# ---- design 1 ----
==> design_1/ff_map.png <==
Other sequential cells in the stronger gray, the rest of the logic in the fainter gray.
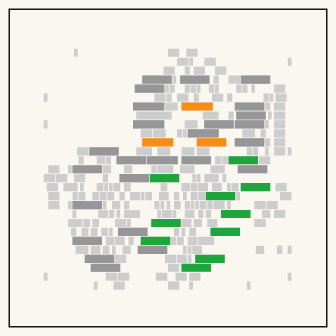

File: config.mk
export PLATFORM = sky130hd
export DESIGN_NAME = vga_timing_gen
export DESIGN_NICKNAME = d
export VERILOG_FILES = /design/src/rtl/vga_timing_gen_pkg.sv /design/src/rtl/vga_delay_line.sv /design/src/rtl/vga_timing_gen.sv
export SDC_FILE = /design/constraint.sdc
export NUM_CORES = 1
export LEC_CHECK = 0
export CORE_MARGIN = 10
export CORE_UTILIZATION = 33
export CTS_BUF_LIST = sky130_fd_sc_hd__clkbuf_8
export DETAILED_ROUTE_END_ITERATION = 8
export HOLD_SLACK_MARGIN = 0.02
export MAX_ROUTING_LAYER = met4
export PLACE_DENSITY = 0.71
export SYNTH_ARGS = -nofsm -noshare
export SYNTH_HDL_FRONTEND = slang
export SYNTH_SLANG_ARGS = --single-unit
export TNS_END_PERCENT = 50
File: constraint.sdc
create_clock -name clk -period 5.5 [get_ports clk]
set_input_delay 0.825 -clock clk [delete_from_list [all_inputs] [get_ports clk]]
set_output_delay 0.825 -clock clk [all_outputs]
set_load 0.01 [all_outputs]
File: src/rtl/vga_timing_gen_pkg.sv
// Shared definitions for the VGA raster timing generator: timing presets,
// sync polarity constants and the delayed control bundle type.
package vga_timing_gen_pkg;

    localparam bit SYNC_ACTIVE_LOW  = 1'b0;
    localparam bit SYNC_ACTIVE_HIGH = 1'b1;

    // 640x480 @ 60 Hz, 25.175 MHz pixel clock
    localparam int VGA640_H_ACTIVE = 640;
    localparam int VGA640_H_FP     = 16;
    localparam int VGA640_H_SYNC   = 96;
    localparam int VGA640_H_BP     = 48;
    localparam int VGA640_V_ACTIVE = 480;
    localparam int VGA640_V_FP     = 10;
    localparam int VGA640_V_SYNC   = 2;
    localparam int VGA640_V_BP     = 33;
    localparam bit VGA640_HS_POL   = SYNC_ACTIVE_LOW;
    localparam bit VGA640_VS_POL   = SYNC_ACTIVE_LOW;

    // 800x600 @ 72 Hz, 50 MHz pixel clock
    localparam int SVGA800_H_ACTIVE = 800;
    localparam int SVGA800_H_FP     = 56;
    localparam int SVGA800_H_SYNC   = 120;
    localparam int SVGA800_H_BP     = 64;
    localparam int SVGA800_V_ACTIVE = 600;
    localparam int SVGA800_V_FP     = 37;
    localparam int SVGA800_V_SYNC   = 6;
    localparam int SVGA800_V_BP     = 23;
    localparam bit SVGA800_HS_POL   = SYNC_ACTIVE_HIGH;
    localparam bit SVGA800_VS_POL   = SYNC_ACTIVE_HIGH;

    typedef struct packed {
        logic hs;
        logic vs;
        logic de;
    } sync_t;

    function automatic int cnt_width(input int h_total, input int v_total);
        return $clog2((h_total > v_total) ? h_total : v_total);
    endfunction

endpackage

File: src/rtl/vga_delay_line.sv
// Clock-enable gated shift register with asynchronous active-low reset;
// a depth of zero degenerates to a wire.
module vga_delay_line #(
    parameter int               WIDTH     = 1,
    parameter int               DEPTH     = 1,
    parameter logic [WIDTH-1:0] RESET_VAL = '0
) (
    input  logic             clk,
    input  logic             rst_n,
    input  logic             ce,
    input  logic [WIDTH-1:0] din,
    output logic [WIDTH-1:0] dout
);

    generate
        if (DEPTH == 0) begin : g_bypass
            assign dout = din;
        end else begin : g_shift
            logic [WIDTH-1:0] stage_q [DEPTH];
            logic [WIDTH-1:0] stage_d [DEPTH];

            always_comb begin
                stage_d = stage_q;
                if (ce) begin
                    stage_d[0] = din;
                    for (int i = 1; i < DEPTH; i++) begin
                        stage_d[i] = stage_q[i-1];
                    end
                end
            end

            always_ff @(posedge clk or negedge rst_n) begin
                if (!rst_n) begin
                    for (int i = 0; i < DEPTH; i++) begin
                        stage_q[i] <= RESET_VAL;
                    end
                end else begin
                    stage_q <= stage_d;
                end
            end

            assign dout = stage_q[DEPTH-1];
        end
    endgenerate

endmodule

File: src/rtl/vga_timing_gen.sv
// VGA raster timing generator: walks the raster, requests pixels ahead of
// time and re-aligns sync/enable with the colour returned by the source.
module vga_timing_gen
    import vga_timing_gen_pkg::*;
#(
    parameter int H_ACTIVE = VGA640_H_ACTIVE,
    parameter int H_FP     = VGA640_H_FP,
    parameter int H_SYNC   = VGA640_H_SYNC,
    parameter int H_BP     = VGA640_H_BP,
    parameter int V_ACTIVE = VGA640_V_ACTIVE,
    parameter int V_FP     = VGA640_V_FP,
    parameter int V_SYNC   = VGA640_V_SYNC,
    parameter int V_BP     = VGA640_V_BP,
    parameter bit HS_POL   = VGA640_HS_POL,
    parameter bit VS_POL   = VGA640_VS_POL,
    parameter int COLOR_W  = 3,
    parameter int COORD_W  = 16,
    parameter int PIPE_LAT = 2
) (
    input  logic               clk,
    input  logic               rst_n,
    input  logic               pix_ce,
    output logic [COORD_W-1:0] req_x,
    output logic [COORD_W-1:0] req_y,
    output logic               req_valid,
    output logic               frame_start,
    output logic               line_start,
    input  logic [COLOR_W-1:0] px_r,
    input  logic [COLOR_W-1:0] px_g,
    input  logic [COLOR_W-1:0] px_b,
    output logic               hs,
    output logic               vs,
    output logic               de,
    output logic [COLOR_W-1:0] r,
    output logic [COLOR_W-1:0] g,
    output logic [COLOR_W-1:0] b
);

    localparam int H_TOTAL = H_ACTIVE + H_FP + H_SYNC + H_BP;
    localparam int V_TOTAL = V_ACTIVE + V_FP + V_SYNC + V_BP;
    localparam int CNT_W   = cnt_width(H_TOTAL, V_TOTAL);

    localparam logic [CNT_W-1:0] H_LAST     = CNT_W'(H_TOTAL - 1);
    localparam logic [CNT_W-1:0] V_LAST     = CNT_W'(V_TOTAL - 1);
    localparam logic [CNT_W-1:0] H_ACT_END  = CNT_W'(H_ACTIVE);
    localparam logic [CNT_W-1:0] V_ACT_END  = CNT_W'(V_ACTIVE);
    localparam logic [CNT_W-1:0] H_SYNC_BEG = CNT_W'(H_ACTIVE + H_FP);
    localparam logic [CNT_W-1:0] H_SYNC_END = CNT_W'(H_ACTIVE + H_FP + H_SYNC);
    localparam logic [CNT_W-1:0] V_SYNC_BEG = CNT_W'(V_ACTIVE + V_FP);
    localparam logic [CNT_W-1:0] V_SYNC_END = CNT_W'(V_ACTIVE + V_FP + V_SYNC);

    localparam sync_t SYNC_IDLE = '{hs: !HS_POL, vs: !VS_POL, de: 1'b0};

    logic [CNT_W-1:0] h_cnt_q, h_cnt_d;
    logic [CNT_W-1:0] v_cnt_q, v_cnt_d;

    always_comb begin
        h_cnt_d = h_cnt_q;
        v_cnt_d = v_cnt_q;
        if (pix_ce) begin
            if (h_cnt_q == H_LAST) begin
                h_cnt_d = '0;
                v_cnt_d = (v_cnt_q == V_LAST) ? '0 : v_cnt_q + CNT_W'(1);
            end else begin
                h_cnt_d = h_cnt_q + CNT_W'(1);
            end
        end
    end

    always_ff @(posedge clk or negedge rst_n) begin
        if (!rst_n) begin
            h_cnt_q <= '0;
            v_cnt_q <= '0;
        end else begin
            h_cnt_q <= h_cnt_d;
            v_cnt_q <= v_cnt_d;
        end
    end

    assign req_x     = COORD_W'(h_cnt_q);
    assign req_y     = COORD_W'(v_cnt_q);
    assign req_valid = (h_cnt_q < H_ACT_END) && (v_cnt_q < V_ACT_END);

    // Counters sit at (0,0) throughout reset; gating with rst_n keeps the
    // pulses quiet until the first tick after release.
    assign line_start  = rst_n && pix_ce && (h_cnt_q == '0);
    assign frame_start = line_start && (v_cnt_q == '0);

    sync_t sync_raw;
    sync_t sync_dly;

    always_comb begin
        sync_raw.de = req_valid;
        sync_raw.hs = ((h_cnt_q >= H_SYNC_BEG) && (h_cnt_q < H_SYNC_END)) ? HS_POL : !HS_POL;
        sync_raw.vs = ((v_cnt_q >= V_SYNC_BEG) && (v_cnt_q < V_SYNC_END)) ? VS_POL : !VS_POL;
    end

    vga_delay_line #(
        .WIDTH     ($bits(sync_t)),
        .DEPTH     (PIPE_LAT),
        .RESET_VAL (SYNC_IDLE)
    ) u_sync_dly (
        .clk   (clk),
        .rst_n (rst_n),
        .ce    (pix_ce),
        .din   (sync_raw),
        .dout  (sync_dly)
    );

    logic               hs_q, hs_d;
    logic               vs_q, vs_d;
    logic               de_q, de_d;
    logic [COLOR_W-1:0] r_q, r_d;
    logic [COLOR_W-1:0] g_q, g_d;
    logic [COLOR_W-1:0] b_q, b_d;

    always_comb begin
        hs_d = hs_q;
        vs_d = vs_q;
        de_d = de_q;
        r_d  = r_q;
        g_d  = g_q;
        b_d  = b_q;
        if (pix_ce) begin
            hs_d = sync_dly.hs;
            vs_d = sync_dly.vs;
            de_d = sync_dly.de;
            r_d  = sync_dly.de ? px_r : '0;
            g_d  = sync_dly.de ? px_g : '0;
            b_d  = sync_dly.de ? px_b : '0;
        end
    end

    always_ff @(posedge clk or negedge rst_n) begin
        if (!rst_n) begin
            hs_q <= !HS_POL;
            vs_q <= !VS_POL;
            de_q <= 1'b0;
            r_q  <= '0;
            g_q  <= '0;
            b_q  <= '0;
        end else begin
            hs_q <= hs_d;
            vs_q <= vs_d;
            de_q <= de_d;
            r_q  <= r_d;
            g_q  <= g_d;
            b_q  <= b_d;
        end
    end

    assign hs = hs_q;
    assign vs = vs_q;
    assign de = de_q;
    assign r  = r_q;
    assign g  = g_q;
    assign b  = b_q;

endmodule

# ---- design 2 ----
$ cat src/rtl/dma_ctrl.sv
// Single-channel memory-to-memory DMA engine: copies LEN words from SRC to DST
// one read/write beat pair at a time, with slave registers for setup and status.
module dma_ctrl (
  input  logic        clk,
  input  logic        rst_n,
  input  logic        we_i,
  input  logic [31:0] addr_i,
  input  logic [31:0] data_i,
  output logic [31:0] data_o,
  output logic [31:0] m_addr_o,
  output logic [31:0] m_data_o,
  input  logic [31:0] m_data_i,
  output logic        m_req_o,
  output logic        m_we_o,
  input  logic        m_gnt_i,
  output logic        int_sig_o
);

  typedef enum logic [1:0] {IDLE, RD, WR, FIN} state_t;

  state_t      state;
  logic [31:0] src;
  logic [31:0] dst;
  logic [31:0] len;
  logic [31:0] buffer;
  logic        int_en;
  logic        done;
  logic        aborted;

  logic        busy;
  logic        ctrl_wr;
  logic        status_wr;
  logic        start;
  logic        abort;
  logic        unused_addr;

  assign busy      = (state != IDLE);
  assign ctrl_wr   = we_i && (addr_i[7:0] == 8'h00);
  assign status_wr = we_i && (addr_i[7:0] == 8'h10);
  // START+ABORT together in IDLE starts the transfer: abort only counts while busy
  assign start     = ctrl_wr && data_i[0] && !busy;
  assign abort     = ctrl_wr && data_i[2] && busy;
  assign int_sig_o = int_en & (done | aborted);
  assign unused_addr = ^addr_i[31:8];

  always_comb begin
    data_o = 32'h0;
    case (addr_i[7:0])
      8'h00:   data_o = {29'b0, 1'b0, int_en, 1'b0};
      8'h04:   data_o = src;
      8'h08:   data_o = dst;
      8'h0C:   data_o = len;
      8'h10:   data_o = {29'b0, aborted, done, busy};
      default: data_o = 32'h0;
    endcase
  end

  always_ff @(posedge clk or negedge rst_n) begin
    if (!rst_n) begin
      state    <= IDLE;
      src      <= 32'h0;
      dst      <= 32'h0;
      len      <= 32'h0;
      buffer   <= 32'h0;
      int_en   <= 1'b0;
      done     <= 1'b0;
      aborted  <= 1'b0;
      m_req_o  <= 1'b0;
      m_we_o   <= 1'b0;
      m_addr_o <= 32'h0;
      m_data_o <= 32'h0;
    end else begin
      if (we_i && !busy) begin
        case (addr_i[7:0])
          8'h00:   int_en <= data_i[1];
          8'h04:   src    <= data_i;
          8'h08:   dst    <= data_i;
          8'h0C:   len    <= data_i;
          default: ;
        endcase
      end

      // clears come first so a hardware set in the same cycle wins
      if (status_wr && data_i[1]) done    <= 1'b0;
      if (status_wr && data_i[2]) aborted <= 1'b0;

      case (state)
        IDLE: begin
          if (start) begin
            if (len != 32'h0) begin
              state    <= RD;
              m_req_o  <= 1'b1;
              m_we_o   <= 1'b0;
              m_addr_o <= src;
              m_data_o <= 32'h0;
            end else begin
              state <= FIN;
            end
          end
        end

        RD: begin
          if (m_gnt_i) buffer <= m_data_i;
          if (abort) begin
            state    <= IDLE;
            aborted  <= 1'b1;
            m_req_o  <= 1'b0;
            m_we_o   <= 1'b0;
            m_addr_o <= 32'h0;
            m_data_o <= 32'h0;
          end else if (m_gnt_i) begin
            state    <= WR;
            m_we_o   <= 1'b1;
            m_addr_o <= dst;
            m_data_o <= m_data_i;
          end
        end

        WR: begin
          if (m_gnt_i) begin
            src <= src + 32'd4;
            dst <= dst + 32'd4;
            len <= len - 32'd1;
          end
          if (abort) begin
            state    <= IDLE;
            aborted  <= 1'b1;
            m_req_o  <= 1'b0;
            m_we_o   <= 1'b0;
            m_addr_o <= 32'h0;
            m_data_o <= 32'h0;
          end else if (m_gnt_i) begin
            if (len == 32'd1) begin
              state    <= FIN;
              m_req_o  <= 1'b0;
              m_we_o   <= 1'b0;
              m_addr_o <= 32'h0;
              m_data_o <= 32'h0;
            end else begin
              state    <= RD;
              m_we_o   <= 1'b0;
              m_addr_o <= src + 32'd4;
              m_data_o <= 32'h0;
            end
          end
        end

        FIN: begin
          state <= IDLE;
          if (abort) aborted <= 1'b1;
          else       done    <= 1'b1;
        end

        default: state <= IDLE;
      endcase
    end
  end

endmodule

$ cat config.mk
export PLATFORM = sky130hd
export DESIGN_NAME = dma_ctrl
export DESIGN_NICKNAME = d
export VERILOG_FILES = /design/src/rtl/dma_ctrl.sv
export SDC_FILE = /design/constraint.sdc
export NUM_CORES = 1
export LEC_CHECK = 0
export CORE_MARGIN = 3
export CORE_UTILIZATION = 40
export CTS_CLUSTER_DIAMETER = 80
export DETAILED_ROUTE_END_ITERATION = 12
export PLACE_DENSITY = 0.71
export SLEW_MARGIN = 20
export SYNTH_ARGS = -nofsm -noshare
export SYNTH_HDL_FRONTEND = slang
export SYNTH_SLANG_ARGS = --single-unit
$ cat constraint.sdc
create_clock -name clk -period 7.1 [get_ports clk]
set_clock_uncertainty 0.15 [all_clocks]
set_input_delay 2.13 -clock clk [delete_from_list [all_inputs] [get_ports clk]]
set_output_delay 2.13 -clock clk [all_outputs]
set_load 0.05 [all_outputs]
# ---- design 3 ----
[src/rtl/aes_sched_pkg.sv]
// Shared types and constants for the AES encryption-core scheduler.
// Holds the block type, the scheduler state encoding and the fixed core latency.
package aes_sched_pkg;

    typedef logic [127:0] aes_block_t;

    typedef enum logic [1:0] {
        IDLE,
        BUSY,
        RESP
    } sched_state_t;

    localparam int AES_LAT = 11;

endpackage

[src/rtl/aes_rr_arbiter.sv]
// Round-robin arbiter: one-hot grant to the first active request at or above ptr,
// wrapping around; no grant while en is low.
module aes_rr_arbiter #(
    parameter  int NUM_REQ = 4,
    localparam int ID_W    = $clog2(NUM_REQ)
) (
    input  logic [NUM_REQ-1:0] req,
    input  logic [ID_W-1:0]    ptr,
    input  logic               en,
    output logic [NUM_REQ-1:0] grant
);

    logic [NUM_REQ-1:0] rot_req;
    logic [NUM_REQ-1:0] rot_gnt;

    // Rotate so ptr sits at bit 0, pick the lowest set bit, then rotate back
    always_comb begin
        rot_req = NUM_REQ'({req, req} >> ptr);
        rot_gnt = '0;
        for (int i = NUM_REQ - 1; i >= 0; i--) begin
            if (rot_req[i]) begin
                rot_gnt    = '0;
                rot_gnt[i] = 1'b1;
            end
        end
        grant = en ? NUM_REQ'(({rot_gnt, rot_gnt} << ptr) >> NUM_REQ) : '0;
    end

endmodule

[src/rtl/aes_enc_sched.sv]
// Round-robin scheduler sharing one AES encryption core between NUM_REQ requesters.
// Optional core-timeout watchdog (err_timeout port) enabled by AES_SCHED_WATCHDOG_EN.
module aes_enc_sched
    import aes_sched_pkg::*;
#(
    parameter  int NUM_REQ = 4,
    localparam int ID_W    = $clog2(NUM_REQ)
) (
    input  logic                      clk,
    input  logic                      reset,
    input  logic [NUM_REQ-1:0]        req_valid,
    output logic [NUM_REQ-1:0]        req_ready,
    input  logic [NUM_REQ-1:0][127:0] req_data,
    input  logic [NUM_REQ-1:0][127:0] req_key,
    output logic                      rsp_valid,
    input  logic                      rsp_ready,
    output logic [127:0]              rsp_data,
    output logic [ID_W-1:0]           rsp_id,
    output logic                      core_data_valid,
    output logic [127:0]              core_data,
    output logic [127:0]              core_key,
    input  logic                      core_res_valid,
    input  logic [127:0]              core_res,
`ifdef AES_SCHED_WATCHDOG_EN
    output logic                      err_timeout,
`endif
    output logic                      busy
);

    sched_state_t       state;
    sched_state_t       state_nxt;
    logic [ID_W-1:0]    rr_ptr;
    logic [ID_W-1:0]    in_flight_id;
    logic [ID_W-1:0]    grant_idx;
    logic [NUM_REQ-1:0] grant;
    logic               can_issue;
    logic               accept;
    logic               wd_expire;
    aes_block_t         sel_data;
    aes_block_t         sel_key;

    // No grants during reset, so no requester sees a handshake that gets discarded
    assign can_issue = !reset && ((state == IDLE) || (state == RESP && rsp_ready));

    aes_rr_arbiter #(
        .NUM_REQ(NUM_REQ)
    ) u_arb (
        .req  (req_valid),
        .ptr  (rr_ptr),
        .en   (can_issue),
        .grant(grant)
    );

    assign req_ready = grant;
    assign accept    = |(req_valid & req_ready);

    always_comb begin
        grant_idx = '0;
        for (int i = 0; i < NUM_REQ; i++) begin
            if (grant[i]) grant_idx = ID_W'(i);
        end
    end

    assign sel_data        = req_data[grant_idx];
    assign sel_key         = req_key[grant_idx];
    assign core_data_valid = accept;
    assign core_data       = accept ? sel_data : '0;
    assign core_key        = accept ? sel_key  : '0;
    assign rsp_valid       = (state == RESP);
    assign busy            = (state != IDLE);

`ifdef AES_SCHED_WATCHDOG_EN
    logic [3:0] wd_cnt;

    // wd_cnt equals cycles since accept; the result is overdue once it would pass AES_LAT
    assign wd_expire = (state == BUSY) && !core_res_valid && (wd_cnt == 4'(AES_LAT));

    always_ff @(posedge clk) begin
        if (reset) begin
            wd_cnt      <= '0;
            err_timeout <= 1'b0;
        end else begin
            err_timeout <= wd_expire;
            if (accept) begin
                wd_cnt <= 4'd1;
            end else if (state == BUSY) begin
                wd_cnt <= wd_cnt + 4'd1;
            end
        end
    end
`else
    assign wd_expire = 1'b0;
`endif

    always_comb begin
        state_nxt = state;
        case (state)
            IDLE: if (accept) state_nxt = BUSY;
            BUSY: begin
                if (core_res_valid) begin
                    state_nxt = RESP;
                end else if (wd_expire) begin
                    state_nxt = IDLE;
                end
            end
            RESP: if (rsp_ready) state_nxt = accept ? BUSY : IDLE;
            default: state_nxt = IDLE;
        endcase
    end

    always_ff @(posedge clk) begin
        if (reset) begin
            state        <= IDLE;
            rr_ptr       <= '0;
            in_flight_id <= '0;
            rsp_data     <= '0;
            rsp_id       <= '0;
        end else begin
            state <= state_nxt;
            if (accept) begin
                rr_ptr       <= (grant_idx == ID_W'(NUM_REQ - 1)) ? '0 : grant_idx + ID_W'(1);
                in_flight_id <= grant_idx;
            end
            if (state == BUSY && core_res_valid) begin
                rsp_data <= core_res;
                rsp_id   <= in_flight_id;
            end
        end
    end

endmodule

[config.mk]
export PLATFORM = sky130hd
export DESIGN_NAME = aes_enc_sched
export DESIGN_NICKNAME = d
export VERILOG_FILES = /design/src/rtl/aes_sched_pkg.sv /design/src/rtl/aes_rr_arbiter.sv /design/src/rtl/aes_enc_sched.sv
export SDC_FILE = /design/constraint.sdc
export NUM_CORES = 1
export LEC_CHECK = 0
export CORE_AREA = 2 2 599 601
export CTS_BUF_LIST = sky130_fd_sc_hd__clkbuf_8
export CTS_CLUSTER_DIAMETER = 150
export DETAILED_ROUTE_END_ITERATION = 8
export DIE_AREA = 0 0 601 603
export PLACE_DENSITY = 0.3
export REMOVE_ABC_BUFFERS = 1
export SETUP_SLACK_MARGIN = 0.02
export SLEW_MARGIN = 20
export SYNTH_ARGS = -nofsm -noshare
export SYNTH_HDL_FRONTEND = slang
export SYNTH_SLANG_ARGS = --single-unit
export TNS_END_PERCENT = 100
[constraint.sdc]
create_clock -name clk -period 2.3 [get_ports clk]
set_input_delay 0.23 -clock clk [delete_from_list [all_inputs] [get_ports clk]]
set_output_delay 0.23 -clock clk [all_outputs]
set_load 0.02 [all_outputs]
==> design_3/layers.png <==
Only two layers are drawn.
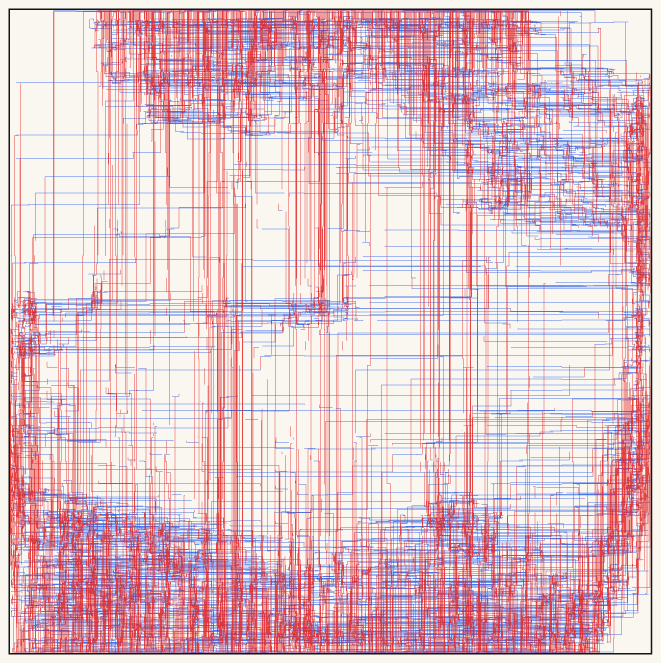
red -> M2  # wire length 176 mm
blue -> M1  # wire length 140 mm

==> Slide: Implementation Results, design 3 <==
Physical Implementation Snapshot

Worst setup path
  • Stages on the worst setup path: 14
  • Crit Path Category: reg2out
  • Worst setup EP type: primary output
  • Crit path max-delay cell type: dfxtp_4
  • Flop2flop setup slack: between 0.3 and 0.4 ns

Placed design
  • Dpl hpwl: 299000 µm

Finish
  • Max reg flops: roughly 130
  • Signal buf overhead: 54.2%
  • Final core utilization: around 14%
  • Clock buf count: 28
  • Seq area share: under 10%
  • Most instantiated logic cells after routing: 1285 x clkdlybuf4s50_1, 355 x buf_4, 288 x a21oi_1, 272 x buf_12, 264 x nand2_1

Global route
  • Vias in the first global route: 25800
  • GR Util met3: under 10%
  • Initial antenna violation count: around 280

Yosys
  • FFs w/ async S/R, synth: 0%
  • Main flop type: dfxtp_1
  • XORs/XNORs by Area: 0%
  • Basic Gates by Area: ~9.8%
  • Area share, top type: 27.6%
  • Count of library flops with an enable pin: 0

Routing
  • WL met2: between 150000 and 200000 µm

Pwr
  • Static Leak: 15.9 nW
  • Comb pwr share: around three quarters
  • Clock Power Share: 12.4%
  • Seq power: ~2.5 mW
  • Logic power comb: 15.4 mW
  • Worst IR drop on VDD: approximately 0.22 mV
  • Clk power: roughly 2.5 mW

Clock tree
  • Postcts setup bufs: 52
  • Clk Latency, worst-skew pair: approximately 0.61 ns

STA
  • Max_slew headroom: between 30% and 40%
  • Crit share post-route: 141%
  • Endpoints failing setup: 257
  • Setup ws final: -0.944 ns

Run status
  • Failing checks: negative setup slack
  • Status: finished, violations left

Floorplanning
  • Die Area: 362000 µm²
  • Row Count: between 200 and 250
==> design_2/congestion_map.png <==
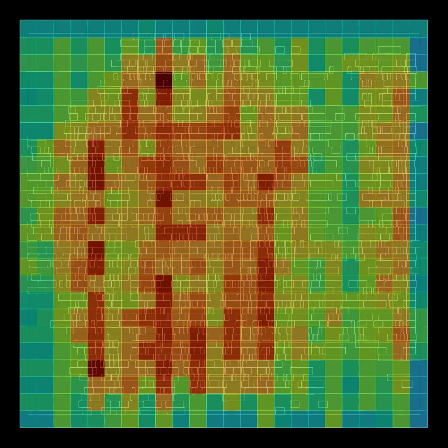
met1 Usage GRT: 37.3%
gr busiest metal: met1

==> Slide: Implementation Results, design 2 <==
Physical Implementation Snapshot

Run status
  • Status: complete, no violations

STA
  • Final hold slack: 0.328 ns

Yosys
  • Mapped Area: a little over 10000 µm²
  • Basic Gates by Area: approximately 24%
  • Ys flops: roughly 170

Global route
  • First-pass GRT wire length: ~56000 µm
  • Grt total ovfl: 0

Worst setup path
  • Crit Path Category: in2out
  • Flop2flop setup slack: around 3.1 ns

Clock tree
  • Clk Latency, worst-skew pair: 0.43 ns
  • Worst-case clock buffer depth: 2

Finish
  • Clock buf count: 19
  • Filler cells: 2265

Hold path
  • Hold EP: m_addr_o[8]

Floorplanning
  • Die X: around 170 µm
  • Io pins: between 150 and 200

Pwr
  • Biggest consumer: combinational cells
  • Switching Fraction: 47.6%
==> design_1/congestion_map.png <==
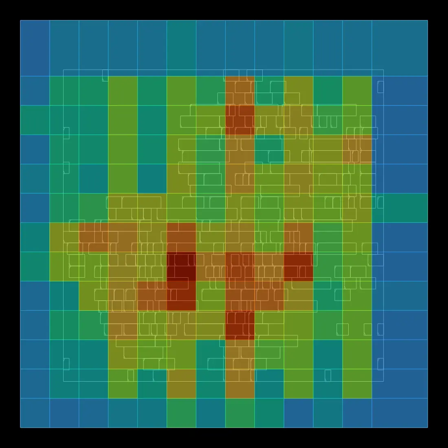
gr busiest metal: met2
GR Util met3: 2.80%
final core utilization: 45.2%
met2 Usage GRT: 15.7%
met1 Usage GRT: 12.5%

==> design_1/layers.png <==
Only two layers are drawn.
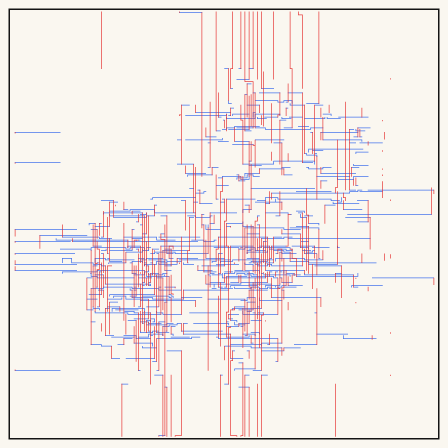
blue -> M1  # wire length 1950 µm
red -> M2  # wire length 2130 µm

## Picture notes: design_1/ff_map.png
green -> h_cnt_q  # sequential cells 10
orange -> u_sync_dly.dout  # sequential cells 3
not colored = 25

==> Slide: Implementation Results, design 1 <==
Physical Implementation Snapshot

Run status
  • Status: complete, no violations

Finish
  • Gate Area: a little over 800 µm²
  • Most used logic cell in the final layout: clkdlybuf4s50_1
  • Seq area share: 38.3%
  • Filler cells: around 540
  • Fin cells: 314
  • Post-route cell area: about 2500 µm²

Worst setup path
  • Startpoint types: input port
  • Crit path max-delay family: buffers and inverters
  • Critical Path End: frame_start

Routing
  • Max layer used: met4
  • WL per Instance: roughly 14 µm
  • Total routed wirelength: about 4500 µm
  • Drt first pass iters: 4
  • Metal-1 WL: around 2000 µm
  • Vias: approximately 1500
  • Met3 routed WL: 376 µm

Yosys
  • Yosys stat chip area: ~1900 µm²
  • FFs w/ async S/R, synth: 100%
  • Ys flops: 38
  • Synth area leader: dfrtp_1
  • Cell with the most instances after synthesis: dfrtp_1
  • Mapped Area: 1900 µm²
  • Syn avg cell area: ~9.9 µm²
  • Main flop type: dfrtp_1
  • Synth logic family: simple AND/OR/NAND/NOR gates

Global route
  • Largest net degree at the start of global routing: between 40 and 50
  • Vias in the first global route: 1546

STA
  • Final Skew: 0.00499 ns
  • Max-slew violations: 0
  • Unrepaired setup endpoints after global routing: false
  • Final Hold Violating Endpoints: 0
  • Endpoints failing setup: 0
  • Max_slew headroom: 38.3%

Clock tree
  • Clock sinks: 38
  • Hold_buf cts: 0
  • CTS tree: built

Floorplanning
  • Die Area: a little over 9000 µm²
  • N_taps: around 70

Pwr
  • Comb pwr share: between 15 and 20%

Placed design
  • DP Area: 2390 µm²
  • Port-buffer cells: approximately 46

Hold path
  • Hold EP: u_sync_dly.g_shift.stage_q[5]

# ---- design 4 ----
==> design_4/closeup.png <==
Window x 26 to 51, y 0 to 25 µm. Cells in gray, sequential cells in the stronger gray; small squares are vias.
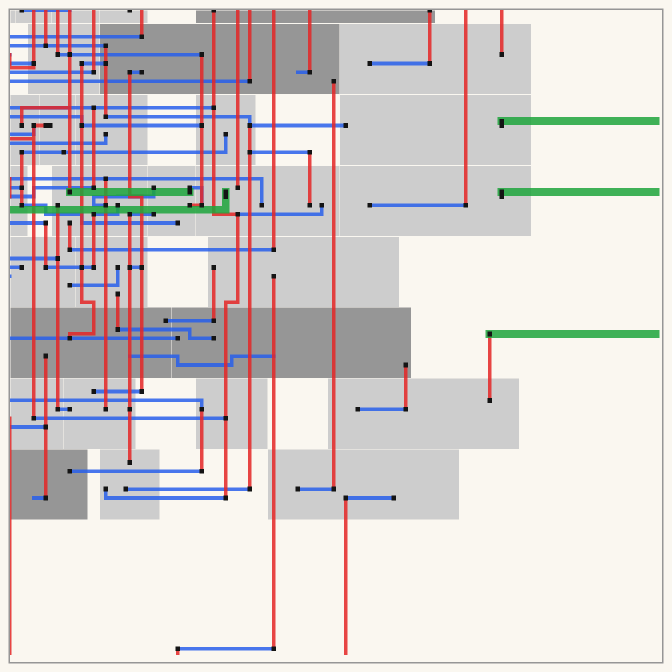

===== src/rtl/traffic_pkg.sv =====
// Shared types and constants for the traffic light sequencer.
// Contents: state encoding (3-bit enum), one-hot lamp codes {red, yellow, green},
//           and a helper that identifies the pedestrian walk states.
package traffic_pkg;

    typedef enum logic [2:0] {
        ALLRED_B  = 3'd0,
        NS_GREEN  = 3'd1,
        NS_YELLOW = 3'd2,
        ALLRED_A  = 3'd3,
        WALK_A    = 3'd4,
        EW_GREEN  = 3'd5,
        EW_YELLOW = 3'd6,
        WALK_B    = 3'd7
    } state_t;

    localparam logic [2:0] LAMP_RED = 3'b100;
    localparam logic [2:0] LAMP_YEL = 3'b010;
    localparam logic [2:0] LAMP_GRN = 3'b001;

    function automatic logic is_walk(input state_t s);
        return (s == WALK_A) || (s == WALK_B);
    endfunction

endpackage


===== src/rtl/dwell_timer.sv =====
// Phase dwell down-counter: load sets the count, each tick decrements it while nonzero.
// Ports: clk/reset (async, active-high), load + load_val (load has priority), tick,
//        done = tick && count==0, combinational from the registered count (0-cycle latency).
module dwell_timer #(
    parameter int              CNT_W   = 4,
    parameter logic [CNT_W-1:0] RST_VAL = '0
) (
    input  logic             clk,
    input  logic             reset,
    input  logic             load,
    input  logic [CNT_W-1:0] load_val,
    input  logic             tick,
    output logic             done
);

    logic [CNT_W-1:0] r_cnt;

    always_ff @(posedge clk or posedge reset) begin
        if (reset) begin
            r_cnt <= RST_VAL;
        end else if (load) begin
            r_cnt <= load_val;
        end else if (tick && (r_cnt != '0)) begin
            r_cnt <= r_cnt - 1'b1;
        end
    end

    assign done = tick && (r_cnt == '0);

endmodule


===== src/rtl/traffic_light_sequencer.sv =====
// Two-way intersection sequencer: green/yellow/all-red phases with pedestrian walk insertion.
// Ports: clk, reset (async, active-high), tick (prescaler enable), ped_req (button);
//        registered outputs ns_light/ew_light {r,y,g}, walk, ped_ack, state; 1 clk after deciding tick.
module traffic_light_sequencer
    import traffic_pkg::*;
#(
    parameter int GREEN_TICKS  = 8,
    parameter int YELLOW_TICKS = 2,
    parameter int ALLRED_TICKS = 1,
    parameter int WALK_TICKS   = 4,
    parameter int CNT_W        = 4
) (
    input  logic       clk,
    input  logic       reset,
    input  logic       tick,
    input  logic       ped_req,
    output logic [2:0] ns_light,
    output logic [2:0] ew_light,
    output logic       walk,
    output logic       ped_ack,
    output logic [2:0] state
);

    // Counters hold TICKS-1, so a TICKS value of 2^CNT_W still fits.
    localparam logic [CNT_W-1:0] GREEN_LD  = CNT_W'(GREEN_TICKS  - 1);
    localparam logic [CNT_W-1:0] YELLOW_LD = CNT_W'(YELLOW_TICKS - 1);
    localparam logic [CNT_W-1:0] ALLRED_LD = CNT_W'(ALLRED_TICKS - 1);
    localparam logic [CNT_W-1:0] WALK_LD   = CNT_W'(WALK_TICKS   - 1);

    state_t           r_state;
    state_t           w_next_state;
    logic             w_done;
    logic [CNT_W-1:0] w_load_val;
    logic             w_enter_walk;
    logic             w_ped_pending_nxt;
    logic [2:0]       w_ns_nxt;
    logic [2:0]       w_ew_nxt;
    logic             w_walk_nxt;

    logic             r_ped_pending;
    logic [2:0]       r_ns_light;
    logic [2:0]       r_ew_light;
    logic             r_walk;
    logic             r_ped_ack;

    // Every transition happens on done, so done doubles as the reload strobe for the next phase.
    dwell_timer #(
        .CNT_W   (CNT_W),
        .RST_VAL (ALLRED_LD)
    ) u_dwell (
        .clk      (clk),
        .reset    (reset),
        .load     (w_done),
        .load_val (w_load_val),
        .tick     (tick),
        .done     (w_done)
    );

    always_ff @(posedge clk or posedge reset) begin
        if (reset) begin
            r_state       <= ALLRED_B;
            r_ped_pending <= 1'b0;
            r_ns_light    <= LAMP_RED;
            r_ew_light    <= LAMP_RED;
            r_walk        <= 1'b0;
            r_ped_ack     <= 1'b0;
        end else begin
            r_state       <= w_next_state;
            r_ped_pending <= w_ped_pending_nxt;
            r_ns_light    <= w_ns_nxt;
            r_ew_light    <= w_ew_nxt;
            r_walk        <= w_walk_nxt;
            r_ped_ack     <= w_enter_walk;
        end
    end

    always_comb begin
        w_next_state = r_state;
        if (w_done) begin
            case (r_state)
                ALLRED_B:  w_next_state = r_ped_pending ? WALK_B : NS_GREEN;
                NS_GREEN:  w_next_state = NS_YELLOW;
                NS_YELLOW: w_next_state = ALLRED_A;
                ALLRED_A:  w_next_state = r_ped_pending ? WALK_A : EW_GREEN;
                WALK_A:    w_next_state = EW_GREEN;
                EW_GREEN:  w_next_state = EW_YELLOW;
                EW_YELLOW: w_next_state = ALLRED_B;
                WALK_B:    w_next_state = NS_GREEN;
                default:   w_next_state = ALLRED_B;
            endcase
        end

        w_load_val = ALLRED_LD;
        case (w_next_state)
            NS_GREEN, EW_GREEN:   w_load_val = GREEN_LD;
            NS_YELLOW, EW_YELLOW: w_load_val = YELLOW_LD;
            WALK_A, WALK_B:       w_load_val = WALK_LD;
            default:              w_load_val = ALLRED_LD;
        endcase

        // Clear on walk entry beats a coincident request; requests during walk are ignored.
        w_enter_walk      = w_done && is_walk(w_next_state);
        w_ped_pending_nxt = r_ped_pending;
        if (w_enter_walk) begin
            w_ped_pending_nxt = 1'b0;
        end else if (ped_req && !is_walk(r_state)) begin
            w_ped_pending_nxt = 1'b1;
        end

        // Lamps are decoded from the next state so they register alongside it.
        w_ns_nxt   = LAMP_RED;
        w_ew_nxt   = LAMP_RED;
        w_walk_nxt = is_walk(w_next_state);
        case (w_next_state)
            NS_GREEN:  w_ns_nxt = LAMP_GRN;
            NS_YELLOW: w_ns_nxt = LAMP_YEL;
            EW_GREEN:  w_ew_nxt = LAMP_GRN;
            EW_YELLOW: w_ew_nxt = LAMP_YEL;
            default: begin
                w_ns_nxt = LAMP_RED;
                w_ew_nxt = LAMP_RED;
            end
        endcase
    end

    assign state    = r_state;
    assign ns_light = r_ns_light;
    assign ew_light = r_ew_light;
    assign walk     = r_walk;
    assign ped_ack  = r_ped_ack;

endmodule


===== config.mk =====
export PLATFORM = sky130hd
export DESIGN_NAME = traffic_light_sequencer
export DESIGN_NICKNAME = d
export VERILOG_FILES = /design/src/rtl/traffic_pkg.sv /design/src/rtl/dwell_timer.sv /design/src/rtl/traffic_light_sequencer.sv
export SDC_FILE = /design/constraint.sdc
export NUM_CORES = 1
export LEC_CHECK = 0
export CORE_MARGIN = 5
export CORE_UTILIZATION = 50
export CTS_CLUSTER_DIAMETER = 30
export DETAILED_ROUTE_END_ITERATION = 6
export PLACE_DENSITY = 0.76
export SLEW_MARGIN = 10
export SYNTH_ARGS = -nofsm -noshare
export SYNTH_HDL_FRONTEND = slang
export SYNTH_SLANG_ARGS = --single-unit

===== constraint.sdc =====
create_clock -name clk -period 1.59 [get_ports clk]
set_input_delay 0.477 -clock clk [delete_from_list [all_inputs] [get_ports clk]]
set_output_delay 0.477 -clock clk [all_outputs]
set_load 0.05 [all_outputs]

# ---- design 5 ----
**src/rtl/rsa_pkg.sv**
```systemverilog
// rsa_pkg: shared constants for the RSA job sequencer.
//   - Register byte offsets of the memory-mapped RSA slave.
//   - Sequencer state encodings (plain constants for legacy tools).
//   - NREQ: number of hardware requesters sharing the core.
//   - key_offset(): register offset of the n-th key word (E, N, N_INV, R2).
package rsa_pkg;

  localparam int NREQ = 2;

  localparam logic [7:0] OFF_CTRL = 8'h00;
  localparam logic [7:0] OFF_STAT = 8'h04;
  localparam logic [7:0] OFF_M    = 8'h08;
  localparam logic [7:0] OFF_E    = 8'h0C;
  localparam logic [7:0] OFF_N    = 8'h10;
  localparam logic [7:0] OFF_NINV = 8'h14;
  localparam logic [7:0] OFF_R2   = 8'h18;
  localparam logic [7:0] OFF_C    = 8'h1C;

  typedef logic [2:0] state_t;

  localparam state_t ST_IDLE = 3'd0;
  localparam state_t ST_KEY  = 3'd1;
  localparam state_t ST_WR_M = 3'd2;
  localparam state_t ST_GAP  = 3'd3;
  localparam state_t ST_POLL = 3'd4;
  localparam state_t ST_RD_C = 3'd5;
  localparam state_t ST_RESP = 3'd6;

  // Key words are written in the order E, N, N_INV, R2.
  function automatic logic [7:0] key_offset(input logic [1:0] idx);
    case (idx)
      2'd0:    return OFF_E;
      2'd1:    return OFF_N;
      2'd2:    return OFF_NINV;
      default: return OFF_R2;
    endcase
  endfunction

endpackage

```
**src/rtl/rsa_wb_master.sv**
```systemverilog
// rsa_wb_master: single-transaction bus engine towards the RSA slave.
//   clk, rst         clock, asynchronous active-low reset
//   go               start one transaction (ignored while busy)
//   addr/wdata/we    transaction request, sampled with go
//   busy             transaction in flight (strobe asserted)
//   done_pulse       one-cycle pulse the cycle after the ack
//   rdata            read data captured on the ack cycle
//   wb_adr_o/wb_dat_o/wb_we_o/rsa_en_o  registered bus outputs
//   wb_dat_i/wb_ack_i                   slave read data and ack
module rsa_wb_master (
  input  logic        clk,
  input  logic        rst,
  input  logic        go,
  input  logic [31:0] addr,
  input  logic [31:0] wdata,
  input  logic        we,
  output logic        busy,
  output logic        done_pulse,
  output logic [31:0] rdata,
  output logic [31:0] wb_adr_o,
  output logic [31:0] wb_dat_o,
  output logic        wb_we_o,
  output logic        rsa_en_o,
  input  logic [31:0] wb_dat_i,
  input  logic        wb_ack_i
);

  logic [31:0] adr_reg;
  logic [31:0] dat_reg;
  logic        we_reg;
  logic        en_reg;
  logic        done_reg;
  logic [31:0] rdata_reg;

  always_ff @(posedge clk or negedge rst) begin
    if (!rst) begin
      adr_reg   <= 32'h0;
      dat_reg   <= 32'h0;
      we_reg    <= 1'b0;
      en_reg    <= 1'b0;
      done_reg  <= 1'b0;
      rdata_reg <= 32'h0;
    end else begin
      done_reg <= 1'b0;
      if (en_reg) begin
        // Strobe drops at the edge that sees the ack; the ack is only
        // honoured while our own strobe is up.
        if (wb_ack_i) begin
          en_reg    <= 1'b0;
          rdata_reg <= wb_dat_i;
          done_reg  <= 1'b1;
        end
      end else if (go) begin
        adr_reg <= addr;
        dat_reg <= wdata;
        we_reg  <= we;
        en_reg  <= 1'b1;
      end
    end
  end

  assign busy       = en_reg;
  assign done_pulse = done_reg;
  assign rdata      = rdata_reg;
  assign wb_adr_o   = adr_reg;
  assign wb_dat_o   = dat_reg;
  assign wb_we_o    = we_reg;
  assign rsa_en_o   = en_reg;

endmodule

```
**src/rtl/rsa_job_seq.sv**
```systemverilog
// rsa_job_seq: shares one memory-mapped RSA core between two requesters.
//   clk, rst        clock, asynchronous active-low reset
//   req_*           per-requester job offer (operands packed per requester)
//   req_ready       one-hot grant, only while idle
//   rsp_*           tagged result (valid/ready handshake), err on timeout
//   wb_*/rsa_en_o   bus towards the RSA slave
// A job: optional key load (E, N, N_INV, R2), M write (starts the core),
// gap/poll loop on the status register, read of C, response.
module rsa_job_seq
  import rsa_pkg::*;
#(
  parameter int          WIDTH         = 32,
  parameter logic [31:0] BASE_ADDR     = 32'h0000_0000,
  parameter int          POLL_GAP      = 4,
  parameter int          TIMEOUT_POLLS = 1024
) (
  input  logic                  clk,
  input  logic                  rst,
  input  logic [NREQ-1:0]       req_valid,
  output logic [NREQ-1:0]       req_ready,
  input  logic [NREQ*WIDTH-1:0] req_m,
  input  logic [NREQ*WIDTH-1:0] req_e,
  input  logic [NREQ*WIDTH-1:0] req_n,
  input  logic [NREQ*WIDTH-1:0] req_ninv,
  input  logic [NREQ*WIDTH-1:0] req_r2,
  input  logic [NREQ-1:0]       req_reload,
  output logic                  rsp_valid,
  input  logic                  rsp_ready,
  output logic                  rsp_id,
  output logic [WIDTH-1:0]      rsp_c,
  output logic                  rsp_err,
  output logic [31:0]           wb_adr_o,
  output logic [31:0]           wb_dat_o,
  input  logic [31:0]           wb_dat_i,
  output logic                  wb_we_o,
  output logic                  rsa_en_o,
  input  logic                  wb_ack_i
);

  localparam int PCW = $clog2(TIMEOUT_POLLS + 1);
  localparam int GCW = $clog2(POLL_GAP + 1);

  logic [WIDTH-1:0] m_arr    [NREQ];
  logic [WIDTH-1:0] e_arr    [NREQ];
  logic [WIDTH-1:0] n_arr    [NREQ];
  logic [WIDTH-1:0] ninv_arr [NREQ];
  logic [WIDTH-1:0] r2_arr   [NREQ];

  state_t           state_reg;
  logic             rr_ptr_reg;
  logic             key_owner_reg;
  logic             key_owner_valid_reg;
  logic             job_id_reg;
  logic             job_reload_reg;
  logic [WIDTH-1:0] job_m_reg, job_e_reg, job_n_reg, job_ninv_reg, job_r2_reg;
  logic [1:0]       key_idx_reg;
  logic             issued_reg;
  logic [GCW-1:0]   gap_cnt_reg;
  logic [PCW-1:0]   poll_cnt_reg;
  logic             rsp_id_reg;
  logic [WIDTH-1:0] rsp_c_reg;
  logic             rsp_err_reg;

  logic             any_req;
  logic             grant_id;
  logic             key_needed;
  logic             bus_state;
  logic [7:0]       bus_off;
  logic [31:0]      bus_wdata;
  logic             bus_we;
  logic             go;
  logic             mst_busy;
  logic             mst_done;
  logic [31:0]      mst_rdata;
  logic             bus_done;

  genvar gi;
  generate
    for (gi = 0; gi < NREQ; gi++) begin : g_req
      assign m_arr[gi]    = req_m[gi*WIDTH +: WIDTH];
      assign e_arr[gi]    = req_e[gi*WIDTH +: WIDTH];
      assign n_arr[gi]    = req_n[gi*WIDTH +: WIDTH];
      assign ninv_arr[gi] = req_ninv[gi*WIDTH +: WIDTH];
      assign r2_arr[gi]   = req_r2[gi*WIDTH +: WIDTH];
      // Gated by rst so the handshake reads 0 while reset is held.
      assign req_ready[gi] = rst && (state_reg == ST_IDLE) && any_req &&
                             (grant_id == 1'(gi));
    end
  endgenerate

  assign any_req  = |req_valid;
  assign grant_id = req_valid[rr_ptr_reg] ? rr_ptr_reg : ~rr_ptr_reg;

  // The loaded key belongs to this job only if its owner loaded it and no
  // timeout has invalidated it since.
  assign key_needed = job_reload_reg || !key_owner_valid_reg ||
                      (key_owner_reg != job_id_reg);

  always_comb begin
    bus_state = 1'b0;
    bus_off   = OFF_M;
    bus_wdata = job_m_reg;
    bus_we    = 1'b0;
    case (state_reg)
      ST_KEY: begin
        bus_state = key_needed;
        bus_off   = key_offset(key_idx_reg);
        bus_we    = 1'b1;
        case (key_idx_reg)
          2'd0:    bus_wdata = job_e_reg;
          2'd1:    bus_wdata = job_n_reg;
          2'd2:    bus_wdata = job_ninv_reg;
          default: bus_wdata = job_r2_reg;
        endcase
      end
      ST_WR_M: begin
        bus_state = 1'b1;
        bus_we    = 1'b1;
      end
      ST_POLL: begin
        bus_state = 1'b1;
        bus_off   = OFF_STAT;
      end
      ST_RD_C: begin
        bus_state = 1'b1;
        bus_off   = OFF_C;
      end
      default: ;
    endcase
  end

  // One go per bus state visit; issued_reg clears when that transaction
  // completes, so the next bus state issues one cycle later (idle gap).
  assign go       = bus_state && !issued_reg && !mst_busy;
  assign bus_done = mst_done && issued_reg;

  rsa_wb_master u_mst (
    .clk       (clk),
    .rst       (rst),
    .go        (go),
    .addr      (BASE_ADDR + {24'h0, bus_off}),
    .wdata     (bus_wdata),
    .we        (bus_we),
    .busy      (mst_busy),
    .done_pulse(mst_done),
    .rdata     (mst_rdata),
    .wb_adr_o  (wb_adr_o),
    .wb_dat_o  (wb_dat_o),
    .wb_we_o   (wb_we_o),
    .rsa_en_o  (rsa_en_o),
    .wb_dat_i  (wb_dat_i),
    .wb_ack_i  (wb_ack_i)
  );

  always_ff @(posedge clk or negedge rst) begin
    if (!rst) begin
      state_reg           <= ST_IDLE;
      rr_ptr_reg          <= 1'b0;
      key_owner_reg       <= 1'b0;
      key_owner_valid_reg <= 1'b0;
      job_id_reg          <= 1'b0;
      job_reload_reg      <= 1'b0;
      job_m_reg           <= '0;
      job_e_reg           <= '0;
      job_n_reg           <= '0;
      job_ninv_reg        <= '0;
      job_r2_reg          <= '0;
      key_idx_reg         <= 2'd0;
      issued_reg          <= 1'b0;
      gap_cnt_reg         <= '0;
      poll_cnt_reg        <= '0;
      rsp_id_reg          <= 1'b0;
      rsp_c_reg           <= '0;
      rsp_err_reg         <= 1'b0;
    end else begin
      if (go) issued_reg <= 1'b1;
      case (state_reg)
        ST_IDLE: begin
          if (any_req) begin
            job_id_reg     <= grant_id;
            job_reload_reg <= req_reload[grant_id];
            job_m_reg      <= m_arr[grant_id];
            job_e_reg      <= e_arr[grant_id];
            job_n_reg      <= n_arr[grant_id];
            job_ninv_reg   <= ninv_arr[grant_id];
            job_r2_reg     <= r2_arr[grant_id];
            rr_ptr_reg     <= ~grant_id;
            poll_cnt_reg   <= '0;
            key_idx_reg    <= 2'd0;
            issued_reg     <= 1'b0;
            state_reg      <= ST_KEY;
          end
        end
        ST_KEY: begin
          if (!key_needed) begin
            state_reg <= ST_WR_M;
          end else if (bus_done) begin
            issued_reg <= 1'b0;
            if (key_idx_reg == 2'd3) begin
              key_owner_reg       <= job_id_reg;
              key_owner_valid_reg <= 1'b1;
              key_idx_reg         <= 2'd0;
              state_reg           <= ST_WR_M;
            end else begin
              key_idx_reg <= key_idx_reg + 2'd1;
            end
          end
        end
        ST_WR_M: begin
          if (bus_done) begin
            issued_reg  <= 1'b0;
            gap_cnt_reg <= '0;
            state_reg   <= ST_GAP;
          end
        end
        ST_GAP: begin
          // Waiting here also lets a stale done from the previous job clear.
          if (gap_cnt_reg == GCW'(POLL_GAP - 1)) state_reg <= ST_POLL;
          else gap_cnt_reg <= gap_cnt_reg + 1'b1;
        end
        ST_POLL: begin
          if (bus_done) begin
            issued_reg <= 1'b0;
            if (mst_rdata[0]) begin
              state_reg <= ST_RD_C;
            end else if (poll_cnt_reg == PCW'(TIMEOUT_POLLS - 1)) begin
              // Core state is unknown after an abort: force a key reload.
              rsp_id_reg          <= job_id_reg;
              rsp_c_reg           <= '0;
              rsp_err_reg         <= 1'b1;
              key_owner_valid_reg <= 1'b0;
              state_reg           <= ST_RESP;
            end else begin
              poll_cnt_reg <= poll_cnt_reg + 1'b1;
              gap_cnt_reg  <= '0;
              state_reg    <= ST_GAP;
            end
          end
        end
        ST_RD_C: begin
          if (bus_done) begin
            issued_reg  <= 1'b0;
            rsp_id_reg  <= job_id_reg;
            rsp_c_reg   <= mst_rdata;
            rsp_err_reg <= 1'b0;
            state_reg   <= ST_RESP;
          end
        end
        ST_RESP: begin
          if (rsp_ready) state_reg <= ST_IDLE;
        end
        default: state_reg <= ST_IDLE;
      endcase
    end
  end

  assign rsp_valid = (state_reg == ST_RESP);
  assign rsp_id    = rsp_id_reg;
  assign rsp_c     = rsp_c_reg;
  assign rsp_err   = rsp_err_reg;

endmodule

```
**config.mk**
```make
export PLATFORM = sky130hd
export DESIGN_NAME = rsa_job_seq
export DESIGN_NICKNAME = d
export VERILOG_FILES = /design/src/rtl/rsa_pkg.sv /design/src/rtl/rsa_wb_master.sv /design/src/rtl/rsa_job_seq.sv
export SDC_FILE = /design/constraint.sdc
export NUM_CORES = 1
export LEC_CHECK = 0
export CAP_MARGIN = 20
export CELL_PAD_IN_SITES_DETAIL_PLACEMENT = 1
export CELL_PAD_IN_SITES_GLOBAL_PLACEMENT = 1
export CORE_UTILIZATION = 35
export DETAILED_ROUTE_END_ITERATION = 8
export GPL_ROUTABILITY_DRIVEN = 0
export PLACE_DENSITY_LB_ADDON = 0.1
export SYNTH_ARGS = -nofsm -noshare
export SYNTH_HDL_FRONTEND = slang
export SYNTH_SLANG_ARGS = --single-unit
export TNS_END_PERCENT = 50
```
**constraint.sdc**
```tcl
create_clock -name clk -period 3 [get_ports clk]
set_input_delay 0.3 -clock clk [delete_from_list [all_inputs] [get_ports clk]]
set_output_delay 0.3 -clock clk [all_outputs]
set_load 0.01 [all_outputs]
```
# ---- design 6 ----
==> config.mk <==
export PLATFORM = sky130hd
export DESIGN_NAME = ldst_mem_arb
export DESIGN_NICKNAME = d
export VERILOG_FILES = /design/src/rtl/ldst_mem_arb.sv
export SDC_FILE = /design/constraint.sdc
export NUM_CORES = 1
export LEC_CHECK = 0
export ABC_CLOCK_PERIOD_IN_PS = 7800
export CAP_MARGIN = 20
export CORE_UTILIZATION = 35
export CTS_BUF_LIST = sky130_fd_sc_hd__clkbuf_8
export CTS_CLUSTER_DIAMETER = 100
export CTS_CLUSTER_SIZE = 20
export DETAILED_ROUTE_END_ITERATION = 8
export GPL_ROUTABILITY_DRIVEN = 0
export PLACE_DENSITY = 0.73
export SLEW_MARGIN = 10
export SYNTH_ARGS = -nofsm -noshare
export SYNTH_HDL_FRONTEND = slang
export SYNTH_SLANG_ARGS = --single-unit
==> constraint.sdc <==
create_clock -name clk_i -period 7.8 [get_ports clk_i]
set_input_delay 1.17 -clock clk_i [delete_from_list [all_inputs] [get_ports clk_i]]
set_output_delay 1.17 -clock clk_i [all_outputs]
set_load 0.02 [all_outputs]
==> src/rtl/ldst_mem_arb.sv <==
`timescale 1ns/1ps
// -----------------------------------------------------------------------------
// ldst_mem_arb
//
// Arbitrates two requesters onto the single data-memory port and sequences
// one req/ack transaction at a time.
//   Port 0 : core load/store unit (address already resolved by execute).
//   Port 1 : secondary master (debug / loader path).
//
// Ports
//   clk_i, rst_i                 clock, asynchronous active-high reset
//   pN_req_i                     request, held with payload until pN_gnt_o
//   pN_addr_i/write_i/data_i     access address, 1 = store, store data
//   pN_gnt_o                     one-cycle grant (first BUSY cycle)
//   pN_done_o                    one-cycle completion (RESP cycle)
//   pN_rdata_o                   last load result of that port (held)
//   mem_req_o                    memory request, high for the whole BUSY phase
//   mem_addr_o/write_o/wdata_o   latched payload of the granted port
//   mem_ack_i, mem_rdata_i       memory completion and load data
//   busy_o                       transaction in flight (not IDLE)
//   err_o                        timeout flag, pulses together with done
//
// Optional feature (macro LDST_ARB_TIMEOUT_EN):
//   When defined, a BUSY phase lasting TIMEOUT cycles without an ack is
//   terminated with done + err; a load then returns 0 and a store is dropped.
//   When undefined, BUSY waits for the ack indefinitely and err_o is 0.
//
// Every output is a register or a decode of registered state; no input
// reaches an output combinationally.
// -----------------------------------------------------------------------------
module ldst_mem_arb #(
    parameter int W_OPR   = 32,
    parameter int ADDR    = 16,
    parameter int TIMEOUT = 15
) (
    input  logic             clk_i,
    input  logic             rst_i,

    input  logic             p0_req_i,
    input  logic [ADDR-1:0]  p0_addr_i,
    input  logic             p0_write_i,
    input  logic [W_OPR-1:0] p0_data_i,
    output logic             p0_gnt_o,
    output logic             p0_done_o,
    output logic [W_OPR-1:0] p0_rdata_o,

    input  logic             p1_req_i,
    input  logic [ADDR-1:0]  p1_addr_i,
    input  logic             p1_write_i,
    input  logic [W_OPR-1:0] p1_data_i,
    output logic             p1_gnt_o,
    output logic             p1_done_o,
    output logic [W_OPR-1:0] p1_rdata_o,

    output logic             mem_req_o,
    output logic [ADDR-1:0]  mem_addr_o,
    output logic             mem_write_o,
    output logic [W_OPR-1:0] mem_wdata_o,
    input  logic             mem_ack_i,
    input  logic [W_OPR-1:0] mem_rdata_i,

    output logic             busy_o,
    output logic             err_o
);

    typedef enum logic [1:0] {
        IDLE = 2'd0,
        BUSY = 2'd1,
        RESP = 2'd2
    } state_t;

    state_t           state_q, state_d;
    logic             owner_q, owner_d;   // 0 = port 0, 1 = port 1
    logic             last_q;             // port granted most recently
    logic             first_q;            // high in the first BUSY cycle only
    logic             start;              // IDLE -> BUSY this cycle
    logic             ack_ok;             // accepted ack this cycle

    logic [ADDR-1:0]  addr_q;
    logic             write_q;
    logic [W_OPR-1:0] wdata_q;
    logic [W_OPR-1:0] rdata0_q, rdata1_q;

    // Payload of the port that is about to be granted.
    logic [ADDR-1:0]  sel_addr;
    logic             sel_write;
    logic [W_OPR-1:0] sel_data;

`ifdef LDST_ARB_TIMEOUT_EN
    localparam int CNT_W = $clog2(TIMEOUT + 1);

    logic [CNT_W-1:0] cnt_q;
    logic             tmo;
    logic             err_q;
`else
    // TIMEOUT only matters when the timeout logic is built in.
    logic             unused_timeout;
    assign unused_timeout = (TIMEOUT >= 1);
`endif

    // -------------------------------------------------------------------------
    // Next state, arbitration and transaction events
    // -------------------------------------------------------------------------
    always_comb begin
        state_d = state_q;
        owner_d = owner_q;
        start   = 1'b0;
        ack_ok  = 1'b0;
`ifdef LDST_ARB_TIMEOUT_EN
        tmo     = 1'b0;
`endif
        case (state_q)
            IDLE: begin
                if (p0_req_i || p1_req_i) begin
                    start   = 1'b1;
                    state_d = BUSY;
                    // Tie goes to the port not granted last; otherwise the
                    // sole requester wins.
                    owner_d = (p0_req_i && p1_req_i) ? ~last_q : p1_req_i;
                end
            end
            BUSY: begin
                if (mem_ack_i) begin
                    // An ack on the final allowed cycle still wins over the
                    // timeout.
                    ack_ok  = 1'b1;
                    state_d = RESP;
                end
`ifdef LDST_ARB_TIMEOUT_EN
                else if (cnt_q == CNT_W'(TIMEOUT - 1)) begin
                    tmo     = 1'b1;
                    state_d = RESP;
                end
`endif
            end
            RESP: begin
                state_d = IDLE;
            end
            default: begin
                state_d = IDLE;
            end
        endcase
    end

    always_comb begin
        sel_addr  = p0_addr_i;
        sel_write = p0_write_i;
        sel_data  = p0_data_i;
        if (owner_d) begin
            sel_addr  = p1_addr_i;
            sel_write = p1_write_i;
            sel_data  = p1_data_i;
        end
    end

    // -------------------------------------------------------------------------
    // Control state
    // -------------------------------------------------------------------------
    always_ff @(posedge clk_i or posedge rst_i) begin
        if (rst_i) begin
            state_q <= IDLE;
            owner_q <= 1'b0;
            last_q  <= 1'b1;   // so port 0 wins the first tie
            first_q <= 1'b0;
        end else begin
            state_q <= state_d;
            owner_q <= owner_d;
            first_q <= start;
            if (state_q == RESP) begin
                last_q <= owner_q;
            end
        end
    end

    // -------------------------------------------------------------------------
    // Latched request payload and per-port load results
    // -------------------------------------------------------------------------
    always_ff @(posedge clk_i or posedge rst_i) begin
        if (rst_i) begin
            addr_q   <= '0;
            write_q  <= 1'b0;
            wdata_q  <= '0;
            rdata0_q <= '0;
            rdata1_q <= '0;
        end else begin
            if (start) begin
                addr_q  <= sel_addr;
                write_q <= sel_write;
                wdata_q <= sel_data;
            end
            if (ack_ok && !write_q) begin
                if (owner_q) begin
                    rdata1_q <= mem_rdata_i;
                end else begin
                    rdata0_q <= mem_rdata_i;
                end
            end
`ifdef LDST_ARB_TIMEOUT_EN
            // A timed-out load returns zero; a timed-out store is dropped.
            if (tmo && !write_q) begin
                if (owner_q) begin
                    rdata1_q <= '0;
                end else begin
                    rdata0_q <= '0;
                end
            end
`endif
        end
    end

`ifdef LDST_ARB_TIMEOUT_EN
    // -------------------------------------------------------------------------
    // BUSY cycle counter and timeout flag
    // -------------------------------------------------------------------------
    always_ff @(posedge clk_i or posedge rst_i) begin
        if (rst_i) begin
            cnt_q <= '0;
            err_q <= 1'b0;
        end else begin
            if (start) begin
                cnt_q <= '0;
            end else if ((state_q == BUSY) && !mem_ack_i && !tmo) begin
                cnt_q <= cnt_q + CNT_W'(1);
            end
            // Sampled on the BUSY -> RESP edge and only read during RESP.
            err_q <= tmo;
        end
    end

    assign err_o = (state_q == RESP) && err_q;
`else
    assign err_o = 1'b0;
`endif

    // -------------------------------------------------------------------------
    // Output decode
    // -------------------------------------------------------------------------
    assign mem_req_o   = (state_q == BUSY);
    assign mem_addr_o  = addr_q;
    assign mem_write_o = write_q;
    assign mem_wdata_o = wdata_q;

    assign p0_gnt_o    = (state_q == BUSY) && first_q && !owner_q;
    assign p1_gnt_o    = (state_q == BUSY) && first_q &&  owner_q;
    assign p0_done_o   = (state_q == RESP) && !owner_q;
    assign p1_done_o   = (state_q == RESP) &&  owner_q;

    assign p0_rdata_o  = rdata0_q;
    assign p1_rdata_o  = rdata1_q;

    assign busy_o      = (state_q != IDLE);

endmodule


==> notes/layouts.md <==
Pictures saved along the way, in no particular order.

Supply network.
panel A
Scale bar: 20 µm. Pins as bars on the die edge. Tap cells in gray.
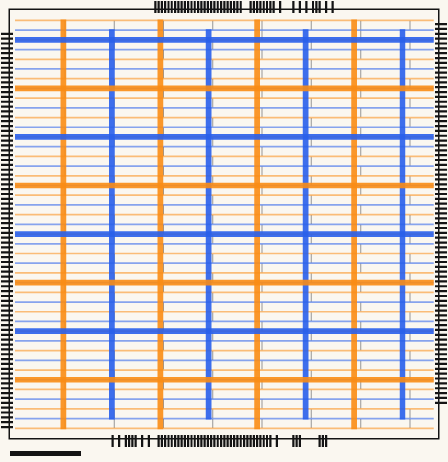
panel B
Scale bar: 20 µm. Pins as bars on the die edge. Tap cells in gray.
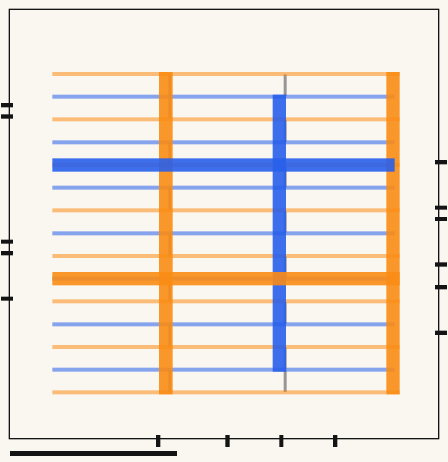
panel C
Scale bar: 50 µm. Pins as bars on the die edge. Tap cells in gray.
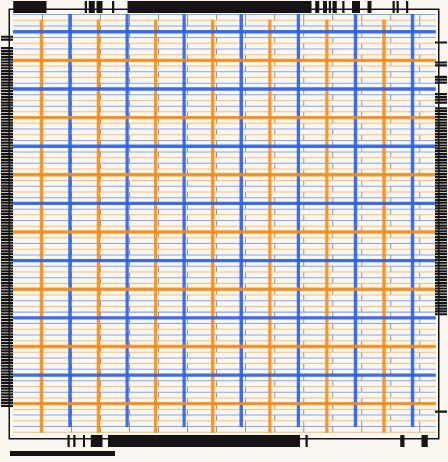
design 6: panel A
design 5: panel C
design 4: panel B

Key to panel A:
blue -> VDD
orange -> VSS
met5 straps = 8
signal pins = 255
tap cells = 176
met1 rails = 43
met4 straps = 8

==> design_6/m4.png <==
Cells faint in the background.
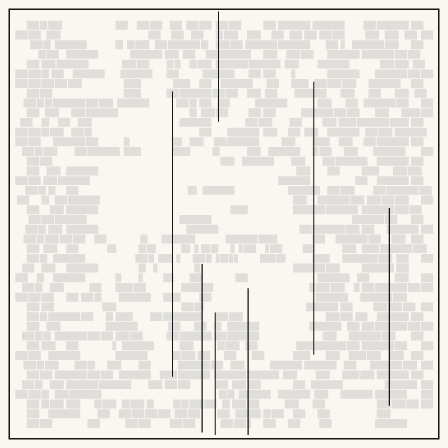
nets with wire on the layer = 6
share of all routed wire = 2.7%
longest straight run = 79.6 µm

==> Slide: Implementation Results, design 6 <==
Physical Implementation Snapshot

Run status
  • Status: complete, no violations

Worst setup path
  • Number of buffers and inverters on the critical path: 1

Finish
  • Gate Area: about 1700 µm²
  • Layout cells sized above 1: between 20 and 30%
  • Most used logic cell in the final layout: clkdlybuf4s50_1
  • Filler cells: 1107
  • Most instantiated logic cells after routing: 253 x clkdlybuf4s50_1, 117 x dfrtp_1, 62 x mux2_2, 48 x or3_1, 48 x o221a_2

Clock tree
  • Cts bufs inserted: 17

Placed design
  • Dpl ws: around 4.5 ns

Hold path
  • HP Start: p0_rdata_o[24]
  • Hold Crit Class: reg2reg

Pwr
  • Seq pwr share: about a third

Routing
  • Drt first pass iters: 4
  • DR DRC count: 0

Yosys
  • Register area share after synthesis: 60.7%
  • FA/HA/MAJ Cells, Area Fraction: 0%
  • Top cells by area: dfrtp_1 60%, mux2_2 14%, o221a_2 11%, or3_1 6.2%, buf_6 1.2%
  • Mapped Area: 4860 µm²

Floorplanning
  • Die Area: roughly 14000 µm²

STA
  • Setup TNS: 0 ns
  • Max-slew violations: 0

Global route
  • Met2 Usage GRT: roughly a third
==> design_5/closeup.png <==
Window x 140 to 165, y 38 to 63 µm. Cells in gray, sequential cells in the stronger gray; small squares are vias.
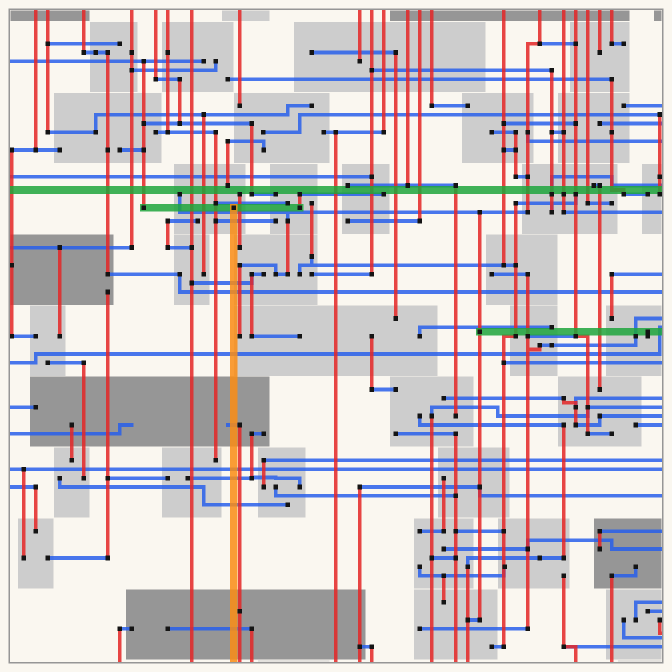
red -> M2
blue -> M1
green -> M3
orange -> M4
netlist names of flops here include = key_owner_valid_reg (1), poll_cnt_reg (1)
sequential cells in the window = 2
most frequent = nand2_1 (4)
cells with their middle in the window = 32

==> Slide: Implementation Results, design 5 <==
Physical Implementation Snapshot

Run status
  • Status: complete, no violations

Yosys
  • Ys flops: ~290
  • Cell with the most instances after synthesis: dfrtp_1
  • Syn avg cell area: 10.5 µm²
  • Ao+oa area frac: a little under an eighth
  • Synth logic family: multiplexers
  • Count of library flops with an enable pin: 0
  • Cell count after synthesis: between 1000 and 1500

Global route
  • GR Util met3: under 10%
  • Met2 Usage GRT: 38.4%

Pwr
  • Biggest consumer: combinational cells
  • Switching Fraction: 36.0%
  • Clk power: approximately 4 mW
  • Logic power comb: between 7 and 8 mW
  • Seq power: roughly 6.7 mW
  • Clock Power Share: between 20 and 25%

Worst setup path
  • Crit path max-delay family: simple AND/OR/NAND/NOR gates
  • Flop2flop setup slack: around 0.52 ns
  • FF-to-FF End: u_mst.wb_dat_o[5]
  • Startpoint types: flop
  • Launch point of the worst reg-to-reg path: key_idx_reg[0]

STA
  • Setup ws final: 0.205 ns
  • Achievable frequency: about 360 MHz
  • Final Hold Violating Endpoints: 0

Clock tree
  • Root Driver: clkbuf_16
  • CTS tree: built
  • Cts bufs inserted: 34

Finish
  • P&R area growth vs syn: 41.8%
  • Most instantiated logic cells after routing: 432 x clkdlybuf4s50_1, 289 x dfrtp_1, 242 x nand2_1, 204 x o21ai_0, 195 x mux2i_1
  • Final core utilization: 50.5%
  • Comb/total area: about a third
  • Flip-flops: 289
  • Nets: about 2100

Floorplanning
  • Die X: between 200 and 250 µm

Placed design
  • Placed insts: 2236

Job
  • Max-cap violation count: 0
==> design_4/layers.png <==
Only two layers are drawn.
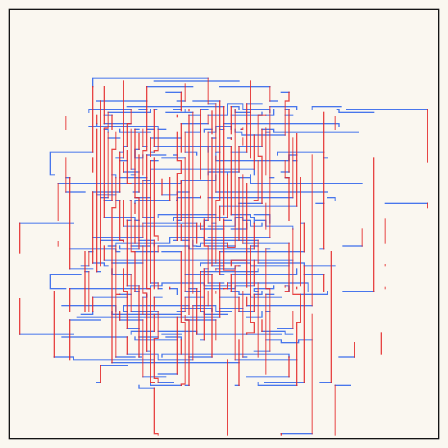
red -> M2  # wire length 1140 µm
blue -> M1  # wire length 973 µm

==> design_4/ff_map.png <==
Other sequential cells in the stronger gray, the rest of the logic in the fainter gray.
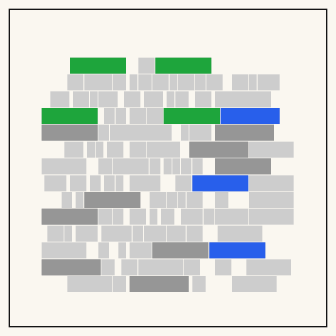
blue -> ew_light  # sequential cells 3
green -> u_dwell.r_cnt  # sequential cells 4

## Picture notes: design_4/closeup.png
green -> M3
blue -> M1
red -> M2
cells with their middle in the window = 22
netlist names of flops here include = ew_light (2), ns_light (1)
most frequent = buf_12 (6), dfrtp_1 (3), buf_4 (3)
sequential cells in the window = 3

==> Slide: Implementation Results, design 4 <==
Physical Implementation Snapshot

Run status
  • Status: complete, no violations

Routing
  • Final ANT Viol Nets: 0
  • WL met2: 1140 µm
  • Avg Vias per Cell: around 6.2

Yosys
  • Cell with the most instances after synthesis: dfrtp_1
  • Ys flops: 16
  • Main flop type: dfrtp_1
  • Most instantiated cells after synthesis: 14 x dfrtp_1, 7 x nor2_1, 7 x o21ai_0, 5 x inv_1, 5 x nor3_1
  • Post-synth mux share: under 10%
  • Syn nets: 92
  • XORs/XNORs by Area: under 10%

Clock tree
  • Clk Latency, worst-skew pair: around 0.3 ns
  • CTS tree: built
  • Cts bufs inserted: 3

Pwr
  • Switching Fraction: around 43%
  • Final Total Pwr: around 2.6 mW
  • Seq pwr share: slightly below 30%
  • Seq power: around 0.74 mW
  • Logic power comb: roughly 1.5 mW
  • Pwr dens: roughly 2000 nW/µm²
  • P_sw: roughly 1.1 mW
  • Comb pwr share: between 60% and 70%
  • Static Leak: ~0.55 nW

Placed design
  • DP Area: about 1200 µm²
  • Placer Congestion: approximately 0.84

STA
  • Max-slew violations: 0
  • Final Skew: ~0.0043 ns
  • Final hold slack: between 0.4 and 0.5 ns
  • Minimum clock period: roughly 1.5 ns
  • Setup ws final: 0.0627 ns
  • Crit share post-route: a little under 100%

Finish
  • Flip-flops: 16
  • Clock buf count: 4
  • Number of non-clock inverters: 5
  • Signal buf overhead: ~27%
  • Top reg by flops: u_dwell.r_cnt

Floorplanning
  • Floorplan utilization: 54.3%
  • Core box area: approximately 1600 µm²

Worst setup path
  • Crit path max-delay cell type: dfrtp_2
  • Stages on the worst setup path: 2

Global route
  • Gr busiest metal: met2
  • GR Util met3: between 2 and 3%
  • All-Layer GR Usage: between 20% and 30%
  • Largest net degree at the start of global routing: 17

# ---- design 7 ----
--- src/rtl/bus_pkg.sv ---
// Shared types and constants for the CPU memory bus arbiter.
package bus_pkg;

  // Arbiter FSM states.
  typedef enum logic [1:0] {
    StIdle,
    StGrant,
    StXfer,
    StTurn
  } state_e;

  // Default master count and the owner-index width it implies.
  localparam int unsigned NUM_MASTERS_DFLT = 4;
  localparam int unsigned OWNER_W          = $clog2(NUM_MASTERS_DFLT);

  // Width of the watchdog counter; holds any TIMEOUT up to 255.
  localparam int unsigned TIMEOUT_W = 8;

  // Read/write encoding on mrw and bus_rw.
  localparam logic RD = 1'b1;
  localparam logic WR = 1'b0;

endpackage

--- src/rtl/rr_pick.sv ---
// Combinational round-robin selector: first requester above the last owner, wrapping.
module rr_pick #(
  parameter int unsigned N = 4,
  parameter int unsigned W = 2
) (
  input  logic [N-1:0] req,
  input  logic [W-1:0] last,
  output logic [N-1:0] gnt,
  output logic [W-1:0] idx,
  output logic         valid
);

  logic [W-1:0] sel;

  // Scan last+1 .. last+N (mod N); the first hit wins, so last itself is lowest priority.
  always_comb begin
    gnt   = '0;
    idx   = '0;
    valid = 1'b0;
    sel   = '0;
    for (int unsigned i = 1; i <= N; i++) begin
      sel = W'((32'(last) + i) % N);
      if (!valid && req[sel]) begin
        valid    = 1'b1;
        idx      = sel;
        gnt[sel] = 1'b1;
      end
    end
  end

endmodule

--- src/rtl/bus_arbiter.sv ---
// Round-robin arbiter and single-transfer sequencer for the shared CPU memory bus.
module bus_arbiter
  import bus_pkg::*;
#(
  parameter int unsigned NUM_MASTERS = 4,
  parameter int unsigned TIMEOUT     = 15
) (
  input  logic                           clk,
  input  logic                           rst,
  input  logic [NUM_MASTERS-1:0]         mreq,
  input  logic [NUM_MASTERS-1:0]         mas,
  input  logic [NUM_MASTERS-1:0]         mrw,
  input  logic                           sack,
  output logic [NUM_MASTERS-1:0]         mgrnt,
  output logic                           bus_as,
  output logic                           bus_rw,
  output logic [$clog2(NUM_MASTERS)-1:0] bus_owner,
  output logic                           bus_busy,
  output logic                           bus_err
);

  localparam int unsigned         OW          = $clog2(NUM_MASTERS);
  localparam logic [TIMEOUT_W-1:0] TimeoutVal = TIMEOUT_W'(TIMEOUT);

  state_e                 state_q;
  logic [OW-1:0]          last_q;
  logic [TIMEOUT_W-1:0]   cnt_q;

  logic [NUM_MASTERS-1:0] pick_gnt;
  logic [OW-1:0]          pick_idx;
  logic                   pick_valid;

  rr_pick #(
    .N(NUM_MASTERS),
    .W(OW)
  ) u_rr_pick (
    .req  (mreq),
    .last (last_q),
    .gnt  (pick_gnt),
    .idx  (pick_idx),
    .valid(pick_valid)
  );

  // Arbitration FSM, watchdog and registered grant/owner/error outputs.
  always_ff @(posedge clk or negedge rst) begin
    if (!rst) begin
      state_q   <= StIdle;
      mgrnt     <= '0;
      bus_owner <= '0;
      cnt_q     <= '0;
      bus_err   <= 1'b0;
      last_q    <= OW'(NUM_MASTERS - 1);
    end else begin
      bus_err <= 1'b0;
      case (state_q)
        StIdle: begin
          if (pick_valid) begin
            mgrnt     <= pick_gnt;
            bus_owner <= pick_idx;
            cnt_q     <= '0;
            state_q   <= StGrant;
          end
        end
        StGrant: begin
          cnt_q <= cnt_q + TIMEOUT_W'(1);
          if (cnt_q == TimeoutVal) begin
            // A coincident sack counts as a clean release.
            mgrnt   <= '0;
            bus_err <= ~sack;
            state_q <= StTurn;
          end else if (mas[bus_owner]) begin
            state_q <= StXfer;
          end else if (!mreq[bus_owner]) begin
            // Owner gave up before strobing: release quietly.
            mgrnt   <= '0;
            state_q <= StTurn;
          end
        end
        StXfer: begin
          cnt_q <= cnt_q + TIMEOUT_W'(1);
          if (sack || (cnt_q == TimeoutVal)) begin
            mgrnt   <= '0;
            bus_err <= ~sack;
            state_q <= StTurn;
          end
        end
        StTurn: begin
          // One idle cycle with no grant; the owner becomes lowest priority next round.
          last_q  <= bus_owner;
          state_q <= StIdle;
        end
        default: begin
          mgrnt   <= '0;
          state_q <= StIdle;
        end
      endcase
    end
  end

  // Forward the owner's strobe and direction while it holds the bus.
  always_comb begin
    bus_busy = (state_q == StGrant) || (state_q == StXfer);
    bus_as   = 1'b0;
    bus_rw   = WR;
    if (bus_busy) begin
      bus_as = mas[bus_owner];
      bus_rw = bus_as ? mrw[bus_owner] : WR;
    end
  end

endmodule

--- config.mk ---
export PLATFORM = sky130hd
export DESIGN_NAME = bus_arbiter
export DESIGN_NICKNAME = d
export VERILOG_FILES = /design/src/rtl/bus_pkg.sv /design/src/rtl/rr_pick.sv /design/src/rtl/bus_arbiter.sv
export SDC_FILE = /design/constraint.sdc
export NUM_CORES = 1
export LEC_CHECK = 0
export CORE_MARGIN = 4
export CORE_UTILIZATION = 25
export CTS_BUF_LIST = sky130_fd_sc_hd__clkbuf_2
export CTS_CLUSTER_DIAMETER = 120
export DETAILED_ROUTE_END_ITERATION = 12
export PLACE_DENSITY = 0.49
export SYNTH_ARGS = -nofsm -noshare
export SYNTH_HDL_FRONTEND = slang
export SYNTH_SLANG_ARGS = --single-unit
--- constraint.sdc ---
create_clock -name clk -period 3.9 [get_ports clk]
set_input_delay 0.585 -clock clk [delete_from_list [all_inputs] [get_ports clk]]
set_output_delay 0.585 -clock clk [all_outputs]
set_load 0.005 [all_outputs]
# ---- design 8 ----
[src/rtl/divider_32b_seq_if.sv]
// Handshake and data bundle for the sequential restoring divider.
// The master drives the requests and operands. The slave returns the results and status.
interface divider_32b_seq_if #(
   parameter int unsigned WIDTH = 32
);
   logic                 iEn;
   logic                 iClr;
   logic                 iStart;
   logic [2*WIDTH-1:0]   iData0;
   logic [WIDTH-1:0]     iData1;
   logic [WIDTH-1:0]     oQuot;
   logic [WIDTH-1:0]     oRem;
   logic                 oBusy;
   logic                 oDone;
   logic                 oErr;

   modport master (
      output iEn, iClr, iStart, iData0, iData1,
      input  oQuot, oRem, oBusy, oDone, oErr
   );

   modport slave (
      input  iEn, iClr, iStart, iData0, iData1,
      output oQuot, oRem, oBusy, oDone, oErr
   );
endinterface

[src/rtl/divider_32b_seq.sv]
// Sequential unsigned divider that divides a 2*WIDTH-bit dividend by a WIDTH-bit divisor.
// It uses restoring division and produces one quotient bit per enabled clock.
module divider_32b_seq #(
   parameter int unsigned WIDTH = 32
) (
   input logic               iClk,
   input logic               iRstN,
   divider_32b_seq_if.slave  bus
);
   localparam int unsigned CW = $clog2(WIDTH);

   typedef enum logic [1:0] {
      IDLE = 2'd0,
      CALC = 2'd1,
      DONE = 2'd2
   } state_t;

   state_t             state, state_nx;
   logic [CW-1:0]      cnt, cnt_nx;
   logic [WIDTH-1:0]   dvd, dvd_nx;      // low dividend half, refilled with quotient bits
   logic [WIDTH-1:0]   dvs, dvs_nx;
   logic [WIDTH:0]     prem, prem_nx;    // partial remainder, one guard bit
   logic [WIDTH-1:0]   quot, quot_nx;
   logic [WIDTH-1:0]   rem, rem_nx;
   logic               err, err_nx;

   logic [WIDTH:0]     shifted;
   logic [WIDTH:0]     diff;
   logic               ge;
   logic               accept;

   always_comb begin
      state_nx = state;
      cnt_nx   = cnt;
      dvd_nx   = dvd;
      dvs_nx   = dvs;
      prem_nx  = prem;
      quot_nx  = quot;
      rem_nx   = rem;
      err_nx   = err;

      shifted  = {prem[WIDTH-1:0], dvd[WIDTH-1]};
      diff     = shifted - {1'b0, dvs};
      ge       = (shifted >= {1'b0, dvs});
      accept   = bus.iEn && bus.iStart && (state == IDLE || state == DONE);

      if (bus.iClr) begin
         state_nx = IDLE;
         cnt_nx   = '0;
         dvd_nx   = '0;
         dvs_nx   = '0;
         prem_nx  = '0;
         quot_nx  = '0;
         rem_nx   = '0;
         err_nx   = '0;
      end else if (bus.iEn) begin
         case (state)
            IDLE, DONE: begin
               if (accept) begin
                  dvd_nx  = bus.iData0[WIDTH-1:0];
                  dvs_nx  = bus.iData1;
                  prem_nx = {1'b0, bus.iData0[2*WIDTH-1:WIDTH]};
                  cnt_nx  = '0;
                  if (bus.iData1 == '0) begin
                     state_nx = DONE;
                     quot_nx  = '1;
                     rem_nx   = bus.iData0[WIDTH-1:0];
                     err_nx   = 1'b1;
                  end else if (bus.iData0[2*WIDTH-1:WIDTH] >= bus.iData1) begin
                     // A high half at or above the divisor cannot give a quotient that fits in WIDTH bits.
                     state_nx = DONE;
                     quot_nx  = '1;
                     rem_nx   = '0;
                     err_nx   = 1'b1;
                  end else begin
                     state_nx = CALC;
                     err_nx   = 1'b0;
                  end
               end else if (state == DONE) begin
                  state_nx = IDLE;
               end
            end
            CALC: begin
               prem_nx = ge ? diff : shifted;
               dvd_nx  = {dvd[WIDTH-2:0], ge};
               if (cnt == CW'(WIDTH-1)) begin
                  state_nx = DONE;
                  cnt_nx   = '0;
                  quot_nx  = {dvd[WIDTH-2:0], ge};
                  rem_nx   = ge ? diff[WIDTH-1:0] : shifted[WIDTH-1:0];
               end else begin
                  cnt_nx   = cnt + 1'b1;
               end
            end
            default: state_nx = IDLE;
         endcase
      end
   end

   always_ff @(posedge iClk or negedge iRstN) begin
      if (!iRstN) begin
         state <= IDLE;
         cnt   <= '0;
         dvd   <= '0;
         dvs   <= '0;
         prem  <= '0;
         quot  <= '0;
         rem   <= '0;
         err   <= 1'b0;
      end else begin
         state <= state_nx;
         cnt   <= cnt_nx;
         dvd   <= dvd_nx;
         dvs   <= dvs_nx;
         prem  <= prem_nx;
         quot  <= quot_nx;
         rem   <= rem_nx;
         err   <= err_nx;
      end
   end

   assign bus.oQuot = quot;
   assign bus.oRem  = rem;
   assign bus.oErr  = err;
   assign bus.oBusy = (state == CALC);
   assign bus.oDone = (state == DONE);
endmodule

[src/flat_wrapper.sv]
// flat-port wrapper written by rule: the top's interface ports become plain ports
module divider_32b_seq_flat 
#(
   parameter int unsigned WIDTH = 32
)
  (iClk, iRstN, bus_iEn, bus_iClr, bus_iStart, bus_iData0, bus_iData1, bus_oQuot, bus_oRem, bus_oBusy, bus_oDone, bus_oErr);
  divider_32b_seq_if #(.WIDTH(WIDTH)) bus_i ();
  input logic iClk;
  input logic iRstN;
  input wire logic [$bits(bus_i.iEn)-1:0] bus_iEn;
  input wire logic [$bits(bus_i.iClr)-1:0] bus_iClr;
  input wire logic [$bits(bus_i.iStart)-1:0] bus_iStart;
  input wire logic [$bits(bus_i.iData0)-1:0] bus_iData0;
  input wire logic [$bits(bus_i.iData1)-1:0] bus_iData1;
  output wire logic [$bits(bus_i.oQuot)-1:0] bus_oQuot;
  output wire logic [$bits(bus_i.oRem)-1:0] bus_oRem;
  output wire logic [$bits(bus_i.oBusy)-1:0] bus_oBusy;
  output wire logic [$bits(bus_i.oDone)-1:0] bus_oDone;
  output wire logic [$bits(bus_i.oErr)-1:0] bus_oErr;
  assign bus_i.iEn = bus_iEn;
  assign bus_i.iClr = bus_iClr;
  assign bus_i.iStart = bus_iStart;
  assign bus_i.iData0 = bus_iData0;
  assign bus_i.iData1 = bus_iData1;
  assign bus_oQuot = bus_i.oQuot;
  assign bus_oRem = bus_i.oRem;
  assign bus_oBusy = bus_i.oBusy;
  assign bus_oDone = bus_i.oDone;
  assign bus_oErr = bus_i.oErr;
  divider_32b_seq #(.WIDTH(WIDTH)) u_core (.iClk(iClk), .iRstN(iRstN), .bus(bus_i));
endmodule
[config.mk]
export PLATFORM = sky130hd
export DESIGN_NAME = divider_32b_seq_flat
export DESIGN_NICKNAME = d
export VERILOG_FILES = /design/src/rtl/divider_32b_seq_if.sv /design/src/rtl/divider_32b_seq.sv /design/src/flat_wrapper.sv
export SDC_FILE = /design/constraint.sdc
export NUM_CORES = 1
export LEC_CHECK = 0
export CAP_MARGIN = 5
export CORE_MARGIN = 2
export CORE_UTILIZATION = 55
export DETAILED_ROUTE_END_ITERATION = 6
export PLACE_DENSITY = 0.81
export SETUP_SLACK_MARGIN = 0.3
export SYNTH_ARGS = -nofsm -noshare
export SYNTH_HDL_FRONTEND = slang
export SYNTH_SLANG_ARGS = --single-unit
[constraint.sdc]
create_clock -name iClk -period 4.13 [get_ports iClk]
set_input_delay 0.826 -clock iClk [delete_from_list [all_inputs] [get_ports iClk]]
set_output_delay 0.826 -clock iClk [all_outputs]
set_load 0.02 [all_outputs]
# ---- design 9 ----
--- src/rtl/tc_cascade_pkg.sv ---
// Shared types and helpers for the cascadable terminal-count counter stage.
package tc_cascade_pkg;

  typedef enum logic [1:0] {
    EMPTY = 2'd0,
    ONE   = 2'd1,
    FULL  = 2'd2
  } snap_st_e;

  function automatic int unsigned clamp_ld(input int unsigned value, input int unsigned max);
    return (value > max) ? max : value;
  endfunction

endpackage

--- src/rtl/snap_fifo2.sv ---
// Two-entry snapshot FIFO with valid/ready readout and a sticky drop flag.
module snap_fifo2
  import tc_cascade_pkg::*;
#(
  parameter int unsigned WIDTH = 4
) (
  input  logic             ck,
  input  logic             rst,
  input  logic             push,
  input  logic [WIDTH-1:0] din,
  input  logic             ready,
  output logic             valid,
  output logic [WIDTH-1:0] dout,
  output logic             drop
);

  snap_st_e         state;
  logic [WIDTH-1:0] head;
  logic [WIDTH-1:0] tail;
  logic             pop;

  assign valid = (state != EMPTY);
  assign dout  = head;
  assign pop   = valid & ready;

  always_ff @(posedge ck) begin
    if (rst) begin
      state <= EMPTY;
      head  <= '0;
      tail  <= '0;
      drop  <= 1'b0;
    end else begin
      unique case (state)
        EMPTY: begin
          if (push) begin
            head  <= din;
            state <= ONE;
          end
        end
        ONE: begin
          if (push && pop) begin
            head <= din;
          end else if (push) begin
            tail  <= din;
            state <= FULL;
          end else if (pop) begin
            state <= EMPTY;
          end
        end
        FULL: begin
          // A pop frees the head slot in the same cycle, so a push alongside it is never dropped.
          if (pop) begin
            head <= tail;
            if (push) begin
              tail <= din;
            end else begin
              state <= ONE;
            end
          end else if (push) begin
            drop <= 1'b1;
          end
        end
        default: state <= EMPTY;
      endcase
    end
  end

endmodule

--- src/rtl/tc_cascade_counter.sv ---
// Cascadable counter stage: advances on upstream carry, with load, terminal count,
// carry-out, sticky overflow and a two-entry snapshot buffer.
module tc_cascade_counter
  import tc_cascade_pkg::*;
#(
  parameter int unsigned WIDTH = 4,
  parameter int unsigned MAX   = 15,
  parameter int unsigned WRAP  = 1
) (
  input  logic             ck,
  input  logic             rst,
  input  logic             start,
  input  logic             ci,
  input  logic             ld,
  input  logic [WIDTH-1:0] ld_val,
  output logic [WIDTH-1:0] cnt,
  output logic             tc,
  output logic             co,
  output logic             ovf,
  input  logic             snap_req,
  output logic             snap_valid,
  input  logic             snap_ready,
  output logic [WIDTH-1:0] snap_data,
  output logic             snap_drop
);

  localparam logic [WIDTH-1:0] MAX_V  = WIDTH'(MAX);
  localparam logic             WRAP_B = (WRAP != 0);

  logic [WIDTH-1:0] ld_clamped;
  logic             roll;

  assign ld_clamped = WIDTH'(clamp_ld(32'(ld_val), MAX));
  assign tc         = (cnt == MAX_V);
  assign roll       = WRAP_B | start;
  assign co         = ci & tc & ~ld & roll;

  always_ff @(posedge ck) begin
    if (rst) begin
      cnt <= '0;
      ovf <= 1'b0;
    end else if (ld) begin
      cnt <= ld_clamped;
      ovf <= 1'b0;
    end else if (ci) begin
      if (!tc) begin
        cnt <= cnt + WIDTH'(1);
      end else if (roll) begin
        cnt <= '0;
        ovf <= 1'b1;
      end
    end
  end

  snap_fifo2 #(
    .WIDTH(WIDTH)
  ) u_snap (
    .ck   (ck),
    .rst  (rst),
    .push (snap_req),
    .din  (cnt),
    .ready(snap_ready),
    .valid(snap_valid),
    .dout (snap_data),
    .drop (snap_drop)
  );

endmodule

--- config.mk ---
export PLATFORM = sky130hd
export DESIGN_NAME = tc_cascade_counter
export DESIGN_NICKNAME = d
export VERILOG_FILES = /design/src/rtl/tc_cascade_pkg.sv /design/src/rtl/snap_fifo2.sv /design/src/rtl/tc_cascade_counter.sv
export SDC_FILE = /design/constraint.sdc
export NUM_CORES = 1
export LEC_CHECK = 0
export CAP_MARGIN = 10
export CORE_MARGIN = 2
export CORE_UTILIZATION = 46
export CTS_CLUSTER_SIZE = 24
export DETAILED_ROUTE_END_ITERATION = 10
export GPL_ROUTABILITY_DRIVEN = 0
export PLACE_DENSITY_LB_ADDON = 0.15
export SYNTH_ARGS = -nofsm -noshare
export SYNTH_HDL_FRONTEND = slang
export SYNTH_HIERARCHICAL = 1
export SYNTH_SLANG_ARGS = --single-unit
--- constraint.sdc ---
create_clock -name ck -period 1.55 [get_ports ck]
set_input_delay 0.155 -clock ck [delete_from_list [all_inputs] [get_ports ck]]
set_output_delay 0.155 -clock ck [all_outputs]
set_load 0.005 [all_outputs]
# ---- design 10 ----
File: src/rtl/npu_config_fifo.sv
// ============================================================================
// Module  : npu_config_fifo
// Brief   : Single-clock FIFO for NPU configuration words, standard read mode
//           (dout registered, one cycle after an accepted read), registered
//           full/empty. Optional data_count port: NPU_CONFIG_FIFO_DATA_COUNT_EN.
// Revision: 1.0 - initial release
// ============================================================================
`default_nettype none

module npu_config_fifo #(
  parameter int DATA_W = 26,
  parameter int DEPTH  = 16,
  parameter int ADDR_W = 4
) (
  input  logic              clk,
  input  logic              srst,
  input  logic [DATA_W-1:0] din,
  input  logic              wr_en,
  input  logic              rd_en,
  output logic [DATA_W-1:0] dout,
  output logic              full,
  output logic              empty
`ifdef NPU_CONFIG_FIFO_DATA_COUNT_EN
  ,
  output logic [ADDR_W:0]   data_count
`endif
);

  localparam logic [ADDR_W:0] c_full_count = (ADDR_W+1)'(DEPTH);

  logic [DATA_W-1:0] r_mem [DEPTH];
  logic [ADDR_W-1:0] r_wr_ptr;
  logic [ADDR_W-1:0] r_rd_ptr;
  logic [ADDR_W:0]   r_count;
  logic              r_empty;
  logic              r_full;
  logic [DATA_W-1:0] r_dout;

  logic              w_wr_acc;
  logic              w_rd_acc;
  logic [ADDR_W:0]   w_count_nxt;

  // Flags gate acceptance, so a write at full or read at empty is a no-op
  assign w_wr_acc = srst && wr_en && !r_full;
  assign w_rd_acc = srst && rd_en && !r_empty;

  always_comb begin
    w_count_nxt = r_count;
    case ({w_wr_acc, w_rd_acc})
      2'b10:   w_count_nxt = r_count + 1'b1;
      2'b01:   w_count_nxt = r_count - 1'b1;
      default: w_count_nxt = r_count;
    endcase
  end

  always_ff @(posedge clk) begin
    if (!srst) begin
      r_wr_ptr <= '0;
      r_rd_ptr <= '0;
      r_count  <= '0;
      r_empty  <= 1'b1;
      r_full   <= 1'b0;
      r_dout   <= '0;
    end else begin
      if (w_wr_acc) r_wr_ptr <= r_wr_ptr + 1'b1;
      if (w_rd_acc) begin
        r_rd_ptr <= r_rd_ptr + 1'b1;
        r_dout   <= r_mem[r_rd_ptr];
      end
      r_count <= w_count_nxt;
      r_empty <= (w_count_nxt == '0);
      r_full  <= (w_count_nxt == c_full_count);
    end
  end

  // Storage has no reset; stale contents are unreachable once pointers clear
  always_ff @(posedge clk) begin
    if (w_wr_acc) r_mem[r_wr_ptr] <= din;
  end

  assign dout  = r_dout;
  assign full  = r_full;
  assign empty = r_empty;
`ifdef NPU_CONFIG_FIFO_DATA_COUNT_EN
  assign data_count = r_count;
`endif

endmodule

`default_nettype wire

File: config.mk
export PLATFORM = sky130hd
export DESIGN_NAME = npu_config_fifo
export DESIGN_NICKNAME = d
export VERILOG_FILES = /design/src/rtl/npu_config_fifo.sv
export SDC_FILE = /design/constraint.sdc
export NUM_CORES = 1
export LEC_CHECK = 0
export ABC_AREA = 1
export ABC_CLOCK_PERIOD_IN_PS = 4000
export CORE_ASPECT_RATIO = 0.7
export CORE_MARGIN = 2
export CORE_UTILIZATION = 50
export CTS_CLUSTER_DIAMETER = 120
export DETAILED_ROUTE_END_ITERATION = 12
export GPL_ROUTABILITY_DRIVEN = 0
export PLACE_DENSITY = 0.72
export REMOVE_ABC_BUFFERS = 1
export SETUP_SLACK_MARGIN = 0.02
export SLEW_MARGIN = 25
export SYNTH_ARGS = -nofsm -noshare
export SYNTH_HDL_FRONTEND = slang
export SYNTH_SLANG_ARGS = --single-unit
File: constraint.sdc
create_clock -name clk -period 4 [get_ports clk]
set_clock_uncertainty 0.1 [all_clocks]
set_input_delay 0.4 -clock clk [delete_from_list [all_inputs] [get_ports clk]]
set_output_delay 0.4 -clock clk [all_outputs]
set_load 0.1 [all_outputs]
==> design_7/ff_map.png <==
Other sequential cells in the stronger gray, the rest of the logic in the fainter gray.
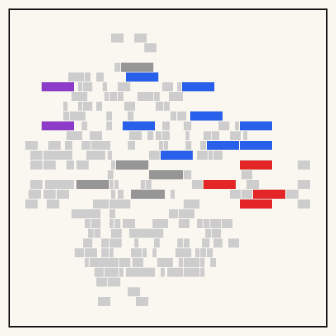
blue -> cnt_q  # sequential cells 8
purple -> state_q  # sequential cells 2
red -> mgrnt  # sequential cells 4, where right middle

==> design_7/congestion_map.png <==
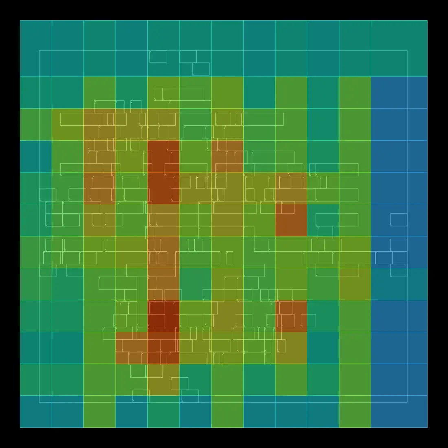
met2 Usage GRT: 14.9%
gr busiest metal: met2

==> Slide: Implementation Results, design 7 <==
Physical Implementation Snapshot

Run status
  • Status: complete, no violations

Yosys
  • Area share, top type: 26.6%
  • Register area share after synthesis: slightly below 30%
  • Synthesis Warnings: 0
  • Synth logic family: AND-OR/OR-AND gates
  • Cell with the most instances after synthesis: dfrtp_1
  • FA/HA/MAJ Cells, Area Fraction: 10.2%

Clock tree
  • Worst-case clock buffer depth: 2
  • Hold_buf cts: 0

Worst setup path
  • Crit path max-delay family: buffers and inverters
  • FF-to-FF End: mgrnt[0]

Pwr
  • Static Leak: roughly 0.78 nW
  • Biggest consumer: combinational cells
  • Seq pwr share: between 20% and 30%

Finish
  • Top reg by flops: cnt_q
  • Layout cells sized above 1: between 10% and 20%
  • P&R area growth vs syn: 17.8%
  • Most instantiated logic cells after routing: 24 x clkdlybuf4s50_1, 17 x dfrtp_1, 15 x nand2_1, 13 x ha_1, 11 x nor2_1

Floorplanning
  • Io pins: 25

Placed design
  • Dpl hpwl: 2630 µm

Routing
  • Iter 0 DRT Violations: about 73
  • Drt first pass iters: 4
==> design_9/layers.png <==
Only two layers are drawn.
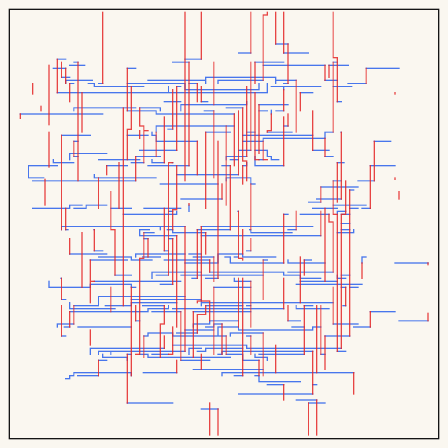
red -> M2  # wire length 792 µm
blue -> M1  # wire length 901 µm

==> Slide: Implementation Results, design 9 <==
Physical Implementation Snapshot

Worst setup path
  • Worst setup EP type: primary output
  • Crit path launch: cnt[2]
  • Number of buffers and inverters on the critical path: 2

Floorplanning
  • Die Area: 2290 µm²

Finish
  • Multi-input gate count: 66
  • P&R area growth vs syn: 44.1%
  • Nets: 141
  • Signal buf overhead: about 26%
  • Most instantiated logic cells after routing: 17 x clkdlybuf4s50_1, 14 x buf_4, 12 x dfxtp_1
  • Filler cells: 138

Global route
  • Grt total ovfl: 0
  • GR Util met3: 5.28%
  • All-Layer GR Usage: approximately 18%

Hold path
  • Hold Path Stages: 3

STA
  • Achievable frequency: approximately 680 MHz
  • Setup TNS: 0 ns
  • Max_slew headroom: 83.6%

Yosys
  • Top cells by area: dfxtp_1 36%, mux2i_1 10%, a211oi_1 7.6%, nand2b_1 6.4%, nand3b_1 2.5%
  • Mapped Area: approximately 880 µm²

Job
  • Count of tool warnings: 27

Routing
  • Max layer used: met4
  • Drt first pass iters: 4

Run status
  • Status: complete, no violations

Clock tree
  • Cts bufs inserted: 3

Pwr
  • Worst IR drop on VDD: about 0.61 mV
  • Comb pwr share: roughly a quarter
  • Internal: 0.716 mW
==> design_10/floorplan.png <==
Scale bar: 50 µm. Pins as bars on the die edge. Tap cells in gray.
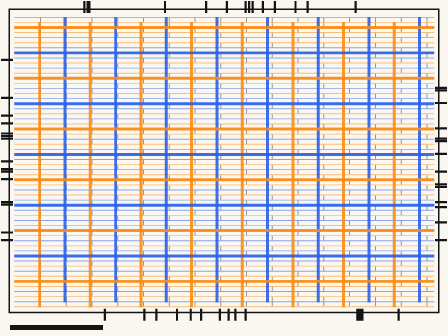
blue -> VDD
orange -> VSS
rows = 57
met4 straps = 16

==> Slide: Implementation Results, design 10 <==
Physical Implementation Snapshot

Hold path
  • Hold Path Stages: 3
  • HP Start: srst
  • Hold Crit Class: in2reg

STA
  • Max_slew headroom: 30.2%

Global route
  • Vias in the first global route: between 10000 and 15000

Worst setup path
  • Stages on the worst setup path: 1
  • Crit path max-delay cell type: clkdlybuf4s50_1
  • Number of buffers and inverters on the critical path: 1

Yosys
  • Ys flops: 457
  • Cell with the most instances after synthesis: edfxtp_1

Clock tree
  • CTS tree: built

Finish
  • Most instantiated logic cells after routing: 416 x edfxtp_1, 202 x o21ai_0, 196 x nor2_1, 82 x o221ai_1, 72 x nand2_1
  • Top reg by flops: r_mem
  • Layout cells sized above 1: under 10%

Floorplanning
  • Row Count: 57

Run status
  • Status: complete, no violations
==> design_8/floorplan.png <==
Scale bar: 50 µm. Pins as bars on the die edge. Tap cells in gray.
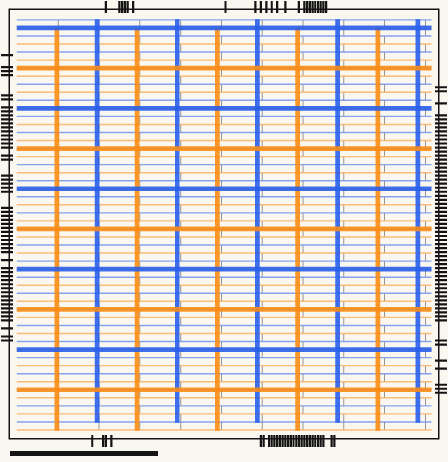
blue -> VDD
orange -> VSS
met4 straps = 10
signal pins = 168
rows = 51
met5 straps = 10

==> Slide: Implementation Results, design 8 <==
Physical Implementation Snapshot

Routing
  • Max layer used: met4
  • WL per Instance: just under 20 µm

Clock tree
  • Htree depth: 4
  • Postcts setup bufs: 0

Pwr
  • Seq pwr share: a little over a third
  • P_sw: 1.87 mW

Global route
  • Initial antenna violation count: 0
  • Vias in the first global route: between 9000 and 10000
  • All-Layer GR Usage: a little under a third
  • Met1 Usage GRT: 46.2%

STA
  • Achievable frequency: about 270 MHz
  • Endpoints failing setup: 0

Floorplanning
  • Die Area: roughly 21000 µm²
  • Core box area: 19500 µm²

Finish
  • Non-CTS buffers: around 200
  • P&R area growth vs syn: 22.9%
  • # diodes: 0
  • Number of non-clock inverters: 72
  • Clock-cell share of area: under 10%

Yosys
  • XORs/XNORs by Area: under 10%
  • Register area share after synthesis: 38.6%
  • FFs w/ async S/R, synth: 100%
  • Synth cell types: between 60 and 70
  • Post-synth mux share: 0.0918%
  • Basic Gates by Area: 18.6%
  • Synthesis Warnings: 0
  • Main flop type: dfrtp_1

Worst setup path
  • Crit path DRT: between 4 and 5 ns
  • Launch point of the worst reg-to-reg path: u_core.prem[3]
  • Number of buffers and inverters on the critical path: 3

Run status
  • Status: complete, no violations

==> notes/layouts.md <==
Pictures saved along the way, in no particular order.

Zoomed window.
picture 1
Window x 23 to 48, y 0 to 25 µm. Cells in gray, sequential cells in the stronger gray; small squares are vias.
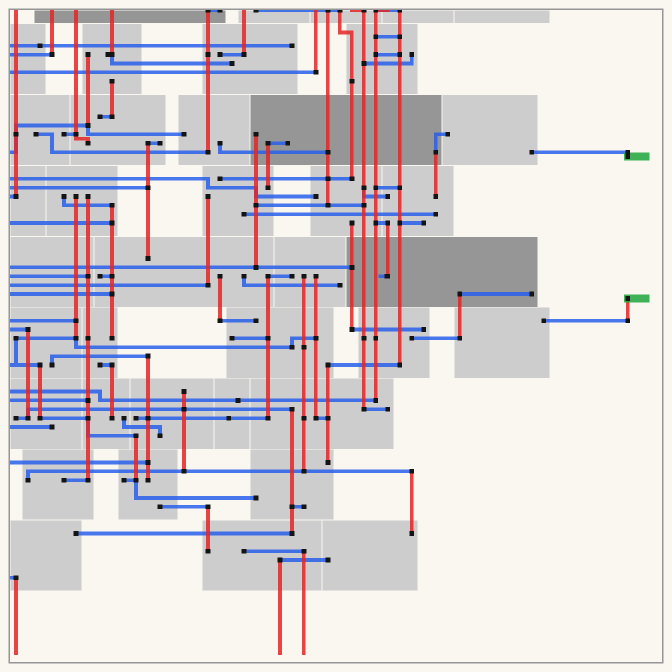
picture 2
Window x 159 to 184, y 28 to 53 µm. Cells in gray, sequential cells in the stronger gray; small squares are vias.
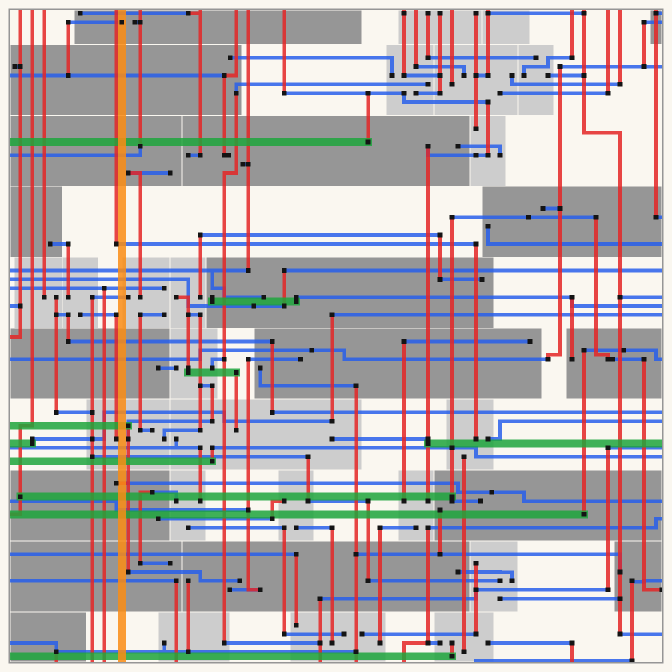
picture 3
Window x 54 to 79, y 10 to 35 µm. Cells in gray, sequential cells in the stronger gray; small squares are vias.
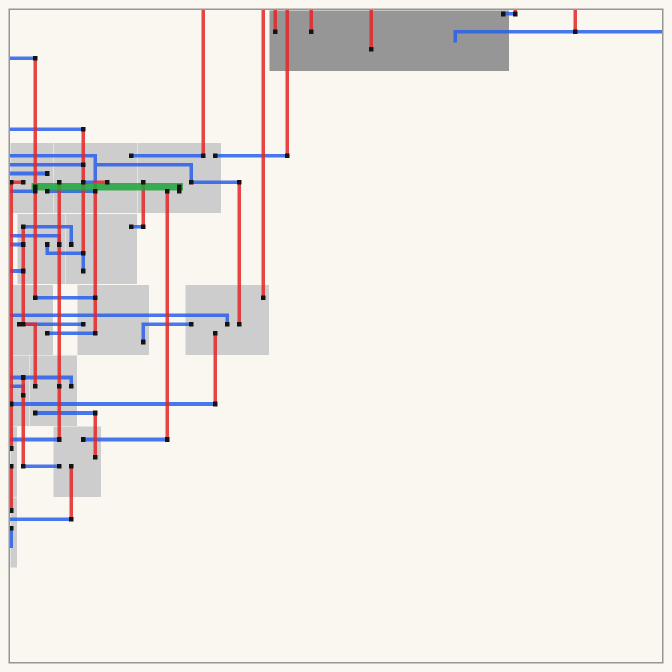
picture 4
Window x 96 to 121, y 24 to 49 µm. Cells in gray, sequential cells in the stronger gray; small squares are vias.
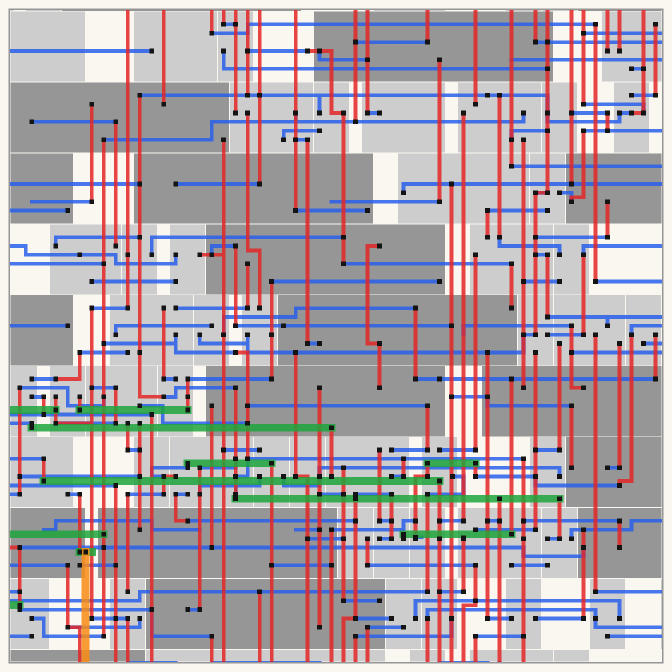
design 10: picture 2
design 8: picture 4
design 7: picture 3
design 9: picture 1

Key to picture 1:
green -> M3
red -> M2
blue -> M1
sequential cells in the window = 2
most frequent = clkdlybuf4s50_1 (4), buf_4 (4), a211oi_1 (4)
cells with their middle in the window = 33
netlist names of flops here include = u_snap/dout (2)


# ---- design 11 ----
===== src/rtl/reg_write_sequencer.sv =====
// Bus-side sequencer for the write-once lockable configuration register:
// accepts one request, strobes the register on unlocked writes, and answers with status and readback.
module reg_write_sequencer #(
    parameter int unsigned         ADDR_W   = 8,
    parameter int unsigned         DATA_W   = 16,
    parameter logic [ADDR_W-1:0]   REG_ADDR = ADDR_W'('h10)
) (
    input  logic              Clk,
    input  logic              ip_resetn,
    input  logic              req_valid,
    output logic              req_ready,
    input  logic              req_write,
    input  logic [ADDR_W-1:0] req_addr,
    input  logic [DATA_W-1:0] req_wdata,
    output logic              write,
    output logic [DATA_W-1:0] Data_in,
    input  logic [DATA_W-1:0] reg_data_out,
    output logic              rsp_valid,
    input  logic              rsp_ready,
    output logic [1:0]        rsp_status,
    output logic [DATA_W-1:0] rsp_rdata,
    output logic [7:0]        lock_rejects
);

    localparam logic [1:0] ST_OK       = 2'b00;
    localparam logic [1:0] ST_LOCKED   = 2'b01;
    localparam logic [1:0] ST_ADDR_ERR = 2'b10;
    localparam logic [1:0] ST_MISMATCH = 2'b11;

    typedef enum logic [1:0] {
        IDLE   = 2'd0,
        WRITE  = 2'd1,
        SETTLE = 2'd2,
        RESP   = 2'd3
    } state_t;

    state_t state;

    // Data_in doubles as the captured write data: it only changes on a write accept.
    always_ff @(posedge Clk or negedge ip_resetn) begin
        if (!ip_resetn) begin
            state        <= IDLE;
            req_ready    <= 1'b1;
            write        <= 1'b0;
            Data_in      <= '0;
            rsp_valid    <= 1'b0;
            rsp_status   <= ST_OK;
            rsp_rdata    <= '0;
            lock_rejects <= '0;
        end else begin
            case (state)
                IDLE: begin
                    if (req_valid) begin
                        req_ready <= 1'b0;
                        if (req_addr != REG_ADDR) begin
                            state      <= RESP;
                            rsp_valid  <= 1'b1;
                            rsp_status <= ST_ADDR_ERR;
                            rsp_rdata  <= '0;
                        end else if (!req_write) begin
                            state      <= RESP;
                            rsp_valid  <= 1'b1;
                            rsp_status <= ST_OK;
                            rsp_rdata  <= reg_data_out;
                        end else if (reg_data_out[0]) begin
                            state      <= RESP;
                            rsp_valid  <= 1'b1;
                            rsp_status <= ST_LOCKED;
                            rsp_rdata  <= reg_data_out;
                            if (lock_rejects != 8'hFF) begin
                                lock_rejects <= lock_rejects + 8'd1;
                            end
                        end else begin
                            state   <= WRITE;
                            write   <= 1'b1;
                            Data_in <= req_wdata;
                        end
                    end
                end
                WRITE: begin
                    write <= 1'b0;
                    state <= SETTLE;
                end
                SETTLE: begin
                    // Readback compares both the payload bits and the lock bit.
                    rsp_rdata  <= reg_data_out;
                    rsp_status <= ((reg_data_out[DATA_W-1:1] == Data_in[DATA_W-1:1]) &&
                                   (reg_data_out[0] == Data_in[0])) ? ST_OK : ST_MISMATCH;
                    rsp_valid  <= 1'b1;
                    state      <= RESP;
                end
                RESP: begin
                    if (rsp_ready) begin
                        rsp_valid <= 1'b0;
                        req_ready <= 1'b1;
                        state     <= IDLE;
                    end
                end
                default: begin
                    state     <= IDLE;
                    req_ready <= 1'b1;
                    write     <= 1'b0;
                    rsp_valid <= 1'b0;
                end
            endcase
        end
    end

endmodule


===== config.mk =====
export PLATFORM = sky130hd
export DESIGN_NAME = reg_write_sequencer
export DESIGN_NICKNAME = d
export VERILOG_FILES = /design/src/rtl/reg_write_sequencer.sv
export SDC_FILE = /design/constraint.sdc
export NUM_CORES = 1
export LEC_CHECK = 0
export CAP_MARGIN = 0
export CORE_MARGIN = 2
export CORE_UTILIZATION = 47
export DETAILED_ROUTE_END_ITERATION = 8
export PLACE_DENSITY_LB_ADDON = 0.15
export SLEW_MARGIN = 20
export SYNTH_ARGS = -nofsm -noshare
export SYNTH_HDL_FRONTEND = slang
export SYNTH_SLANG_ARGS = --single-unit

===== constraint.sdc =====
create_clock -name Clk -period 4.8 [get_ports Clk]
set_input_delay 0.96 -clock Clk [delete_from_list [all_inputs] [get_ports Clk]]
set_output_delay 0.96 -clock Clk [all_outputs]
set_load 0.05 [all_outputs]

# ---- design 12 ----
===== src/rtl/rx_deser.sv =====
// Serial-to-parallel receiver: idle-high line, start bit, 8 data bits LSB first,
// optional even parity, stop bit. Words appear on Pout with a one-cycle valid pulse.
//
// state      | meaning
// -----------+------------------------------------------------------------
// IDLE       | line idle, watching the synchronised line for a start bit
// START      | timing the start bit, rejecting glitches at the sample point
// DATA       | sampling 8 data bits, LSB first
// PARITY     | sampling the even-parity bit (only when PARITY_EN)
// STOP       | checking stop bit and parity at mid-bit, then leaving early
// WAIT_IDLE  | framing error or break: hold until the line returns high
module rx_deser #(
  parameter int CLKS_PER_BIT = 4,
  parameter bit PARITY_EN    = 1'b1
) (
  input  logic       CLOCK_50,
  input  logic       resetN,
  input  logic       Sin,
  output logic [7:0] Pout,
  output logic       valid,
  output logic       err,
  output logic       busy
);

  localparam int CNT_W  = (CLKS_PER_BIT > 1) ? $clog2(CLKS_PER_BIT) : 1;
  localparam logic [CNT_W-1:0] SAMPLE = CNT_W'(CLKS_PER_BIT / 2);
  localparam logic [CNT_W-1:0] LAST   = CNT_W'(CLKS_PER_BIT - 1);

  typedef enum logic [2:0] {
    ST_IDLE,
    ST_START,
    ST_DATA,
    ST_PARITY,
    ST_STOP,
    ST_WAIT_IDLE
  } state_t;

  state_t           r_state;
  logic             r_sync1;
  logic             r_sync2;
  logic [CNT_W-1:0] r_cnt;
  logic [2:0]       r_idx;
  logic [7:0]       r_shift;
  logic             r_par;
  logic [7:0]       r_pout;
  logic             r_valid;
  logic             r_err;

  logic w_s;
  logic w_sample;
  logic w_wrap;
  logic w_par_ok;

  assign w_s      = r_sync2;
  assign w_sample = (r_cnt == SAMPLE);
  assign w_wrap   = (r_cnt == LAST);
  assign w_par_ok = !PARITY_EN || ((^r_shift ^ r_par) == 1'b0);

  always_ff @(posedge CLOCK_50) begin
    if (!resetN) begin
      r_state <= ST_IDLE;
      r_sync1 <= 1'b1;
      r_sync2 <= 1'b1;
      r_cnt   <= '0;
      r_idx   <= '0;
      r_shift <= '0;
      r_par   <= 1'b0;
      r_pout  <= '0;
      r_valid <= 1'b0;
      r_err   <= 1'b0;
    end else begin
      r_sync1 <= Sin;
      r_sync2 <= r_sync1;
      r_valid <= 1'b0;
      r_err   <= 1'b0;

      case (r_state)
        ST_IDLE: begin
          r_cnt <= '0;
          if (!w_s) r_state <= ST_START;
        end

        ST_START: begin
          // glitch rejection takes priority over the wrap when CLKS_PER_BIT==1
          if (w_sample && w_s) begin
            r_state <= ST_IDLE;
            r_cnt   <= '0;
          end else if (w_wrap) begin
            r_state <= ST_DATA;
            r_cnt   <= '0;
            r_idx   <= '0;
          end else begin
            r_cnt <= r_cnt + 1'b1;
          end
        end

        ST_DATA: begin
          if (w_sample) r_shift[r_idx] <= w_s;
          if (w_wrap) begin
            r_cnt <= '0;
            if (r_idx == 3'd7) r_state <= PARITY_EN ? ST_PARITY : ST_STOP;
            else               r_idx   <= r_idx + 1'b1;
          end else begin
            r_cnt <= r_cnt + 1'b1;
          end
        end

        ST_PARITY: begin
          if (w_sample) r_par <= w_s;
          if (w_wrap) begin
            r_cnt   <= '0;
            r_state <= ST_STOP;
          end else begin
            r_cnt <= r_cnt + 1'b1;
          end
        end

        ST_STOP: begin
          // leave at mid-bit so a start bit right after the stop bit is caught
          if (w_sample) begin
            r_cnt <= '0;
            if (w_s) begin
              r_state <= ST_IDLE;
              if (w_par_ok) begin
                r_valid <= 1'b1;
                r_pout  <= r_shift;
              end else begin
                r_err <= 1'b1;
              end
            end else begin
              r_err   <= 1'b1;
              r_state <= ST_WAIT_IDLE;
            end
          end else begin
            r_cnt <= r_cnt + 1'b1;
          end
        end

        ST_WAIT_IDLE: begin
          r_cnt <= '0;
          if (w_s) r_state <= ST_IDLE;
        end

        default: begin
          r_state <= ST_IDLE;
          r_cnt   <= '0;
        end
      endcase
    end
  end

  assign Pout  = r_pout;
  assign valid = r_valid;
  assign err   = r_err;
  assign busy  = (r_state != ST_IDLE);

endmodule


===== config.mk =====
export PLATFORM = sky130hd
export DESIGN_NAME = rx_deser
export DESIGN_NICKNAME = d
export VERILOG_FILES = /design/src/rtl/rx_deser.sv
export SDC_FILE = /design/constraint.sdc
export NUM_CORES = 1
export LEC_CHECK = 0
export ABC_AREA = 1
export CELL_PAD_IN_SITES_DETAIL_PLACEMENT = 1
export CELL_PAD_IN_SITES_GLOBAL_PLACEMENT = 2
export CORE_MARGIN = 2
export CORE_UTILIZATION = 28
export CTS_CLUSTER_SIZE = 8
export DETAILED_ROUTE_END_ITERATION = 16
export GPL_ROUTABILITY_DRIVEN = 0
export PLACE_DENSITY_LB_ADDON = 0.1
export SLEW_MARGIN = 0
export SYNTH_ARGS = -nofsm -noshare
export SYNTH_HDL_FRONTEND = slang
export SYNTH_SLANG_ARGS = --single-unit
export TNS_END_PERCENT = 10

===== constraint.sdc =====
create_clock -name CLOCK_50 -period 1.5 [get_ports CLOCK_50]
set_input_delay 0.3 -clock CLOCK_50 [delete_from_list [all_inputs] [get_ports CLOCK_50]]
set_output_delay 0.3 -clock CLOCK_50 [all_outputs]
set_load 0.02 [all_outputs]

==> design_11/congestion_map.png <==
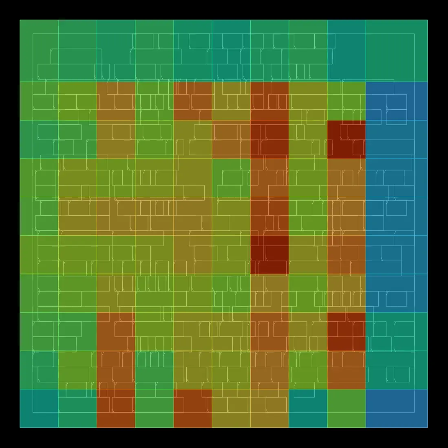
met2 Usage GRT: 34.5%
final core utilization: 70.4%
GR Util met3: 5.52%

==> Slide: Implementation Results, design 11 <==
Physical Implementation Snapshot

STA
  • Setup ws final: ~1.5 ns
  • Final hold slack: 0.469 ns
  • Max_slew headroom: a little under half
  • Achievable frequency: just over 300 MHz

Global route
  • Grt total ovfl: 0
  • Largest net degree at the start of global routing: 48

Worst setup path
  • Number of buffers and inverters on the critical path: 1

Pwr
  • Switching Fraction: approximately 41%
  • Worst IR drop on VDD: about 0.26 mV
  • Biggest consumer: combinational cells
  • Final Total Pwr: roughly 1.4 mW
  • Clk power: approximately 0.26 mW

Yosys
  • Synth area leader: dfrtp_1
  • Cell with the most instances after synthesis: dfrtp_1
  • Area share, top type: about half
  • Syn avg cell area: approximately 11 µm²
  • Basic Gates by Area: around a fifth
  • FA/HA/MAJ Cells, Area Fraction: 3.34%
  • XORs/XNORs by Area: about 8.9%
  • Syn nets: 259

Clock tree
  • Clock sinks: approximately 47
  • Hold_buf cts: 0
  • Htree depth: 2

Finish
  • Clock-cell share of area: under 10%
  • Largest regs: Data_in (16), rsp_rdata (16), lock_rejects (8)
  • Gate Area: roughly 1000 µm²
  • Seq area share: roughly 36%
  • FF+latch area: 1180 µm²
  • Flip-flops: roughly 47
  • Largest cell class: registers

Floorplanning
  • Die Area: 5360 µm²

Run status
  • Status: complete, no violations

Hold path
  • Hold EP: rsp_rdata[4]

Routing
  • Final ANT Viol Nets: 0
  • Vias: about 1800
  • Total routed wirelength: between 5000 and 6000 µm
  • WL met2: between 2000 and 3000 µm

Job
  • Max-cap violation count: 0
  • Count of tool warnings: 30
==> design_12/layers.png <==
Only two layers are drawn.
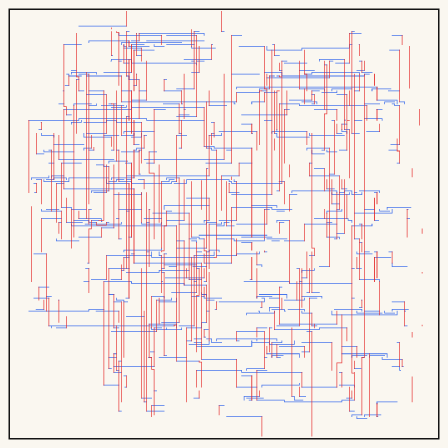
red -> M2  # wire length 2220 µm
blue -> M1  # wire length 1760 µm

==> Slide: Implementation Results, design 12 <==
Physical Implementation Snapshot

Finish
  • Final core utilization: roughly 40%
  • Filler cells: 705
  • # diodes: 0
  • Layout cells sized above 1: about a third
  • Multi-input gate count: between 150 and 200
  • Most used logic cell in the final layout: nand2_1
  • Non-CTS buffers: 45

Pwr
  • Logic power comb: ~0.95 mW
  • Seq power: about 0.88 mW
  • Switching Fraction: around 34%
  • Clock Power Share: 31.9%
  • Seq pwr share: around a third
  • Static Leak: ~1.1 nW
  • Worst IR drop on VDD: 0.739 mV

Routing
  • WL met2: approximately 2200 µm
  • Final ANT Viol Nets: 0

Clock tree
  • Htree depth: 2
  • Postcts setup bufs: 0
  • Clock sinks: 29
  • Root Driver: clkbuf_8
  • CTS tree: built

STA
  • Crit share post-route: 96.2%
  • Final hold slack: 0.417 ns
  • Achievable frequency: between 600 and 700 MHz

Worst setup path
  • Stages on the worst setup path: 8
  • Crit Path Category: reg2reg
  • Flop2flop setup slack: ~0.057 ns
  • Worst path max stage delay: between 0.3 and 0.4 ns

Yosys
  • XORs/XNORs by Area: 0%
  • Syn avg cell area: 6.66 µm²
  • Synthesis Warnings: 0
  • Mapped Area: between 1500 and 2000 µm²
  • FA/HA/MAJ Cells, Area Fraction: 4.82%
  • Main flop type: dfxtp_1

Global route
  • Met1 Usage GRT: 16.8%
  • Initial antenna violation count: 0
  • All-Layer GR Usage: roughly 15%
  • Grt total ovfl: 0

Floorplanning
  • Die X: around 80 µm
  • Row Count: 27

Run status
  • Status: complete, no violations

Placed design
  • Port-buffer cells: 13

==> gallery <==
Zoomed window.
(a)
Window x 46 to 71, y 7 to 32 µm. Cells in gray, sequential cells in the stronger gray; small squares are vias.
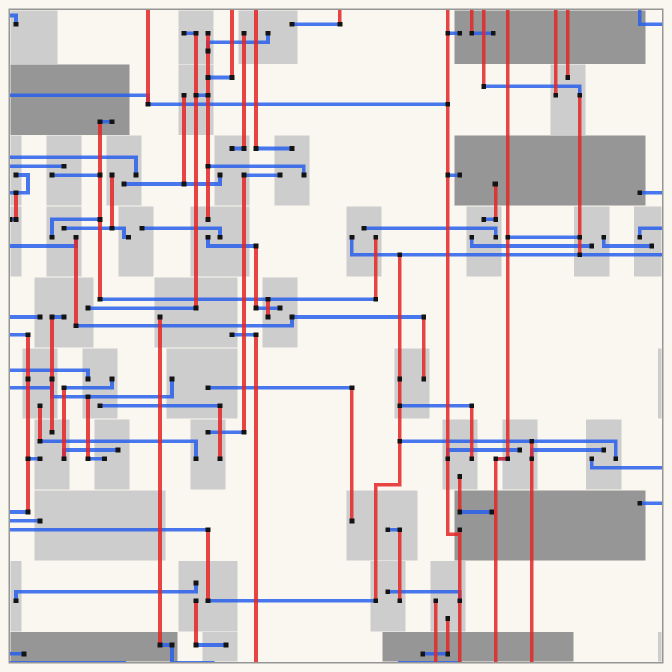
(b)
Window x 42 to 67, y 6 to 31 µm. Cells in gray, sequential cells in the stronger gray; small squares are vias.
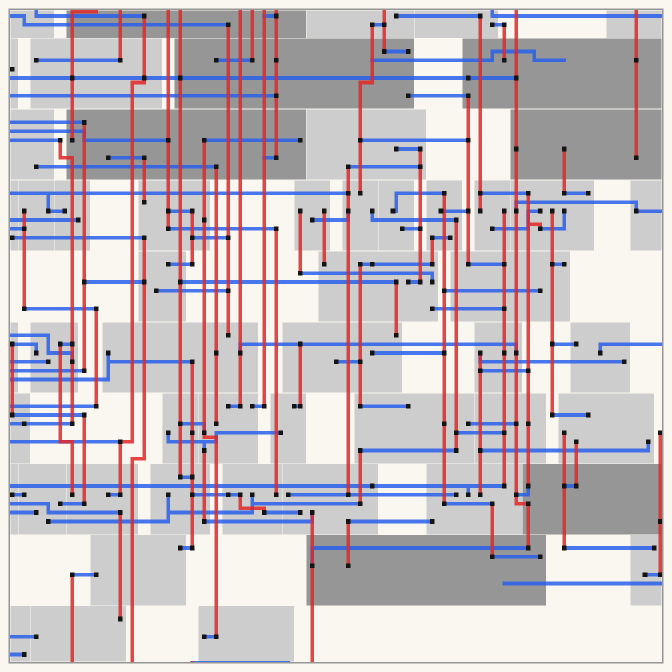
(a) comes from design 12.
(b) comes from design 11.

Key to (b):
red -> M2
blue -> M1
cells with their middle in the window = 41
sequential cells in the window = 6
most frequent = inv_1 (5), ha_1 (5), dfrtp_1 (5)
netlist names of flops here include = state (2)



==> layout pictures side by side <==
Routed metal, one color a layer.
Only two layers are drawn.
image #1
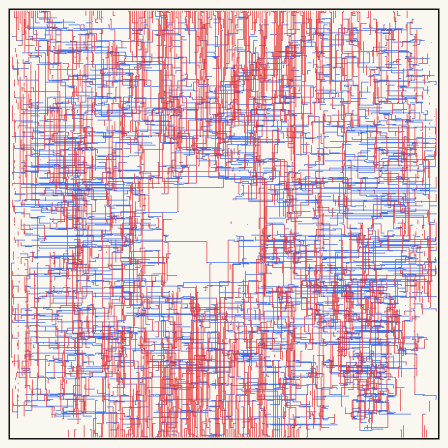
image #2
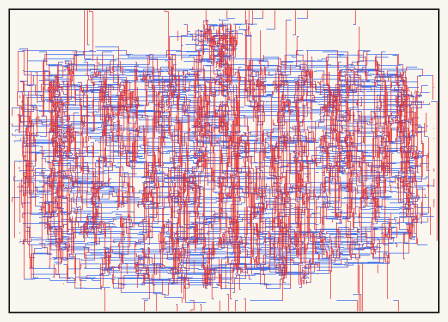
image #3
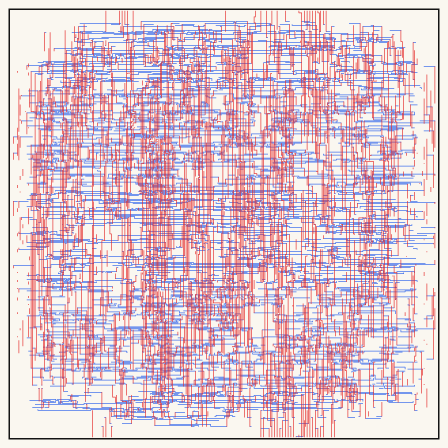
image #4
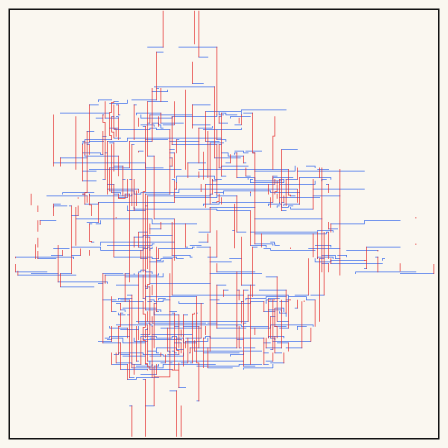
image #5
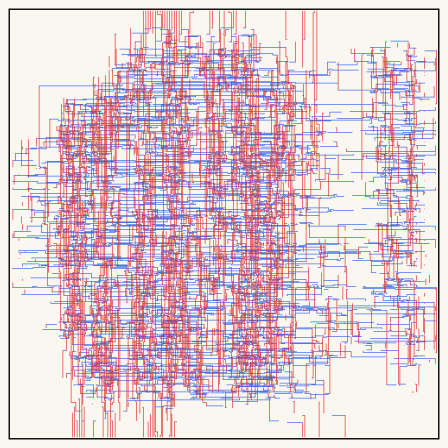
image #6
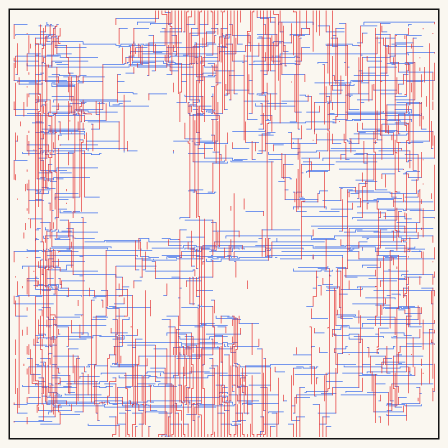
The one with the least wire is image #4.
| from | picture |
|---|---|
| design 5 | image #1 |
| design 8 | image #3 |
| design 6 | image #6 |
| design 2 | image #5 |
| design 7 | image #4 |
| design 10 | image #2 |


==> notes/layouts.md <==
Pictures saved along the way, in no particular order.

Zoomed window.
Plate I
Window x 59 to 84, y 11 to 36 µm. Cells in gray, sequential cells in the stronger gray; small squares are vias.
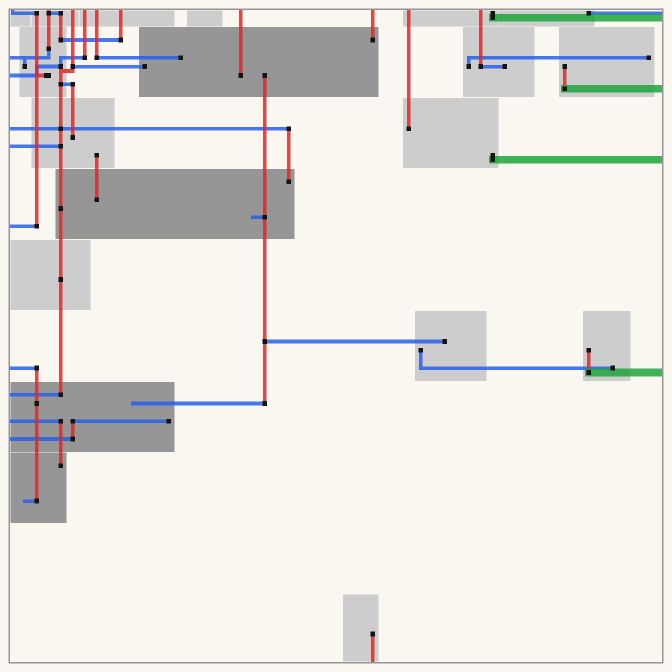
Plate II
Window x 112 to 137, y 29 to 54 µm. Cells in gray, sequential cells in the stronger gray; small squares are vias.
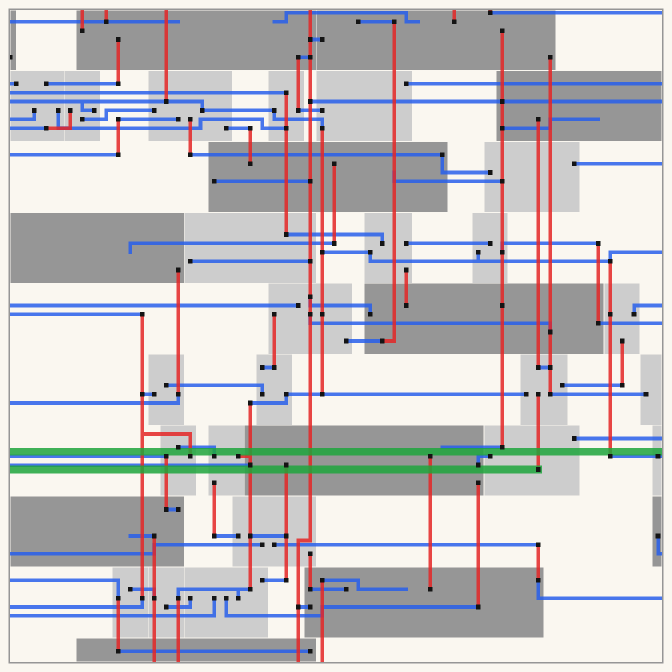
Plate III
Window x 77 to 102, y 17 to 42 µm. Cells in gray, sequential cells in the stronger gray; small squares are vias.
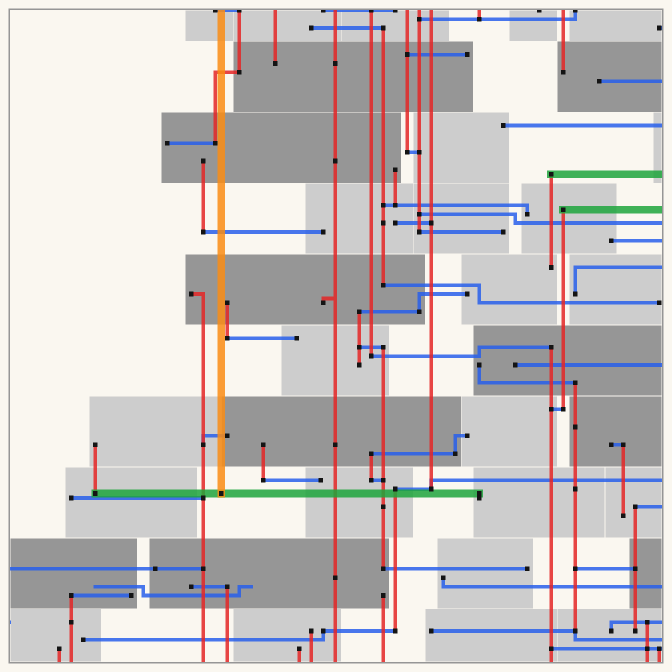
Plate II: design 2
Plate III: design 6
Plate I: design 1

Power figures rest on the tool's default switching activity, not on a simulated workload.
